=== rotor_a_forward ===
**rotor_a_forward: cells coloured by class**

Scale bar: 50 um. Fill, decap, tap and diode cells in grey.
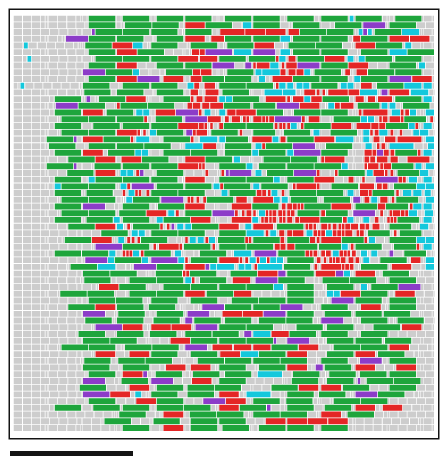

[src/rtl/enigma_pkg.sv]
// Shared widths, rotor FSM state encoding and small modular-arithmetic helpers.
package enigma_pkg;

    localparam int unsigned CODE_W      = 6;
    localparam int unsigned TABLE_DEPTH = 64;
    localparam int unsigned ADDR_W      = $clog2(TABLE_DEPTH);
    localparam int unsigned ST_W        = 2;

    typedef logic [CODE_W-1:0] code_t;
    typedef logic [ADDR_W-1:0] addr_t;

    // Rotor FSM states, kept as plain constants so legacy blocks can compare against them.
    localparam logic [ST_W-1:0] ST_IDLE = 2'd0;
    localparam logic [ST_W-1:0] ST_LOAD = 2'd1;
    localparam logic [ST_W-1:0] ST_RUN  = 2'd2;

    // Wrap-around subtraction of the rotor offset; no saturation.
    function automatic code_t code_sub(input code_t a, input code_t b);
        return CODE_W'(a - b);
    endfunction

    // Wrap-around addition, used by the offset accumulator and the backward stage.
    function automatic code_t code_add(input code_t a, input code_t b);
        return CODE_W'(a + b);
    endfunction

endpackage

[src/rtl/rotor_table_rf.sv]
// Rotor wiring storage: 64x6 register file, one synchronous write, one combinational read.
// Contents are intentionally not reset; the table is always reloaded before use.
module rotor_table_rf
    import enigma_pkg::*;
(
    input  logic              clk,
    input  logic              wr_en,
    input  logic [ADDR_W-1:0] wr_addr,
    input  logic [CODE_W-1:0] wr_data,
    input  logic [ADDR_W-1:0] rd_addr,
    output logic [CODE_W-1:0] rd_data_c
);

    logic [CODE_W-1:0] mem_q [TABLE_DEPTH];

    // Write port: one entry per cycle while loading.
    always_ff @(posedge clk) begin
        if (wr_en) begin
            mem_q[wr_addr] <= wr_data;
        end
    end

    // Read port: combinational lookup feeding the output register in the parent.
    assign rd_data_c = mem_q[rd_addr];

endmodule

[src/rtl/rotor_a_forward.sv]
// Rotor A forward stage: loads a 64-entry wiring table, then maps each accepted
// character through the table at an offset that advances by STEP per character.
module rotor_a_forward
    import enigma_pkg::*;
#(
    parameter int unsigned STEP = 1
) (
    input  logic              clk,
    input  logic              rst_n,
    input  logic              table_load,
    input  logic [CODE_W-1:0] table_data,
    input  logic              crypt_mode,
    input  logic              in_valid,
    input  logic [CODE_W-1:0] in_code,
    output logic              in_ready,
    output logic              out_valid,
    output logic [CODE_W-1:0] out_code,
    output logic              crypt_mode_buf,
    output logic [CODE_W-1:0] shift_accu,
    output logic [CODE_W-1:0] shift_accu_pipe
);

    localparam logic [CODE_W-1:0] STEP_C   = CODE_W'(STEP);
    localparam logic [ADDR_W-1:0] LAST_IDX = ADDR_W'(TABLE_DEPTH - 1);

    logic [ST_W-1:0]   state_q,          state_d;
    logic [ADDR_W-1:0] load_cnt_q,       load_cnt_d;
    logic              in_ready_q,       in_ready_d;
    logic              out_valid_q,      out_valid_d;
    logic [CODE_W-1:0] out_code_q,       out_code_d;
    logic              crypt_mode_buf_q, crypt_mode_buf_d;
    logic [CODE_W-1:0] shift_accu_q,     shift_accu_d;
    logic [CODE_W-1:0] shift_pipe_q,     shift_pipe_d;

    logic              accept_c;
    logic              load_last_c;
    logic [ADDR_W-1:0] wr_addr_c;
    logic [ADDR_W-1:0] rd_addr_c;
    logic [CODE_W-1:0] rd_data_c;

    // Handshake and load bookkeeping; a load request always beats a character.
    always_comb begin
        accept_c    = in_valid & in_ready_q & ~table_load;
        load_last_c = table_load & (state_q == ST_LOAD) & (load_cnt_q == LAST_IDX);
        wr_addr_c   = (state_q == ST_LOAD) ? load_cnt_q : '0;
        rd_addr_c   = ADDR_W'(code_sub(in_code, shift_accu_q));
    end

    rotor_table_rf u_table (
        .clk       (clk),
        .wr_en     (table_load),
        .wr_addr   (wr_addr_c),
        .wr_data   (table_data),
        .rd_addr   (rd_addr_c),
        .rd_data_c (rd_data_c)
    );

    // Next-state logic: any load pulse outside LOAD writes entry 0 and restarts loading.
    always_comb begin
        state_d    = state_q;
        load_cnt_d = load_cnt_q;
        in_ready_d = 1'b0;
        case (state_q)
            ST_IDLE, ST_RUN: begin
                if (table_load) begin
                    state_d    = ST_LOAD;
                    load_cnt_d = ADDR_W'(1);
                end
            end
            ST_LOAD: begin
                if (table_load) begin
                    if (load_last_c) begin
                        state_d    = ST_RUN;
                        load_cnt_d = '0;
                    end else begin
                        load_cnt_d = ADDR_W'(load_cnt_q + ADDR_W'(1));
                    end
                end
            end
            default: begin
                state_d    = ST_IDLE;
                load_cnt_d = '0;
            end
        endcase
        in_ready_d = (state_d == ST_RUN);
    end

    // Datapath next values: output register, offset accumulator and mode latch.
    always_comb begin
        out_valid_d      = accept_c;
        out_code_d       = out_code_q;
        shift_pipe_d     = shift_pipe_q;
        shift_accu_d     = shift_accu_q;
        crypt_mode_buf_d = crypt_mode_buf_q;
        if (accept_c) begin
            out_code_d   = rd_data_c;
            shift_pipe_d = shift_accu_q;
            shift_accu_d = code_add(shift_accu_q, STEP_C);
        end
        if (load_last_c) begin
            shift_accu_d     = '0;
            crypt_mode_buf_d = crypt_mode;
        end
    end

    // State and output registers.
    always_ff @(posedge clk or negedge rst_n) begin
        if (!rst_n) begin
            state_q          <= ST_IDLE;
            load_cnt_q       <= '0;
            in_ready_q       <= 1'b0;
            out_valid_q      <= 1'b0;
            out_code_q       <= '0;
            crypt_mode_buf_q <= 1'b0;
            shift_accu_q     <= '0;
            shift_pipe_q     <= '0;
        end else begin
            state_q          <= state_d;
            load_cnt_q       <= load_cnt_d;
            in_ready_q       <= in_ready_d;
            out_valid_q      <= out_valid_d;
            out_code_q       <= out_code_d;
            crypt_mode_buf_q <= crypt_mode_buf_d;
            shift_accu_q     <= shift_accu_d;
            shift_pipe_q     <= shift_pipe_d;
        end
    end

    assign in_ready        = in_ready_q;
    assign out_valid       = out_valid_q;
    assign out_code        = out_code_q;
    assign crypt_mode_buf  = crypt_mode_buf_q;
    assign shift_accu      = shift_accu_q;
    assign shift_accu_pipe = shift_pipe_q;

endmodule

[config.mk]
export PLATFORM = sky130hd
export DESIGN_NAME = rotor_a_forward
export DESIGN_NICKNAME = d
export VERILOG_FILES = /design/src/rtl/enigma_pkg.sv /design/src/rtl/rotor_table_rf.sv /design/src/rtl/rotor_a_forward.sv
export SDC_FILE = /design/constraint.sdc
export NUM_CORES = 1
export LEC_CHECK = 0
export CAP_MARGIN = 10
export CORE_UTILIZATION = 56
export DETAILED_ROUTE_END_ITERATION = 12
export MAX_ROUTING_LAYER = met4
export PLACE_DENSITY = 0.76
export SYNTH_ARGS = -nofsm -noshare
export SYNTH_HDL_FRONTEND = slang
export SYNTH_SLANG_ARGS = --single-unit
[constraint.sdc]
create_clock -name clk -period 3 [get_ports clk]
set_clock_uncertainty 0.1 [all_clocks]
set_input_delay 0.45 -clock clk [delete_from_list [all_inputs] [get_ports clk]]
set_output_delay 0.45 -clock clk [all_outputs]
set_load 0.01 [all_outputs]
=== button_debouncer ===
`config.mk`:
```
export PLATFORM = sky130hd
export DESIGN_NAME = button_debouncer
export DESIGN_NICKNAME = d
export VERILOG_FILES = /design/src/rtl/button_debouncer.sv
export SDC_FILE = /design/constraint.sdc
export NUM_CORES = 1
export LEC_CHECK = 0
export CORE_MARGIN = 2
export CORE_UTILIZATION = 45
export DETAILED_ROUTE_END_ITERATION = 10
export PLACE_DENSITY = 0.64
export SLEW_MARGIN = 20
export SYNTH_ARGS = -nofsm -noshare
export SYNTH_HDL_FRONTEND = slang
export SYNTH_SLANG_ARGS = --single-unit
```
`constraint.sdc`:
```
create_clock -name HCLK -period 2.6 [get_ports HCLK]
set_clock_uncertainty 0.2 [all_clocks]
set_input_delay 0.39 -clock HCLK [delete_from_list [all_inputs] [get_ports HCLK]]
set_output_delay 0.39 -clock HCLK [all_outputs]
set_load 0.1 [all_outputs]
```
`src/rtl/button_debouncer.sv`:
```
// button_debouncer
//   Per-bit two-flop synchroniser followed by an independent STABLE/COUNTING
//   debounce FSM per button bit. BTN_CLEAN changes only after the synchronised
//   input has held its new level for DEBOUNCE_CYCLES consecutive HCLK cycles.
//
//   Optional feature macro: BUTTON_DEBOUNCE_EDGE_EN
//     defined     : BTN_PRESS / BTN_RELEASE give registered one-cycle pulses,
//                   aligned with the change of BTN_CLEAN.
//     not defined : no pulse registers; BTN_PRESS / BTN_RELEASE are tied to 0.
//
//   Handshake: there is none. BTN_CLEAN is a level, and the pulses are
//   qualifiers that are valid for exactly the one cycle in which BTN_CLEAN
//   changes. No consumer back-pressure exists.
module button_debouncer #(
    parameter int NBTN            = 8,
    parameter int DEBOUNCE_CYCLES = 50000,
    parameter int CNT_W           = 16
) (
    input  logic            HCLK,
    input  logic            HRESETn,
    input  logic [NBTN-1:0] BTN_RAW,
    output logic [NBTN-1:0] BTN_CLEAN,
    output logic [NBTN-1:0] BTN_PRESS,
    output logic [NBTN-1:0] BTN_RELEASE
);

    typedef enum logic {
        STABLE   = 1'b0,
        COUNTING = 1'b1
    } state_t;

    // The cycle in which STABLE first sees the mismatch already counts as one
    // stable cycle, so COUNTING only needs DEBOUNCE_CYCLES-1 further cycles:
    // cnt runs 0 .. DEBOUNCE_CYCLES-2 and commits on that last value. This
    // puts the BTN_CLEAN update at edge DEBOUNCE_CYCLES+2 after the raw change.
    localparam logic [CNT_W-1:0] CNT_TERM = CNT_W'(DEBOUNCE_CYCLES - 2);

    logic [NBTN-1:0]  sync1;
    logic [NBTN-1:0]  sync2;
    logic [NBTN-1:0]  clean_q;
    logic [NBTN-1:0]  clean_d;
    state_t           state_q [NBTN];
    state_t           state_d [NBTN];
    logic [CNT_W-1:0] cnt_q   [NBTN];
    logic [CNT_W-1:0] cnt_d   [NBTN];

    // Two-flop synchroniser chain, nothing between the flops.
    always_ff @(posedge HCLK or negedge HRESETn) begin
        if (!HRESETn) begin
            sync1 <= '0;
            sync2 <= '0;
        end else begin
            sync1 <= BTN_RAW;
            sync2 <= sync1;
        end
    end

    // Per-bit FSM next state, counter and clean-level update.
    always_comb begin
        clean_d = clean_q;
        for (int i = 0; i < NBTN; i++) begin
            state_d[i] = state_q[i];
            cnt_d[i]   = cnt_q[i];
            case (state_q[i])
                STABLE: begin
                    if (sync2[i] != clean_q[i]) begin
                        state_d[i] = COUNTING;
                    end
                end
                COUNTING: begin
                    if (sync2[i] == clean_q[i]) begin
                        // Bounced back to the old level: restart from zero.
                        state_d[i] = STABLE;
                        cnt_d[i]   = '0;
                    end else if (cnt_q[i] == CNT_TERM) begin
                        clean_d[i] = sync2[i];
                        state_d[i] = STABLE;
                        cnt_d[i]   = '0;
                    end else begin
                        cnt_d[i] = cnt_q[i] + 1'b1;
                    end
                end
                default: begin
                    state_d[i] = STABLE;
                    cnt_d[i]   = '0;
                end
            endcase
        end
    end

    // FSM state, counters and the clean output register.
    always_ff @(posedge HCLK or negedge HRESETn) begin
        if (!HRESETn) begin
            clean_q <= '0;
            for (int i = 0; i < NBTN; i++) begin
                state_q[i] <= STABLE;
                cnt_q[i]   <= '0;
            end
        end else begin
            clean_q <= clean_d;
            for (int i = 0; i < NBTN; i++) begin
                state_q[i] <= state_d[i];
                cnt_q[i]   <= cnt_d[i];
            end
        end
    end

    assign BTN_CLEAN = clean_q;

`ifdef BUTTON_DEBOUNCE_EDGE_EN
    logic [NBTN-1:0] press_q;
    logic [NBTN-1:0] release_q;

    // Edge pulses taken from the next clean value so they line up with BTN_CLEAN.
    always_ff @(posedge HCLK or negedge HRESETn) begin
        if (!HRESETn) begin
            press_q   <= '0;
            release_q <= '0;
        end else begin
            press_q   <= clean_d & ~clean_q;
            release_q <= ~clean_d & clean_q;
        end
    end

    assign BTN_PRESS   = press_q;
    assign BTN_RELEASE = release_q;
`else
    assign BTN_PRESS   = '0;
    assign BTN_RELEASE = '0;
`endif

endmodule
```
=== fpu_ds_scheduler_flat ===
$ cat config.mk
export PLATFORM = sky130hd
export DESIGN_NAME = fpu_ds_scheduler_flat
export DESIGN_NICKNAME = d
export VERILOG_FILES = /design/src/rtl/fpu_ds_if.sv /design/src/rtl/fpu_ds_scheduler.sv /design/src/flat_wrapper.sv
export SDC_FILE = /design/constraint.sdc
export NUM_CORES = 1
export LEC_CHECK = 0
export ABC_AREA = 1
export CAP_MARGIN = 20
export CORE_AREA = 2 2 78 80
export CTS_BUF_LIST = sky130_fd_sc_hd__clkbuf_16
export CTS_CLUSTER_SIZE = 8
export DETAILED_ROUTE_END_ITERATION = 12
export DIE_AREA = 0 0 80 82
export PLACE_DENSITY = 0.79
export SETUP_SLACK_MARGIN = 0.05
export SYNTH_ARGS = -nofsm -noshare
export SYNTH_HDL_FRONTEND = slang
export SYNTH_SLANG_ARGS = --single-unit
$ cat constraint.sdc
create_clock -name clk -period 1.49 [get_ports clk]
set_input_delay 0.298 -clock clk [delete_from_list [all_inputs] [get_ports clk]]
set_output_delay 0.298 -clock clk [all_outputs]
set_load 0.005 [all_outputs]
$ cat src/rtl/fpu_ds_if.sv
// fpu_ds_if: engine start/done handshake and result handoff bundle of the fdiv/fsqrt scheduler
interface fpu_ds_if;
  logic eng_start;
  logic eng_op;
  logic eng_done;
  logic [31:0] eng_result;
  logic res_valid;
  logic [31:0] res_data;
  logic [4:0] res_n;
  modport master(output eng_start, eng_op, res_valid, res_data, res_n, input eng_done, eng_result);
  modport slave(input eng_start, eng_op, res_valid, res_data, res_n, output eng_done, eng_result);
endinterface

$ cat src/rtl/fpu_ds_scheduler.sv
// fpu_ds_scheduler: sequences the shared iterative fdiv/fsqrt engine and stalls IF/ID until its result returns.
// Optional watchdog abort enabled by defining FP_DS_TIMEOUT_EN.
module fpu_ds_scheduler #(
  parameter int CNT_W = 5,
  parameter int TIMEOUT = 24
) (
  input  logic clk,
  input  logic clrn,
  input  logic e,
  input  logic fdiv,
  input  logic fsqrt,
  input  logic [4:0] fd,
  fpu_ds_if.master ds,
  output logic st_ds,
  output logic [CNT_W-1:0] count_div,
  output logic [CNT_W-1:0] count_sqrt,
  output logic ds_err
);
`ifdef FP_DS_TIMEOUT_EN
  localparam bit WD = 1'b1;
`else
  localparam bit WD = 1'b0;
`endif
  typedef enum logic [1:0] {IDLE, RUN, DONE} state_t;
  state_t state, state_nxt;
  logic req, start, op_q, sat, tmo, fin;
  logic [CNT_W-1:0] cnt_sel;
  logic [31:0] res_q;
  logic [4:0] n_q;
  assign req = fdiv | fsqrt;
  assign start = clrn & (state == IDLE) & req & e;
  assign st_ds = clrn & req & (state != DONE);
  assign cnt_sel = op_q ? count_sqrt : count_div;
  assign sat = &cnt_sel;
  // abort on the cycle the counter steps onto TIMEOUT, so DONE shows count == TIMEOUT
  assign tmo = WD & (state == RUN) & ~ds.eng_done & (cnt_sel == CNT_W'(TIMEOUT - 1));
  assign fin = (state == RUN) & (ds.eng_done | tmo);
  assign ds.eng_start = start;
  assign ds.eng_op = (state == IDLE) ? (start & ~fdiv) : op_q;
  assign ds.res_valid = state == DONE;
  assign ds.res_data = res_q;
  assign ds.res_n = n_q;
  always_ff @(posedge clk or negedge clrn)
    if (!clrn) state <= IDLE;
    else state <= state_nxt;
  always_comb begin
    state_nxt = state;
    case (state)
      IDLE: state_nxt = (req & e) ? RUN : IDLE;
      RUN: state_nxt = fin ? DONE : RUN;
      DONE: state_nxt = e ? IDLE : DONE;
      default: state_nxt = IDLE;
    endcase
  end
  always_ff @(posedge clk or negedge clrn)
    if (!clrn) begin
      op_q <= 1'b0;
      n_q <= '0;
      res_q <= '0;
      count_div <= '0;
      count_sqrt <= '0;
      ds_err <= 1'b0;
    end else begin
      if (start) begin
        op_q <= ~fdiv;
        n_q <= fd;
        if (fdiv) count_div <= '0;
        else count_sqrt <= '0;
      end
      if (state == RUN && !sat) begin
        if (op_q) count_sqrt <= count_sqrt + CNT_W'(1);
        else count_div <= count_div + CNT_W'(1);
      end
      if (fin) res_q <= tmo ? 32'h7fc00000 : ds.eng_result;
      if (tmo) ds_err <= 1'b1;
    end
endmodule

$ cat src/flat_wrapper.sv
// flat-port wrapper written by rule: the top's interface ports become plain ports
module fpu_ds_scheduler_flat 
#(
  parameter int CNT_W = 5,
  parameter int TIMEOUT = 24
)
  (clk, clrn, e, fdiv, fsqrt, fd, st_ds, count_div, count_sqrt, ds_err, ds_eng_start, ds_eng_op, ds_res_valid, ds_res_data, ds_res_n, ds_eng_done, ds_eng_result);
  fpu_ds_if ds_i ();
  input  logic clk;
  input  logic clrn;
  input  logic e;
  input  logic fdiv;
  input  logic fsqrt;
  input  logic [4:0] fd;
  output logic st_ds;
  output logic [CNT_W-1:0] count_div;
  output logic [CNT_W-1:0] count_sqrt;
  output logic ds_err;
  output wire logic [$bits(ds_i.eng_start)-1:0] ds_eng_start;
  output wire logic [$bits(ds_i.eng_op)-1:0] ds_eng_op;
  output wire logic [$bits(ds_i.res_valid)-1:0] ds_res_valid;
  output wire logic [$bits(ds_i.res_data)-1:0] ds_res_data;
  output wire logic [$bits(ds_i.res_n)-1:0] ds_res_n;
  input wire logic [$bits(ds_i.eng_done)-1:0] ds_eng_done;
  input wire logic [$bits(ds_i.eng_result)-1:0] ds_eng_result;
  assign ds_eng_start = ds_i.eng_start;
  assign ds_eng_op = ds_i.eng_op;
  assign ds_res_valid = ds_i.res_valid;
  assign ds_res_data = ds_i.res_data;
  assign ds_res_n = ds_i.res_n;
  assign ds_i.eng_done = ds_eng_done;
  assign ds_i.eng_result = ds_eng_result;
  fpu_ds_scheduler #(.CNT_W(CNT_W), .TIMEOUT(TIMEOUT)) u_core (.clk(clk), .clrn(clrn), .e(e), .fdiv(fdiv), .fsqrt(fsqrt), .fd(fd), .ds(ds_i), .st_ds(st_ds), .count_div(count_div), .count_sqrt(count_sqrt), .ds_err(ds_err));
endmodule
=== uart_tx_fifo_flat ===
File: config.mk
export PLATFORM = sky130hd
export DESIGN_NAME = uart_tx_fifo_flat
export DESIGN_NICKNAME = d
export VERILOG_FILES = /design/src/rtl/uart_tx_fifo_if.sv /design/src/rtl/uart_tx_fifo.sv /design/src/flat_wrapper.sv
export SDC_FILE = /design/constraint.sdc
export NUM_CORES = 1
export LEC_CHECK = 0
export CORE_ASPECT_RATIO = 1.2
export CORE_MARGIN = 2
export CORE_UTILIZATION = 50
export CTS_CLUSTER_DIAMETER = 120
export DETAILED_ROUTE_END_ITERATION = 8
export PLACE_DENSITY = 0.74
export SLEW_MARGIN = 20
export SYNTH_ARGS = -nofsm -noshare
export SYNTH_HDL_FRONTEND = slang
export SYNTH_SLANG_ARGS = --single-unit
File: constraint.sdc
create_clock -name clk_i -period 3.79 [get_ports clk_i]
set_clock_uncertainty 0.15 [all_clocks]
set_input_delay 0.758 -clock clk_i [delete_from_list [all_inputs] [get_ports clk_i]]
set_output_delay 0.758 -clock clk_i [all_outputs]
set_load 0.01 [all_outputs]
File: src/rtl/uart_tx_fifo_if.sv
// Byte-stream side of the FIFO-fed UART transmitter: the write handshake plus
// the serial line and status outputs.
interface uart_tx_fifo_if #(
    parameter int DEPTH = 8
) ();
    logic                         valid_i;
    logic [7:0]                   data_i;
    logic                         ready_o;
    logic                         tx_o;
    logic                         busy_o;
    logic [$clog2(DEPTH+1)-1:0]   level_o;

    modport master (
        output valid_i, data_i,
        input  ready_o, tx_o, busy_o, level_o
    );

    modport slave (
        input  valid_i, data_i,
        output ready_o, tx_o, busy_o, level_o
    );
endinterface

File: src/rtl/uart_tx_fifo.sv
// 8N1 UART transmitter fed from a small synchronous FIFO; frames are sent
// back to back while bytes are queued.
module uart_tx_fifo #(
    parameter int CLK_FREQ = 50_000_000,
    parameter int BAUD     = 115_200,
    parameter int DEPTH    = 8
) (
    input  logic          clk_i,
    input  logic          rst_ni,
    uart_tx_fifo_if.slave bus
);
    localparam int CPB   = CLK_FREQ / BAUD;
    localparam int CNT_W = (CPB > 1) ? $clog2(CPB) : 1;
    localparam int PTR_W = $clog2(DEPTH);
    localparam int LVL_W = $clog2(DEPTH + 1);

    localparam logic [CNT_W-1:0] CNT_LAST = CNT_W'(CPB - 1);
    localparam logic [LVL_W-1:0] LVL_FULL = LVL_W'(DEPTH);

    generate
        if (CPB < 2) begin : g_cpb_check
            $error("uart_tx_fifo: CLK_FREQ/BAUD must be at least 2");
        end
        if (DEPTH < 2 || (DEPTH & (DEPTH - 1)) != 0) begin : g_depth_check
            $error("uart_tx_fifo: DEPTH must be a power of two >= 2");
        end
    endgenerate

    typedef enum logic [1:0] {IDLE, START, DATA, STOP} state_t;

    state_t           state, state_n;
    logic [CNT_W-1:0] cnt, cnt_n;
    logic [2:0]       bit_idx, bit_idx_n;
    logic [7:0]       shreg, shreg_n;
    logic             tx, tx_n;

    logic [7:0]       mem [DEPTH];
    logic [PTR_W-1:0] wptr, rptr;
    logic [LVL_W-1:0] level;
    logic             push, pop, empty, ready;

    // A push is judged against the registered level only, so a pop on a full
    // FIFO never frees a slot in the same cycle.
    assign ready = (level != LVL_FULL);
    assign empty = (level == '0);
    assign push  = bus.valid_i && ready;

    always_ff @(posedge clk_i) begin
        if (rst_ni && push) begin
            mem[wptr] <= bus.data_i;
        end
    end

    always_ff @(posedge clk_i) begin
        if (!rst_ni) begin
            wptr  <= '0;
            rptr  <= '0;
            level <= '0;
        end else begin
            if (push) begin
                wptr <= wptr + 1'b1;
            end
            if (pop) begin
                rptr <= rptr + 1'b1;
            end
            case ({push, pop})
                2'b10:   level <= level + 1'b1;
                2'b01:   level <= level - 1'b1;
                default: level <= level;
            endcase
        end
    end

    always_ff @(posedge clk_i) begin
        if (!rst_ni) begin
            state   <= IDLE;
            cnt     <= '0;
            bit_idx <= '0;
            shreg   <= '0;
            tx      <= 1'b1;
        end else begin
            state   <= state_n;
            cnt     <= cnt_n;
            bit_idx <= bit_idx_n;
            shreg   <= shreg_n;
            tx      <= tx_n;
        end
    end

    // tx is produced as a next-state value so the line is driven straight from
    // a flop; the shift register moves right so bit 1 is always next in line.
    always_comb begin
        state_n   = state;
        cnt_n     = cnt;
        bit_idx_n = bit_idx;
        shreg_n   = shreg;
        tx_n      = tx;
        pop       = 1'b0;
        case (state)
            IDLE: begin
                if (!empty) begin
                    pop     = 1'b1;
                    shreg_n = mem[rptr];
                    tx_n    = 1'b0;
                    cnt_n   = '0;
                    state_n = START;
                end else begin
                    tx_n = 1'b1;
                end
            end
            START: begin
                if (cnt == CNT_LAST) begin
                    cnt_n     = '0;
                    bit_idx_n = '0;
                    tx_n      = shreg[0];
                    state_n   = DATA;
                end else begin
                    cnt_n = cnt + 1'b1;
                end
            end
            DATA: begin
                if (cnt == CNT_LAST) begin
                    cnt_n = '0;
                    if (bit_idx == 3'd7) begin
                        tx_n    = 1'b1;
                        state_n = STOP;
                    end else begin
                        bit_idx_n = bit_idx + 1'b1;
                        shreg_n   = {1'b0, shreg[7:1]};
                        tx_n      = shreg[1];
                    end
                end else begin
                    cnt_n = cnt + 1'b1;
                end
            end
            STOP: begin
                if (cnt == CNT_LAST) begin
                    cnt_n = '0;
                    if (!empty) begin
                        pop     = 1'b1;
                        shreg_n = mem[rptr];
                        tx_n    = 1'b0;
                        state_n = START;
                    end else begin
                        tx_n    = 1'b1;
                        state_n = IDLE;
                    end
                end else begin
                    cnt_n = cnt + 1'b1;
                end
            end
            default: begin
                state_n = IDLE;
                tx_n    = 1'b1;
            end
        endcase
    end

    assign bus.ready_o = ready;
    assign bus.tx_o    = tx;
    assign bus.busy_o  = (state != IDLE) || !empty;
    assign bus.level_o = level;
endmodule

File: src/flat_wrapper.sv
// flat-port wrapper written by rule: the top's interface ports become plain ports
module uart_tx_fifo_flat 
#(
    parameter int CLK_FREQ = 50_000_000,
    parameter int BAUD     = 115_200,
    parameter int DEPTH    = 8
)
  (clk_i, rst_ni, bus_valid_i, bus_data_i, bus_ready_o, bus_tx_o, bus_busy_o, bus_level_o);
  uart_tx_fifo_if #(.DEPTH(DEPTH)) bus_i ();
  input  logic clk_i;
  input  logic rst_ni;
  input wire logic [$bits(bus_i.valid_i)-1:0] bus_valid_i;
  input wire logic [$bits(bus_i.data_i)-1:0] bus_data_i;
  output wire logic [$bits(bus_i.ready_o)-1:0] bus_ready_o;
  output wire logic [$bits(bus_i.tx_o)-1:0] bus_tx_o;
  output wire logic [$bits(bus_i.busy_o)-1:0] bus_busy_o;
  output wire logic [$bits(bus_i.level_o)-1:0] bus_level_o;
  assign bus_i.valid_i = bus_valid_i;
  assign bus_i.data_i = bus_data_i;
  assign bus_ready_o = bus_i.ready_o;
  assign bus_tx_o = bus_i.tx_o;
  assign bus_busy_o = bus_i.busy_o;
  assign bus_level_o = bus_i.level_o;
  uart_tx_fifo #(.CLK_FREQ(CLK_FREQ), .BAUD(BAUD), .DEPTH(DEPTH)) u_core (.clk_i(clk_i), .rst_ni(rst_ni), .bus(bus_i));
endmodule
**button_debouncer: metal layers overlaid**

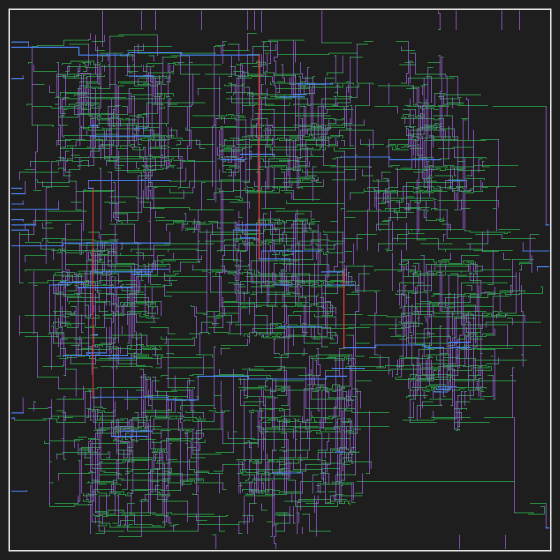
legend:
  metal 1:
    colour: green
    wire_length: 7950 um
  metal 4:
    colour: red
    wire_length: 127 um
  metal 3:
    colour: blue
    wire_length: 590 um
  metal 2:
    colour: purple
    wire_length: 7480 um
gr usage total: 17.5%
via count: 6523
drt wl/cell: 14.0 um
Routed Wire Length: 16100 um

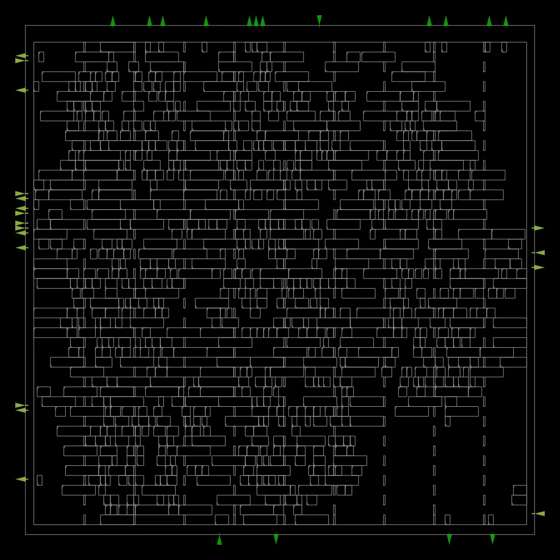
**Above:** button_debouncer (cell placement).
FFs & Latches: 160
Well Taps: 229
Core Util, Final: 52.2%
filler cell count: 1688

==> results.py, button_debouncer <==
# Flow results
metrics = {
    "drt": {
        "wl_met3_um": 589,
        "drc": 0,
        "dr.max_layer_used": "met4",
        "via_per_inst": 5.67,
    },
    "placed_design": {
        "dp_hpwl_um": 10900,
    },
    "cells_and_area": {
        "fin_nets": 935,
        "drive_above_1_share_pct": 10.3,
        "lay_top_count": "dfrtp_1",
        "fin_area_um2": 9470,
        "layout_top_cells": "dfrtp_1, nand2_1, o21ai_0, nor2_1, a31oi_1",
        "logic_area_um2": 4070,
        "max_flop_register": "cnt_q",
        "areaGrowthSynthToFinish_pct": 12.8,
    },
    "grt": {
        "use_met1_pct": 24.6,
        "use_met2_pct": 27.1,
        "first_global_vias": 6192,
        "grt_max_degree": 59,
    },
    "status": {
        "status": "completed",
    },
    "yosys": {
        "edf_count": 0,
        "synth_flops": 160,
        "common_cells": "dfrtp_1, nand2_1, o21ai_0",
        "syn_area_um2": 8400,
        "synthesis.instances": 878,
    },
    "cts": {
        "cts_buffer_depth": 2,
        "post_cts_buffers": 0,
        "clk_pin_slew_ns": 0.06,
        "post_cts_resized": 0,
    },
    "critical_path": {
        "crit_type": "register to register",
    },
    "floorplanning": {
        "dieWidth_um": 141,
        "fp_util_pct": 46.3,
        "dieArea_um2": 19800,
    },
    "sta": {
        "relSlewSlack_pct": 38.6,
        "whs_ns": 0.148,
        "fin_ws_ns": 0.143,
        "finalMaxSlewViolations": 0,
    },
    "power_and_ir_drop": {
        "power_mw": 5.63,
    },
    "job": {
        "max_cap_violations": 0,
    },
}
[button_debouncer: logic make-up (layout without fill, tap and decap cells)]
| family | after synthesis | after routing | share of synthesized area [%] |
|---|---|---|---|
| AOI/OAI and AO/OA | 222 | 222 | 16.8 |
| xor gates and xnor gates | 31 | 31 | 3.23 |
| adders and majority gates | 16 | 16 | 2.38 |
| buffers and inverters | 79 | 107 | 4.56 |
| DFF | 160 | 160 | 47.7 |
| muxes | 14 | 14 | 1.79 |
| other | 1 | 16 | 0.0446 |
| and+or+nand+nor | 355 | 355 | 23.5 |
[button_debouncer: power breakdown]
| part | internal (mW) | switching [mW] |
|---|---|---|
| Combinational | 0.133 | 0.312 |
| Clock | 1.54 | 0.995 |
| Sequential | 2.56 | 0.0907 |
[button_debouncer: worst max-delay path, stage by stage, from the launching register on]
cell	delay, ns
dfrtp_1	0.38
inv_1	0.11
ha_1	0.14
or4b_4	0.46
nor4_4	0.34
or2_1	0.30
nor3_1	0.09
a311o_1	0.31
[button_debouncer: final cells by class]
cell class	instances	share of cell area, %
clock buffer	19	4.68
clock inverter	12	1.68
inverter	31	1.23
multi-input combinational	654	43.0
sequential	160	42.3
tap	229	3.03
timing repair buffer	45	4.11
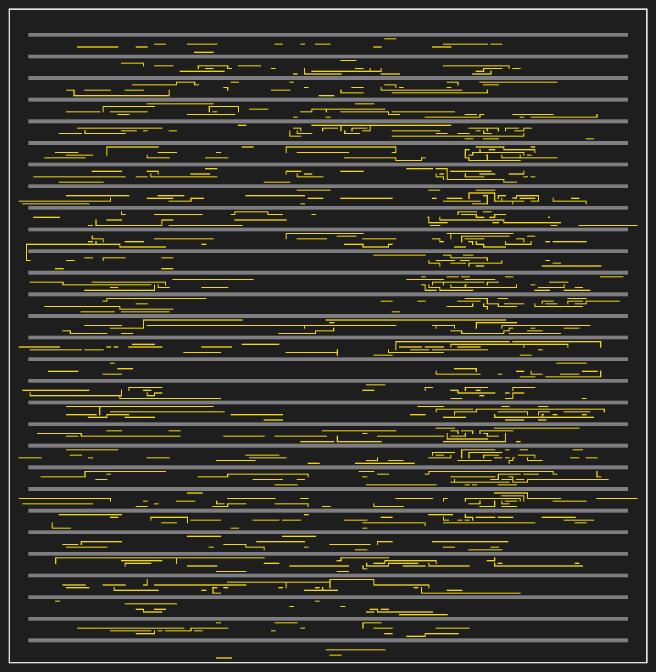
**Above:** fpu_ds_scheduler_flat (the metal 1 layer).
Supply wires on this layer in grey.
longest straight run: 31.3 um
main direction: horizontal
share of all routed wire: 42%
Routed Wire Length: 5450 um
met1 usage: 20.3%
via count: 1859

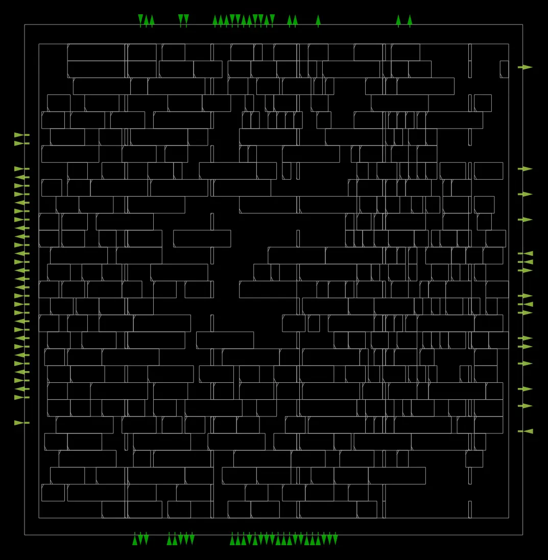
**Above:** fpu_ds_scheduler_flat (cell placement).
Post-Layout Cell Count: 409
Rows: 28

==> results.py, fpu_ds_scheduler_flat <==
# Flow results
metrics = {
    "status": {
        "status": "finished, violations left",
        "violations": "negative setup slack",
    },
    "placed_design": {
        "portBuffers": 93,
        "dpl_cell_area_um2": 3490,
    },
    "drt": {
        "final_antenna_net_count": 0,
    },
    "yosys": {
        "synthesis.instances": 201,
        "yosys_area_um2": 2370,
        "synth_seq_share_pct": 52.8,
    },
    "critical_path": {
        "endpoint_kind": "primary output",
    },
    "sta": {
        "setup_viol": 3,
        "hold_viol_final": 0,
        "skew_ns": 0.00483,
        "fin_ws_ns": -0.206,
    },
    "cells_and_area": {
        "utilization_pct": 67.0,
    },
    "cts": {
        "cts.sinks": 50,
    },
}
==> fpu_ds_scheduler_flat: layout make-up <==
class / count / area (um^2) / share of cell area (%)
Inverter: 20 / 85.1 / 2.21
Timing Repair Buffer: 129 / 1230 / 32.0
Clock buffer: 5 / 125 / 3.25
Clock inverter: 3 / 12.5 / 0.325
Sequential cell: 50 / 1250 / 32.5
Tap cell: 75 / 93.8 / 2.44
Multi-Input combinational cell: 127 / 1050 / 27.3
==> fpu_ds_scheduler_flat: kinds of logic (layout without fill, tap and decap cells) <==
family / count (synthesis) / in the layout / share of synthesized area [%]
DFF: 50 / 50 / 52.8
adders and majority gates: 2 / 2 / 1.06
other: 1 / 1 / 0.158
AOI/OAI and AO/OA: 6 / 6 / 1.27
xor gates and xnor gates: 5 / 5 / 1.85
muxes: 32 / 32 / 19.8
buffers and inverters: 24 / 157 / 5.12
and+or+nand+nor: 81 / 81 / 17.9
==> fpu_ds_scheduler_flat: layout by cell type, fill, tap and decap left out, drive strengths merged, types with 13 or more instances in the layout <==
cell type	n
dlygate4sd2	32
buf	40
clkdlybuf4s50	41
dfrtp	50
mux2	32
nand3	13
nor2	19
dlymetal6s2s	16
nand2	45
inv	20
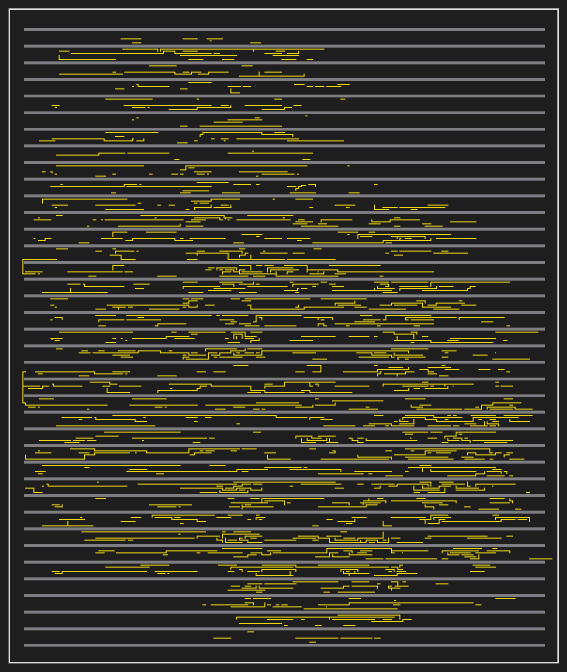
**Above:** uart_tx_fifo_flat (the metal 1 layer).
Supply wires on this layer in grey.
main direction: horizontal
nets with wire on the layer: 341
via count: 2660
Routed Wire Length: 8020 um
met1 usage: 22.5%

==> results.py, uart_tx_fifo_flat <==
# Flow results
metrics = {
    "critical_path": {
        "cp.buffers_inverters": 2,
        "crit_path_start_kind": "register",
        "cp_slowest_cell": "or4_1",
        "slowest_delay_ns": 0.72,
        "crit_type": "register to primary output",
    },
    "yosys": {
        "syn_area_um2": 4380,
        "synthesis.instances": 318,
    },
    "cells_and_area": {
        "fillers": 675,
        "logic_area_um2": 1640,
        "seq_share_pct": 53.8,
        "design.seq.count": 100,
    },
    "floorplanning": {
        "fp_util_pct": 51.1,
        "rows": 37,
        "core_um2": 8560,
    },
    "grt": {
        "antenna_found_initial": 0,
    },
    "cts": {
        "htree_levels": 3,
    },
    "power_and_ir_drop": {
        "power.group.top": "registers",
        "p_int_mw": 2.06,
        "combPwrFrac_pct": 34.3,
    },
    "sta": {
        "finalMaxSlewViolations": 0,
    },
    "status": {
        "status": "completed",
    },
    "drt": {
        "routedWlPerCell_um": 17.3,
    },
}
-- uart_tx_fifo_flat: path summary, 6_finish.rpt --
check / from / endpoint / slack [ns] / cells after the start
max: u_core.bus.level_o[0]$_SDFFE_PN0P_ / bus_busy_o / 0.61 / 4
min reg2reg: u_core.shreg[6]$_SDFFE_PN0P_ / u_core.shreg[6]$_SDFFE_PN0P_ / 0.33 / 2
max reg2reg: u_core.cnt[2]$_SDFFE_PN0P_ / u_core.bus.level_o[2]$_SDFFE_PN0P_ / 0.63 / 10
min: u_core.shreg[6]$_SDFFE_PN0P_ / u_core.shreg[6]$_SDFFE_PN0P_ / 0.33 / 2
-- uart_tx_fifo_flat: stage by stage --
step	area [um^2]	hold slack, ns	worst slack, ns
6_report	4910	0.329	0.613
5_1_grt	4910	0.356	0.443
4_1_cts	4910	0.328	0.597
3_5_place_dp	4710	0.313	0.679
3_3_place_gp	4710	0.300	0.801
2_1_floorplan	4380	0.292	0.972
-- uart_tx_fifo_flat: sequential cells by signal (all words and copies together) (netlist names), named ones only --
name	count
u_core.wptr	3
u_core.shreg	8
u_core.bit_idx	3
u_core.bus.level_o	4
u_core.bus.tx_o	1
u_core.mem	64
u_core.state	2
u_core.rptr	3
u_core.cnt	9
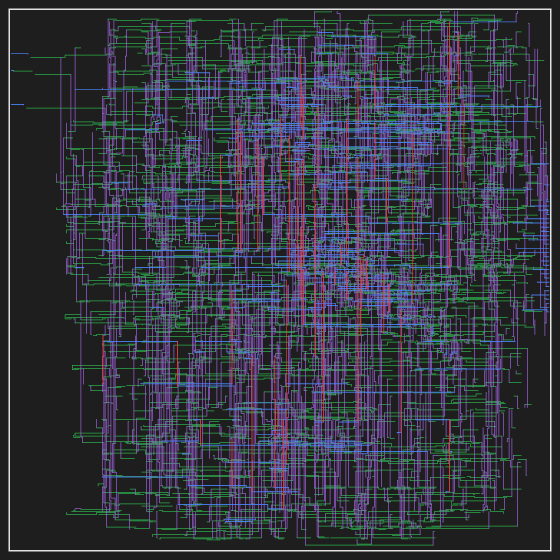
**Above:** rotor_a_forward (metal layers overlaid).
legend:
  metal 1:
    colour: green
    wire_length: 15000 um
  metal 3:
    colour: blue
    wire_length: 3100 um
  metal 4:
    colour: red
    wire_length: 1290 um
  metal 2:
    colour: purple
    wire_length: 20.0 mm
drt wl/cell: 27.4 um
via count: 9062
Routed Wire Length: 39400 um
gr usage total: 27.9%

About 'cells coloured by class' of rotor_a_forward:
legend:
  combinational and other logic:
    colour: red
    cells: 392
    share_of_their_area: 22%
  clock drivers and dummy loads:
    colour: purple
    cells: 72
    share_of_their_area: 7.0%
  remaining buffers and delay cells:
    colour: cyan
    cells: 178
    share_of_their_area: 8.8%
  sequential cells:
    colour: green
    cells: 413
    share_of_their_area: 62%
CORE AREA: 28800 um^2
fin area: 20100 um^2

==> results.py, rotor_a_forward <==
# Flow results
metrics = {
    "status": {
        "status": "finished, violations left",
        "violations": "negative setup slack",
    },
    "critical_path": {
        "required_ns": 3.32,
        "r2r_end": "out_code[1]$_DFFE_PN0P_",
        "worstPathMaxFanout": 6,
        "cp_slowest_cell": "fa_4",
        "endpoint_kind": "register",
    },
    "yosys": {
        "common_cells": "edfxtp_1, mux4_2, nor2_1",
        "edf_count": 384,
        "area_leaders": "edfxtp_1, mux4_2, dfrtp_1",
        "syn_area_um2": 16500,
        "adder_share_pct": 0.653,
        "ys_sh_aoi_pct": 2.77,
        "ys.flop_type": "edfxtp_1",
    },
    "sta": {
        "setup_viol": 6,
        "fin_crit_ns": 3.28,
        "fin_ws_ns": -0.281,
        "clock.fmax_mhz": 305,
        "whs_ns": 0.220,
    },
    "floorplanning": {
        "dieArea_um2": 30100,
    },
    "power_and_ir_drop": {
        "pg_seq_mw": 6.69,
        "clock_power_share_pct": 35.4,
    },
    "cts": {
        "cts-root-buf": "clkbuf_16",
        "cts_tree": "yes",
    },
    "grt": {
        "antenna_found_initial": 2,
        "grt_max_degree": 65,
    },
    "drt": {
        "drt_iter0_markers": 1073,
    },
    "cells_and_area": {
        "areaGrowthSynthToFinish_pct": 22.2,
        "layout_top_cells": "edfxtp_1, buf_4, mux4_2, nor2_1, nand2_1",
    },
}
rotor_a_forward: registers in the layout, summed over array words and instances (netlist names):
name and count:
u_table.mem_q 384, out_valid 1, state_q 2, crypt_mode_buf 1, out_code 6, shift_accu_pipe 6
load_cnt_q 6, shift_accu 6, in_ready 1
rotor_a_forward: worst reg2reg max path, stage by stage (launching register included):
cell and delay, ns:
dfrtp_1 0.42, ha_4 0.18, fa_4 0.81, buf_12 0.15, buf_6 0.11, buf_6 0.09
mux4_2 0.27, and2_4 0.17, a211oi_2 0.16, a31oi_1 0.11, a2111oi_2 0.39, buf_4 0.18
nor3_2 0.04
rotor_a_forward: area by class of cell:
class | instances | area share (%)
repair buffers | 178 | 8.56
flip-flops and latches | 413 | 60.9
clock inverters | 31 | 1.76
inverters | 11 | 0.205
diodes | 2 | 0.0249
well taps | 384 | 2.39
multi-input cells | 381 | 21.1
clock buffers | 41 | 5.10
rotor_a_forward: layer usage:
layer  track usage, %  up-vias
met5                -        -
met4             10.7        0
met3             5.20      105
met2             44.6      505
met1             35.9     4678
li1                 -     3774

==> notes/layouts.md <==
Pictures saved along the way, in no particular order.

Cells coloured by class.
panel A
Scale bar: 20 um. Fill, decap, tap and diode cells in grey.
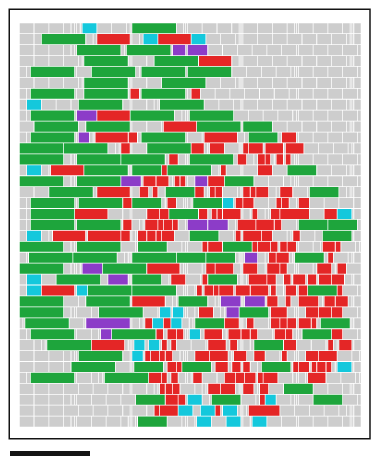
panel B
Scale bar: 50 um. Fill, decap, tap and diode cells in grey.
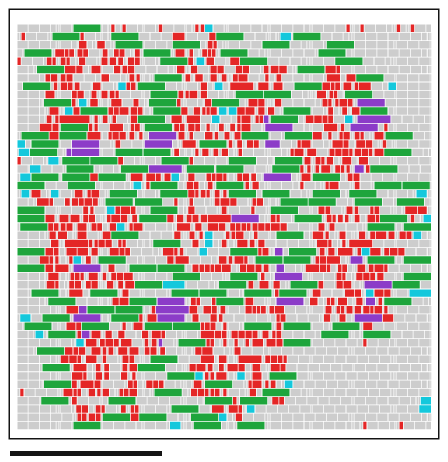
panel C
Scale bar: 20 um. Fill, decap, tap and diode cells in grey.
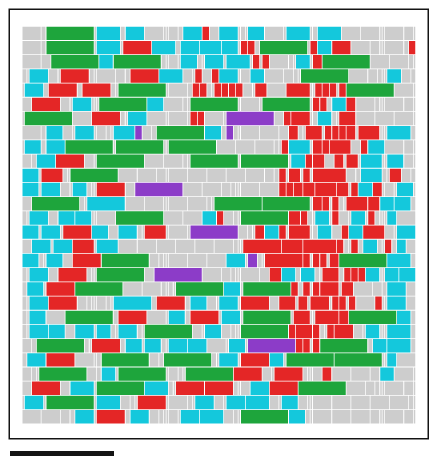
- most cells: panel B
- smallest die: panel C
| from | picture |
|---|---|
| button_debouncer | panel B |
| fpu_ds_scheduler_flat | panel C |
| uart_tx_fifo_flat | panel A |


=== seg7_scan_mux ===
**seg7_scan_mux: signal metal coverage by tile**

The die is cut into 21 by 27 equal tiles; black is low, pale yellow is high, scaled to the fullest tile. Values are wire area over tile area, all layers added.
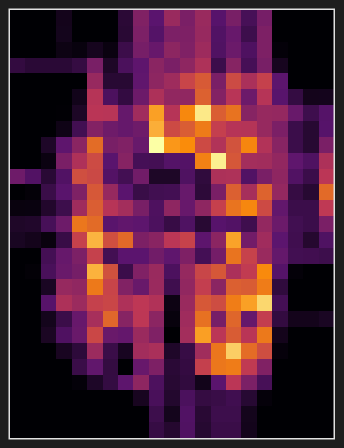

File: config.mk
export PLATFORM = sky130hd
export DESIGN_NAME = seg7_scan_mux
export DESIGN_NICKNAME = d
export VERILOG_FILES = /design/src/rtl/seg7_scan_mux.sv
export SDC_FILE = /design/constraint.sdc
export NUM_CORES = 1
export LEC_CHECK = 0
export ABC_AREA = 1
export CORE_ASPECT_RATIO = 1.4
export CORE_MARGIN = 10
export CORE_UTILIZATION = 40
export DETAILED_ROUTE_END_ITERATION = 16
export GPL_ROUTABILITY_DRIVEN = 0
export GPL_TIMING_DRIVEN = 0
export PLACE_DENSITY = 0.66
export SKIP_LAST_GASP = 1
export SYNTH_ARGS = -nofsm -noshare
export SYNTH_HDL_FRONTEND = slang
export SYNTH_SLANG_ARGS = --single-unit
File: constraint.sdc
create_clock -name i_sclk -period 8.55 [get_ports i_sclk]
set_input_delay 1.2825 -clock i_sclk [delete_from_list [all_inputs] [get_ports i_sclk]]
set_output_delay 1.2825 -clock i_sclk [all_outputs]
set_load 0.005 [all_outputs]
File: src/rtl/seg7_scan_mux.sv
// Time-multiplexed 7-segment scanner with per-slot PWM brightness.
// One digit is shown per slot. Every output is registered.
module seg7_scan_mux #(
    parameter int NUM_DIGITS = 8,
    parameter int SEG_W      = 8,
    parameter int TICK_DIV   = 6250,
    parameter int DIM_BITS   = 4,
    localparam int IDX_W     = $clog2(NUM_DIGITS),
    localparam int TICK_W    = (TICK_DIV > 1) ? $clog2(TICK_DIV) : 1
) (
    input  logic                        i_sclk,
    input  logic                        i_reset,
    input  logic [NUM_DIGITS*SEG_W-1:0] i_seg_data,
    input  logic [NUM_DIGITS-1:0]       i_digit_en,
    input  logic [DIM_BITS-1:0]         i_bright,
    input  logic                        i_blank,
    output logic [SEG_W-1:0]            o_segments,
    output logic [NUM_DIGITS-1:0]       o_digits,
    output logic [IDX_W-1:0]            o_scan_idx,
    output logic                        o_frame_done
);

    logic [TICK_W-1:0]     tick_q, tick_d;
    logic [DIM_BITS-1:0]   sub_q, sub_d;
    logic [IDX_W-1:0]      idx_q, idx_d;
    logic [SEG_W-1:0]      pat_q, pat_d;
    logic [DIM_BITS-1:0]   bright_q, bright_d;
    logic                  valid_q, valid_d;
    logic                  first_q, first_d;
    logic [SEG_W-1:0]      seg_q, seg_d;
    logic [NUM_DIGITS-1:0] dig_q, dig_d;
    logic                  fd_q, fd_d;

    logic                  tick, slot_start, found, on;
    logic [IDX_W-1:0]      nxt_idx, cand;

    always_comb begin
        tick       = (tick_q == TICK_W'(TICK_DIV - 1));
        slot_start = tick && (sub_q == {DIM_BITS{1'b1}});
        tick_d     = tick ? '0 : tick_q + 1'b1;
        sub_d      = tick ? sub_q + 1'b1 : sub_q;

        // Ascending search from idx+1; k = NUM_DIGITS lands back on the current digit.
        nxt_idx = idx_q;
        found   = 1'b0;
        cand    = '0;
        for (int k = 1; k <= NUM_DIGITS; k++) begin
            cand = IDX_W'((int'(idx_q) + k) % NUM_DIGITS);
            if (!found && i_digit_en[cand]) begin
                found   = 1'b1;
                nxt_idx = cand;
            end
        end

        idx_d    = idx_q;
        pat_d    = pat_q;
        bright_d = bright_q;
        valid_d  = valid_q;
        first_d  = first_q;
        fd_d     = 1'b0;
        if (slot_start) begin
            first_d = 1'b0;
            valid_d = found;
            if (found) begin
                idx_d    = nxt_idx;
                pat_d    = i_seg_data[nxt_idx*SEG_W +: SEG_W];
                bright_d = i_bright;
                fd_d     = !first_q && (nxt_idx <= idx_q);
            end
        end

        // Outputs are computed from next state so they move on the same edge.
        on    = valid_d && !i_blank && (sub_d <= bright_d);
        dig_d = on ? ~(NUM_DIGITS'(1) << idx_d) : '1;
        seg_d = on ? pat_d : '1;
    end

    // Counters rest at terminal values so the first edge after reset starts a slot.
    always_ff @(posedge i_sclk or posedge i_reset) begin
        if (i_reset) begin
            tick_q   <= TICK_W'(TICK_DIV - 1);
            sub_q    <= '1;
            idx_q    <= IDX_W'(NUM_DIGITS - 1);
            pat_q    <= '1;
            bright_q <= '0;
            valid_q  <= 1'b0;
            first_q  <= 1'b1;
            seg_q    <= '1;
            dig_q    <= '1;
            fd_q     <= 1'b0;
        end else begin
            tick_q   <= tick_d;
            sub_q    <= sub_d;
            idx_q    <= idx_d;
            pat_q    <= pat_d;
            bright_q <= bright_d;
            valid_q  <= valid_d;
            first_q  <= first_d;
            seg_q    <= seg_d;
            dig_q    <= dig_d;
            fd_q     <= fd_d;
        end
    end

    assign o_segments   = seg_q;
    assign o_digits     = dig_q;
    assign o_scan_idx   = idx_q;
    assign o_frame_done = fd_q;

endmodule
=== counter_n_bit_mod ===
**config.mk**
```make
export PLATFORM = sky130hd
export DESIGN_NAME = counter_n_bit_mod
export DESIGN_NICKNAME = d
export VERILOG_FILES = /design/src/rtl/counter_n_bit_mod.sv
export SDC_FILE = /design/constraint.sdc
export NUM_CORES = 1
export LEC_CHECK = 0
export ABC_CLOCK_PERIOD_IN_PS = 4200
export CAP_MARGIN = 20
export CORE_MARGIN = 2
export CORE_UTILIZATION = 30
export CTS_BUF_LIST = sky130_fd_sc_hd__clkbuf_4
export CTS_CLUSTER_DIAMETER = 80
export DETAILED_ROUTE_END_ITERATION = 10
export DONT_BUFFER_PORTS = 1
export GPL_TIMING_DRIVEN = 0
export MAX_ROUTING_LAYER = met4
export PLACE_DENSITY = 0.48
export SETUP_SLACK_MARGIN = 0.1
export SKIP_CTS_REPAIR_TIMING = 1
export SLEW_MARGIN = 0
export SYNTH_ARGS = -nofsm -noshare
export SYNTH_HDL_FRONTEND = slang
export SYNTH_SLANG_ARGS = --single-unit
```
**constraint.sdc**
```tcl
create_clock -name Clk -period 4.2 [get_ports Clk]
set_clock_uncertainty 0.05 [all_clocks]
set_input_delay 1.05 -clock Clk [delete_from_list [all_inputs] [get_ports Clk]]
set_output_delay 1.05 -clock Clk [all_outputs]
set_load 0.005 [all_outputs]
```
**src/rtl/counter_n_bit_mod.sv**
```systemverilog
// -----------------------------------------------------------------------------
// counter_n_bit_mod
//
// Loadable up/down counter with a run-time inclusive upper bound (Max_val).
// At a bound the counter either wraps (Wrap pulse) or holds (Sat level),
// selected per cycle by Saturate. Intended to drive timers, clock dividers
// and address sequencers directly.
//
// Parameters
//   WIDTH      counter/data width in bits (2..32)
//   RESET_VAL  value loaded by Reset; must not exceed any Max_val in use
//
// Ports
//   Clk        system clock, all state changes on the rising edge
//   Reset      synchronous active-high reset (highest priority)
//   Load       parallel load of Count_in, clamped to Max_val
//   Count_en   count enable
//   Up         1 = increment, 0 = decrement
//   Saturate   1 = hold at the bound, 0 = wrap around
//   Max_val    inclusive upper bound of the count range 0..Max_val
//   Count_in   load value
//   Count_out  registered count
//   Tc         combinational terminal count for the current direction
//   Wrap       registered pulse: the previous edge wrapped
//   Sat        registered level: the counter is pinned at a bound
// -----------------------------------------------------------------------------
module counter_n_bit_mod #(
    parameter int WIDTH     = 8,
    parameter int RESET_VAL = 0
) (
    input  logic             Clk,
    input  logic             Reset,
    input  logic             Load,
    input  logic             Count_en,
    input  logic             Up,
    input  logic             Saturate,
    input  logic [WIDTH-1:0] Max_val,
    input  logic [WIDTH-1:0] Count_in,
    output logic [WIDTH-1:0] Count_out,
    output logic             Tc,
    output logic             Wrap,
    output logic             Sat
);

    localparam logic [WIDTH-1:0] RESET_CNT = RESET_VAL[WIDTH-1:0];
    localparam logic [WIDTH-1:0] ONE       = {{(WIDTH-1){1'b0}}, 1'b1};
    localparam logic [WIDTH-1:0] ZERO      = '0;

    logic [WIDTH-1:0] count_reg;
    logic [WIDTH-1:0] count_next;
    logic             wrap_reg;
    logic             wrap_next;
    logic             sat_reg;
    logic             sat_next;

    // Bound comparisons shared by the next-state logic and Tc.
    logic             below_max;
    logic             at_max;
    logic             at_zero;
    logic [WIDTH-1:0] load_val;

    assign below_max = (count_reg < Max_val);
    assign at_max    = (count_reg == Max_val);
    assign at_zero   = (count_reg == ZERO);

    // Loads never place the counter outside 0..Max_val.
    assign load_val  = (Count_in > Max_val) ? Max_val : Count_in;

    // -------------------------------------------------------------------------
    // Next-state logic. Wrap and Sat default to 0 so both clear on any edge
    // that does not itself wrap or saturate (including hold and load).
    // -------------------------------------------------------------------------
    always_comb begin
        count_next = count_reg;
        wrap_next  = 1'b0;
        sat_next   = 1'b0;

        if (Load) begin
            count_next = load_val;
        end else if (Count_en) begin
            if (Up) begin
                if (below_max) begin
                    count_next = count_reg + ONE;
                end else if (Saturate) begin
                    // Also covers an out-of-range count after Max_val was
                    // lowered: clamp down onto the bound and report it.
                    count_next = Max_val;
                    sat_next   = 1'b1;
                end else begin
                    // At or above the bound: the next value in range is 0.
                    // With Max_val = all ones this is plain modulo rollover.
                    count_next = ZERO;
                    wrap_next  = 1'b1;
                end
            end else begin
                if (!at_zero) begin
                    // Decrement even when above Max_val so an out-of-range
                    // count walks back into the range.
                    count_next = count_reg - ONE;
                end else if (Saturate) begin
                    count_next = ZERO;
                    sat_next   = 1'b1;
                end else begin
                    count_next = Max_val;
                    wrap_next  = 1'b1;
                end
            end
        end
    end

    // -------------------------------------------------------------------------
    // State registers with synchronous reset.
    // -------------------------------------------------------------------------
    always_ff @(posedge Clk) begin
        if (Reset) begin
            count_reg <= RESET_CNT;
            wrap_reg  <= 1'b0;
            sat_reg   <= 1'b0;
        end else begin
            count_reg <= count_next;
            wrap_reg  <= wrap_next;
            sat_reg   <= sat_next;
        end
    end

    // Tc uses equality only, so an out-of-range count never flags terminal.
    assign Tc        = Count_en & ~Load & (Up ? at_max : at_zero);
    assign Count_out = count_reg;
    assign Wrap      = wrap_reg;
    assign Sat       = sat_reg;

endmodule

```
=== fetch_unit ===
**config.mk**
```make
export PLATFORM = sky130hd
export DESIGN_NAME = fetch_unit
export DESIGN_NICKNAME = d
export VERILOG_FILES = /design/src/rtl/riscv_pkg.sv /design/src/rtl/fetch_redirect_sel.sv /design/src/rtl/fetch_unit.sv
export SDC_FILE = /design/constraint.sdc
export NUM_CORES = 1
export LEC_CHECK = 0
export CORE_MARGIN = 1
export CORE_UTILIZATION = 45
export DETAILED_ROUTE_END_ITERATION = 7
export PLACE_DENSITY = 0.81
export RECOVER_POWER = 50
export SLEW_MARGIN = 40
export SYNTH_ARGS = -nofsm -noshare
export SYNTH_HDL_FRONTEND = slang
export SYNTH_SLANG_ARGS = --single-unit
```
**constraint.sdc**
```tcl
create_clock -name clk -period 5.3 [get_ports clk]
set_input_delay 1.06 -clock clk [delete_from_list [all_inputs] [get_ports clk]]
set_output_delay 1.06 -clock clk [all_outputs]
set_load 0.05 [all_outputs]
```
**src/rtl/riscv_pkg.sv**
```systemverilog
// Shared fetch-side definitions: NOP encoding, fetch FSM states and default reset PC.
package riscv_pkg;

   localparam logic [31:0] NOP_INSTR        = 32'h0000_0013;
   localparam logic [31:0] DEFAULT_RESET_PC = 32'h0000_0000;

   typedef enum logic [1:0] {
      FS_IDLE      = 2'd0,
      FS_WAIT      = 2'd1,
      FS_WAIT_KILL = 2'd2
   } fetch_state_e;

endpackage

```
**src/rtl/fetch_redirect_sel.sv**
```systemverilog
// Priority select of the redirect source: trap over branch over jump.
module fetch_redirect_sel (
   input  logic        flush_trap,
   input  logic [31:0] trap_target,
   input  logic        flush_branch,
   input  logic [31:0] branch_target,
   input  logic        flush_jal,
   input  logic [31:0] jal_target,
   output logic        redirect,
   output logic [31:0] target
);

   always_comb begin
      redirect = flush_trap | flush_branch | flush_jal;
      if (flush_trap) begin
         target = trap_target;
      end else if (flush_branch) begin
         target = branch_target;
      end else begin
         target = jal_target;
      end
   end

endmodule

```
**src/rtl/fetch_unit.sv**
```systemverilog
// Single-outstanding instruction fetch with a one-entry output slot and redirect handling.
// Optional misaligned-target trapping is enabled by defining FETCH_MISALIGN_TRAP_EN.
module fetch_unit
   import riscv_pkg::*;
#(
   parameter logic [31:0] RESET_PC = DEFAULT_RESET_PC
) (
   input  logic        clk,
   input  logic        reset,
   input  logic        stall,
   input  logic        flush_trap,
   input  logic [31:0] trap_target,
   input  logic        flush_branch,
   input  logic [31:0] branch_target,
   input  logic        flush_jal,
   input  logic [31:0] jal_target,
   output logic        imem_req,
   output logic [31:0] imem_addr,
   input  logic        imem_rvalid,
   input  logic [31:0] imem_rdata,
   output logic        fetch_valid,
   output logic [31:0] pc_out,
   output logic [31:0] instr_out,
   output logic        fetch_misalign
);

   fetch_state_e state_q, state_d;
   logic [31:0]  pc_q, pc_d;
   logic [31:0]  addr_q, addr_d;
   logic [31:0]  pc_out_q, pc_out_d;
   logic [31:0]  instr_q, instr_d;
   logic         req_q, req_d;
   logic         valid_q, valid_d;
   logic         misalign_q, misalign_d;

   logic         redirect;
   logic         consumed;
   logic         target_bad;
   logic [31:0]  raw_target;
   logic [31:0]  target;

   fetch_redirect_sel u_redirect_sel (
      .flush_trap    (flush_trap),
      .trap_target   (trap_target),
      .flush_branch  (flush_branch),
      .branch_target (branch_target),
      .flush_jal     (flush_jal),
      .jal_target    (jal_target),
      .redirect      (redirect),
      .target        (raw_target)
   );

   assign consumed = valid_q && !stall;

`ifdef FETCH_MISALIGN_TRAP_EN
   assign target     = raw_target;
   assign target_bad = redirect && (raw_target[1:0] != 2'b00);
`else
   assign target     = raw_target & 32'hFFFF_FFFC;
   assign target_bad = 1'b0;
`endif

   always_comb begin
      state_d    = state_q;
      pc_d       = pc_q;
      addr_d     = addr_q;
      req_d      = 1'b0;
      valid_d    = valid_q;
      pc_out_d   = pc_out_q;
      instr_d    = instr_q;
      misalign_d = misalign_q;

      if (consumed) begin
         valid_d = 1'b0;
         instr_d = NOP_INSTR;
      end

      if (redirect) begin
         pc_d       = target;
         valid_d    = 1'b0;
         instr_d    = NOP_INSTR;
         misalign_d = target_bad;
         if (target_bad) begin
            pc_out_d = target;
         end
         // An outstanding request must still drain; only a same-cycle response ends it.
         case (state_q)
            FS_WAIT, FS_WAIT_KILL: state_d = imem_rvalid ? FS_IDLE : FS_WAIT_KILL;
            default:               state_d = FS_IDLE;
         endcase
      end else begin
         case (state_q)
            FS_IDLE: begin
               if ((!valid_q || consumed) && !misalign_q) begin
                  req_d   = 1'b1;
                  addr_d  = pc_q;
                  state_d = FS_WAIT;
               end
            end
            FS_WAIT: begin
               if (imem_rvalid) begin
                  valid_d  = 1'b1;
                  pc_out_d = addr_q;
                  instr_d  = imem_rdata;
                  pc_d     = addr_q + 32'd4;
                  state_d  = FS_IDLE;
               end
            end
            FS_WAIT_KILL: begin
               if (imem_rvalid) begin
                  state_d = FS_IDLE;
               end
            end
            default: state_d = FS_IDLE;
         endcase
      end
   end

   always_ff @(posedge clk or negedge reset) begin
      if (!reset) begin
         state_q    <= FS_IDLE;
         pc_q       <= RESET_PC;
         addr_q     <= 32'h0;
         req_q      <= 1'b0;
         valid_q    <= 1'b0;
         pc_out_q   <= 32'h0;
         instr_q    <= NOP_INSTR;
         misalign_q <= 1'b0;
      end else begin
         state_q    <= state_d;
         pc_q       <= pc_d;
         addr_q     <= addr_d;
         req_q      <= req_d;
         valid_q    <= valid_d;
         pc_out_q   <= pc_out_d;
         instr_q    <= instr_d;
         misalign_q <= misalign_d;
      end
   end

   assign imem_req       = req_q;
   assign imem_addr      = addr_q;
   assign fetch_valid    = valid_q;
   assign pc_out         = pc_out_q;
   assign instr_out      = instr_q;
   assign fetch_misalign = misalign_q;

endmodule

```

==> gallery <==
Cells coloured by class.
Scale bar: 20 um. Fill, decap, tap and diode cells in grey.
Plate I
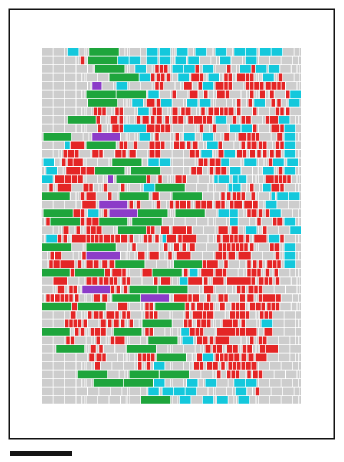
Plate II
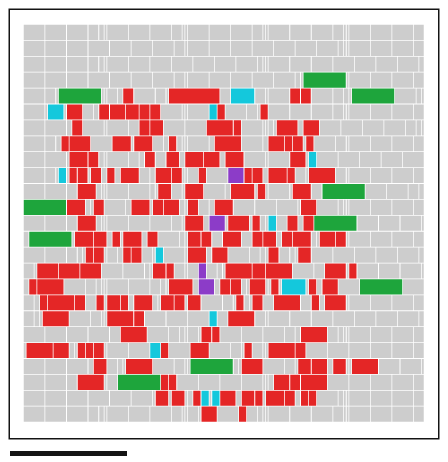
Plate III
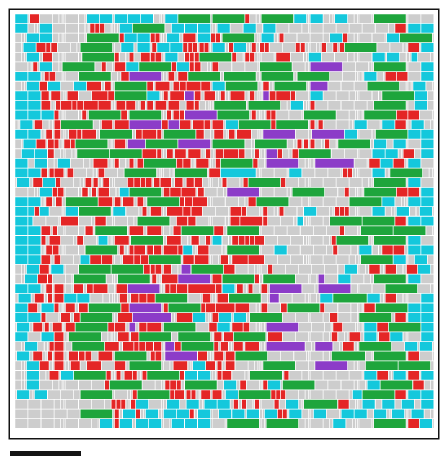
Of these, most cells: Plate III
Of these, lowest utilization: Plate II
seg7_scan_mux -> Plate I
fetch_unit -> Plate III
counter_n_bit_mod -> Plate II

Key to Plate II:
legend:
  combinational and other logic:
    colour: red
    cells: 169
    share_of_their_area: 80%
  sequential cells:
    colour: green
    cells: 10
    share_of_their_area: 14%
  remaining buffers and delay cells:
    colour: cyan
    cells: 12
    share_of_their_area: 4.4%
  clock drivers and dummy loads:
    colour: purple
    cells: 4
    share_of_their_area: 1.8%

**counter_n_bit_mod: the metal 1 layer**

Supply wires on this layer in grey.
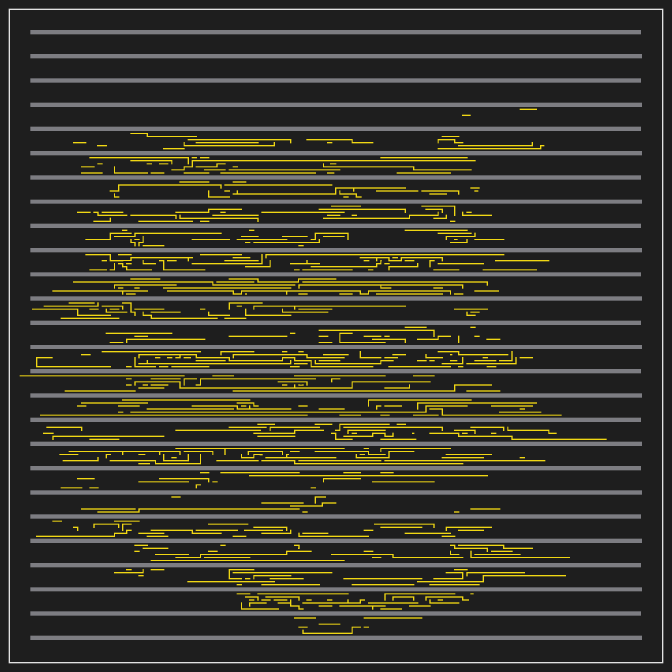
share of all routed wire: 48%
wire length on this layer: 2210 um
nets with wire on the layer: 223
longest straight run: 33.1 um
main direction: horizontal
met1 usage: 25.7%
via count: 1425
Routed Wire Length: 4620 um

==> results.py, counter_n_bit_mod <==
# Flow results
metrics = {
    "placed_design": {
        "dp_hpwl_um": 3560,
    },
    "cells_and_area": {
        "area_share_nonclk_buffers_pct": 4.25,
        "antenna_cells": 0,
        "sh_comb_area_pct": 73.1,
        "fin_nets": 237,
        "buffers": 12,
        "lay_top_count": "ha_1",
        "utilization_pct": 32.8,
        "largestClassByArea": "combinational gates",
        "stdcell_count": 249,
    },
    "critical_path": {
        "cp.buffers_inverters": 1,
        "rr_worst_depth": 10,
        "r2r_slack_ns": 1.23,
        "r2r_start": "Count_out[0]$_SDFFE_PP0P_",
        "cp-startpoint": "Max_val[7]",
        "required_ns": 3.10,
        "critPathTopFamily": "simple AND/OR/NAND/NOR gates",
    },
    "floorplanning": {
        "fp_util_pct": 30.8,
        "dieArea_um2": 5360,
        "core_um2": 4660,
        "dieHeight_um": 73.2,
        "nWellTaps": 54,
    },
    "job": {
        "max_cap_violations": 0,
    },
    "cts": {
        "cts_tree": "yes",
        "clock_latency_ns": 0.30,
        "cts_buffers": 3,
    },
    "sta": {
        "worst_slew_pin_slew_ns": 1.04,
        "relSlewSlack_pct": 29.8,
        "clock.fmax_mhz": 314,
        "period_used_pct": 75.8,
    },
    "yosys": {
        "ys.flop_type": "dfxtp_1",
        "yosys_area_um2": 1440,
        "area_leaders": "ha_1, dfxtp_1, mux2i_1",
        "synthesis.instances": 191,
        "synth_flops": 10,
        "synth_seq_share_pct": 13.9,
        "synth.avg_cell_area_um2": 7.52,
        "top_cell_area_share_pct": 16.6,
    },
    "grt": {
        "grt_max_degree": 11,
        "antenna_found_initial": 0,
        "track_usage_pct": 19.3,
    },
    "drt": {
        "wl_met2_um": 2030,
        "drt_iter0_markers": 79,
    },
    "status": {
        "status": "completed",
    },
    "worst_hold_path": {
        "hold_depth": 3,
    },
}
counter_n_bit_mod: per-stage QoR:
step | total power, mW | worst slack [ns] | hold slack [ns] | area (um^2)
finish | 0.413 | 1.02 | 0.643 | 1530
global route | 0.439 | 0.897 | 0.685 | 1530
CTS | 0.410 | 1.02 | 0.651 | 1530
detailed placement | 0.324 | 0.897 | 0.637 | 1500
global placement | 0.326 | 0.846 | 0.634 | 1500
floorplan | 0.281 | 1.24 | 0.576 | 1440
counter_n_bit_mod: power by group:
| part | internal (mW) | switching (mW) |
|---|---|---|
| combinational | 0.0903 | 0.114 |
| sequential | 0.104 | 0.0164 |
| clock | 0.0346 | 0.0539 |
counter_n_bit_mod: cell families (layout without fill, tap and decap cells):
logic type / Yosys count / after routing / share of synthesized area [%]
adder cells (fa/ha/maj): 19 / 19 / 16.6
AND/OR/NAND/NOR: 69 / 69 / 25.8
XOR/XNOR: 11 / 11 / 6.71
multiplexers: 9 / 9 / 6.27
AND-OR/OR-AND: 47 / 47 / 22.6
buffers and inverters: 26 / 30 / 8.19
flip-flops: 10 / 10 / 13.9
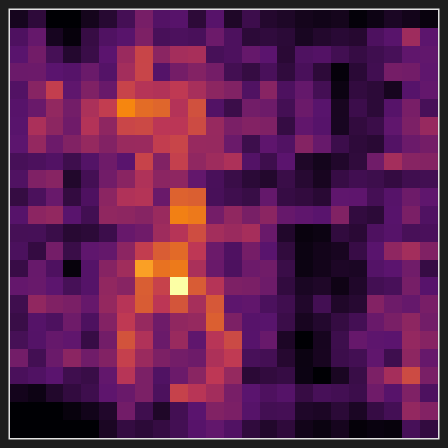
**Above:** fetch_unit (signal metal coverage by tile).
The die is cut into 24 by 24 equal tiles; black is low, pale yellow is high, scaled to the fullest tile. Values are wire area over tile area, all layers added.
fullest tile: 0.83
mean over tiles: 0.22
nearly empty tiles: 3.1%
tiles over half the peak: 7.8%
densest ninth of the die: middle
gr usage total: 27.8%
Routed Wire Length: 19500 um
drt wl/cell: 18.9 um
via count: 5904

==> results.py, fetch_unit <==
# Flow results
metrics = {
    "grt": {
        "first_global_vias": 6063,
    },
    "cells_and_area": {
        "layout_top_cells": "clkdlybuf4s50_1, dfrtp_1, nand2_1, a21oi_1",
        "fin_nets": 977,
        "flop_area_um2": 3310,
    },
    "sta": {
        "clock.fmax_mhz": 265,
        "hold_viol_final": 0,
        "grt_setup_unrepaired": "no",
        "finalMaxSlewViolations": 124,
    },
    "cts": {
        "cts.sinks": 132,
        "clk_pin_slew_ns": 0.06,
        "cts_tree": "yes",
    },
    "floorplanning": {
        "dieWidth_um": 121,
        "core_um2": 13800,
        "dieArea_um2": 14600,
    },
    "yosys": {
        "yosys_area_um2": 6340,
        "ys_sh_aoi_pct": 17.3,
        "yosysMostFrequentCell": "dfrtp_1",
        "syn_area_um2": 6340,
    },
    "placed_design": {
        "dp_hpwl_um": 13400,
    },
    "status": {
        "status": "finished, violations left",
        "violations": "max-capacitance violations, max-slew violations",
    },
    "drt": {
        "drc": 0,
        "m1WireLength_um": 8240,
        "dr.max_layer_used": "met4",
        "via_per_inst": 5.72,
    },
    "power_and_ir_drop": {
        "clock_power_share_pct": 34.9,
        "combPwrFrac_pct": 27.8,
        "ir_drop_uv": 224,
        "seq_power_share_pct": 37.4,
    },
    "job": {
        "max_cap_violations": 2,
    },
    "critical_path": {
        "endpoint_kind": "register",
        "path_cells": "dlygate4sd3_1 -> clkbuf_1 -> nor3_1 -> buf_4 -> nand3_4 -> mux2_2",
        "cp.arrival_ns": 4.06,
    },
}
-- fetch_unit: path summary, 6_finish.rpt --
kind	from	to	slack, ns	cells past startpoint
setup / recovery	flush_branch	imem_addr[26]$_DFFE_PN0P_	1.53	6
hold / removal	pc_out[27]$_DFFE_PN0P_	pc_out[27]$_DFFE_PN0P_	0.46	2
setup reg to reg	imem_addr[4]$_DFFE_PN0P_	pc_q[25]$_DFFE_PN0P_	2.86	5
hold reg to reg	pc_out[27]$_DFFE_PN0P_	pc_out[27]$_DFFE_PN0P_	0.46	2
max in group asynchronous	reset	pc_out[25]$_DFFE_PN0P_	1.89	2
min in group asynchronous	reset	instr_out[16]$_DFF_PN0_	1.33	1
-- fetch_unit: worst max-delay path, delay by kind of cell --
kind | cells | cell delay (ns)
buf+inv | 3 | 1.97
simple gates | 2 | 0.61
mux | 1 | 0.41
-- fetch_unit: area by class of cell --
cell class	count	share of cell area, %
Clock inverter	12	1.64
Multi-Input combinational cell	443	30.0
Timing Repair Buffer	236	25.1
Sequential cell	132	35.5
Inverter	9	0.362
Tap cell	180	2.41
Clock buffer	20	5.00
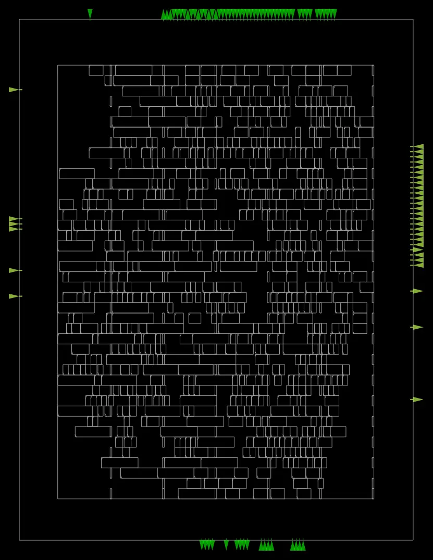
**Above:** seg7_scan_mux (cell placement).
Rows: 42
Well Taps: 132

## Picture notes: 'signal metal coverage by tile' of seg7_scan_mux
nearly empty tiles: 26%
densest ninth of the die: top middle
tiles over half the peak: 15%
via count: 3982
Routed Wire Length: 11500 um
gr usage total: 15.9%
drt wl/cell: 14.1 um

==> results.py, seg7_scan_mux <==
# Flow results
metrics = {
    "status": {
        "status": "completed",
    },
    "drt": {
        "firstDrtPassIters": 5,
        "drc": 0,
        "dr.max_layer_used": "met4",
    },
    "placed_design": {
        "pre_cts_slack_ns": 3.73,
        "portBuffers": 98,
    },
    "yosys": {
        "synth_flops": 51,
        "area_leaders": "dfstp_2, nand2_1, nand3_1",
        "syn_area_um2": 3930,
        "edf_count": 0,
        "async_flop_share_pct": 100,
    },
    "critical_path": {
        "required_ns": 8.77,
        "cpMostUsedCell": "nand2_1",
    },
    "worst_hold_path": {
        "hold_depth": 2,
        "holdPathEnd": "first_q$_DFFE_PP1P_",
    },
    "sta": {
        "hold_viol_final": 0,
        "finalMaxSlewViolations": 0,
        "fin_ws_ns": 4.05,
        "clock.fmax_mhz": 222,
        "fin_tns_setup_ns": 0,
    },
    "grt": {
        "grt.overflow.total": 0,
        "grt_pass1_wl_um": 18900,
    },
    "cts": {
        "cts-root-buf": "clkbuf_16",
        "htree_levels": 2,
        "hold_buffers": 0,
    },
}
[seg7_scan_mux: cells by family after synthesis]
group                    Yosys count  share of synthesized area [%]
buffers and inverters            110                           11.6
flip-flops                        51                           33.7
adder cells (fa/ha/maj)           12                           3.83
AND-OR/OR-AND                     30                           4.97
XOR/XNOR                           7                           1.75
AND/OR/NAND/NOR                  369                           44.1
[seg7_scan_mux: power by group through the flow]
| stage | Combinational (mW) | Clock (mW) | Sequential, mW |
|---|---|---|---|
| after floorplan | 0.0626 | 0 | 0.250 |
| after global placement | 0.119 | 0 | 0.250 |
| after detailed placement | 0.121 | 0 | 0.250 |
| after CTS | 0.122 | 0.232 | 0.246 |
| after global routing | 0.135 | 0.240 | 0.246 |
| final | 0.122 | 0.226 | 0.246 |
[seg7_scan_mux: area by class of cell]
type	count	share of cell area, %
repair buffers	99	19.0
well taps	132	3.14
clock buffers	5	2.38
flip-flops and latches	51	25.2
plain buffers	16	1.97
inverters	94	6.71
multi-input cells	418	40.8
clock inverters	3	0.833
[seg7_scan_mux: per-stage QoR]
step	cell area, um^2	hold WS [ns]
finish	5260	0.461
global route	5260	0.475
CTS	5260	0.456
detailed placement	5090	0.446
global placement	5070	0.441
floorplan	3930	0.433


==> layout pictures side by side <==
Cell placement.
shot_01.png
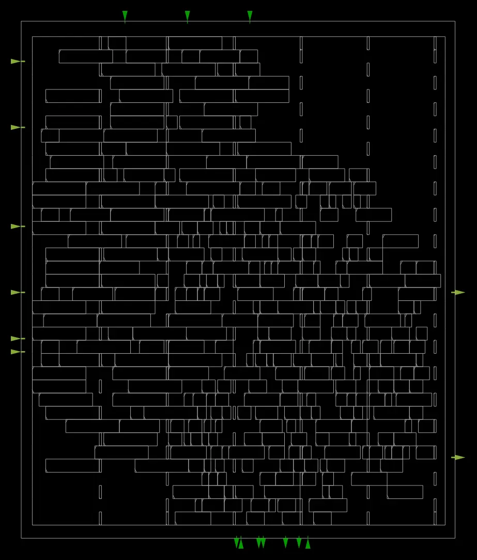
shot_02.png
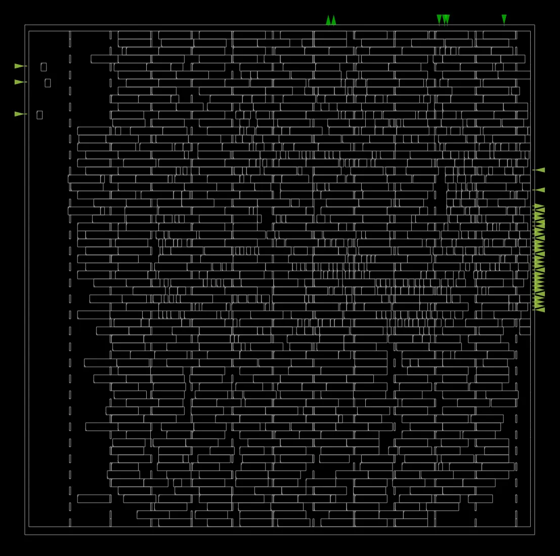
shot_03.png
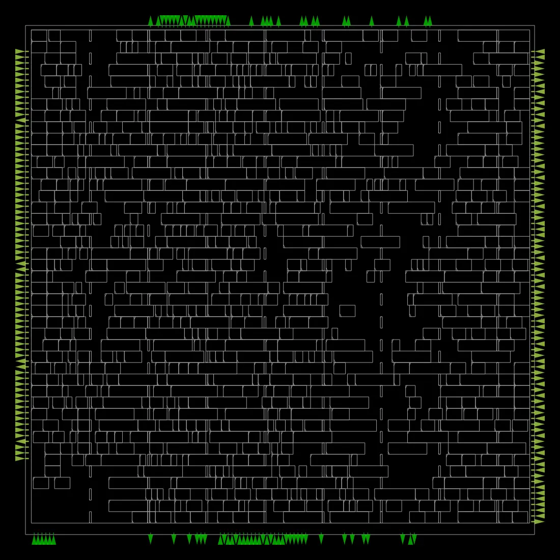
shot_04.png
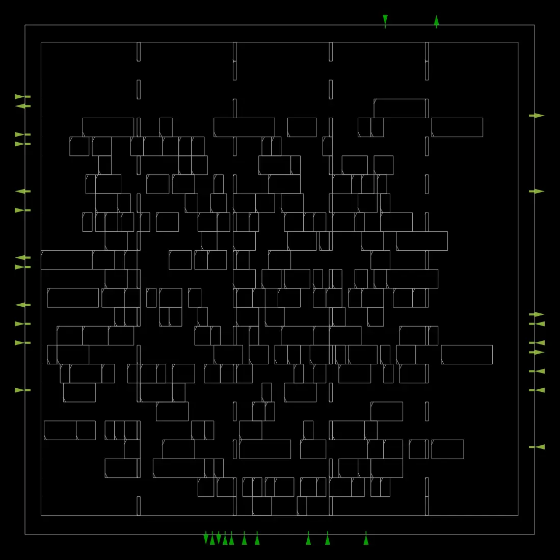
shot_01.png comes from uart_tx_fifo_flat.
shot_03.png comes from fetch_unit.
shot_02.png comes from rotor_a_forward.
shot_04.png comes from counter_n_bit_mod.


==> screenshots <==
Signal metal coverage by tile.
(a)
The die is cut into 16 by 16 equal tiles; black is low, pale yellow is high, scaled to the fullest tile. Values are wire area over tile area, all layers added.
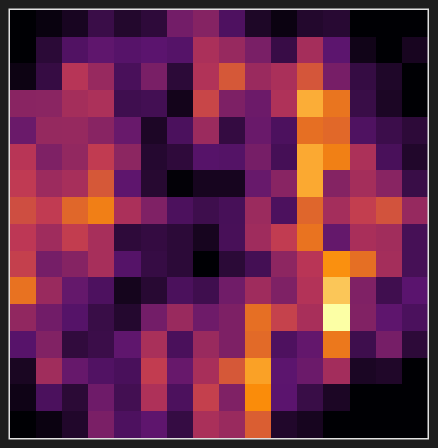
(b)
The die is cut into 35 by 35 equal tiles; black is low, pale yellow is high, scaled to the fullest tile. Values are wire area over tile area, all layers added.
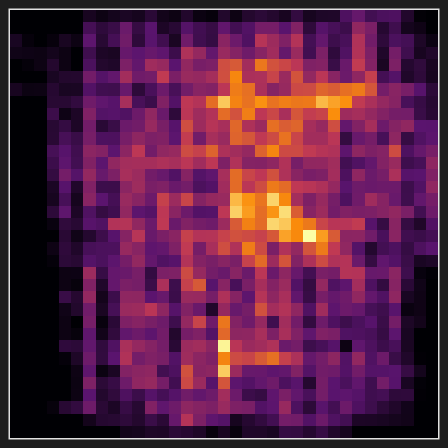
(c)
The die is cut into 18 by 21 equal tiles; black is low, pale yellow is high, scaled to the fullest tile. Values are wire area over tile area, all layers added.
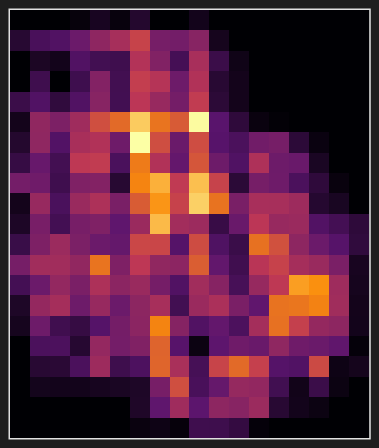
(d)
The die is cut into 15 by 15 equal tiles; black is low, pale yellow is high, scaled to the fullest tile. Values are wire area over tile area, all layers added.
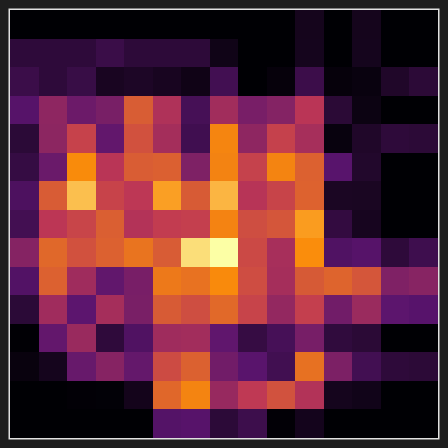
(e)
The die is cut into 28 by 28 equal tiles; black is low, pale yellow is high, scaled to the fullest tile. Values are wire area over tile area, all layers added.
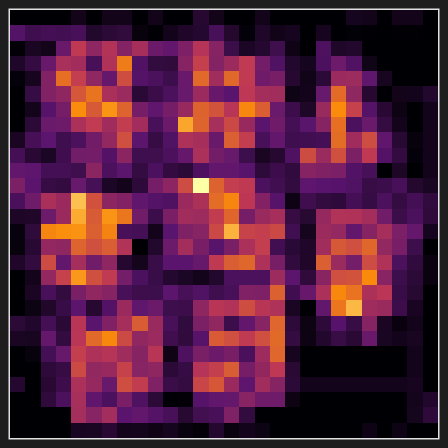
- button_debouncer = (e)
- uart_tx_fifo_flat = (c)
- counter_n_bit_mod = (d)
- rotor_a_forward = (b)
- fpu_ds_scheduler_flat = (a)

Key to (d):
fullest tile: 0.48
densest ninth of the die: middle
mean over tiles: 0.14
tiles over half the peak: 25%
nearly empty tiles: 21%

No activity file was given, so power comes from the tool's default toggle rates.
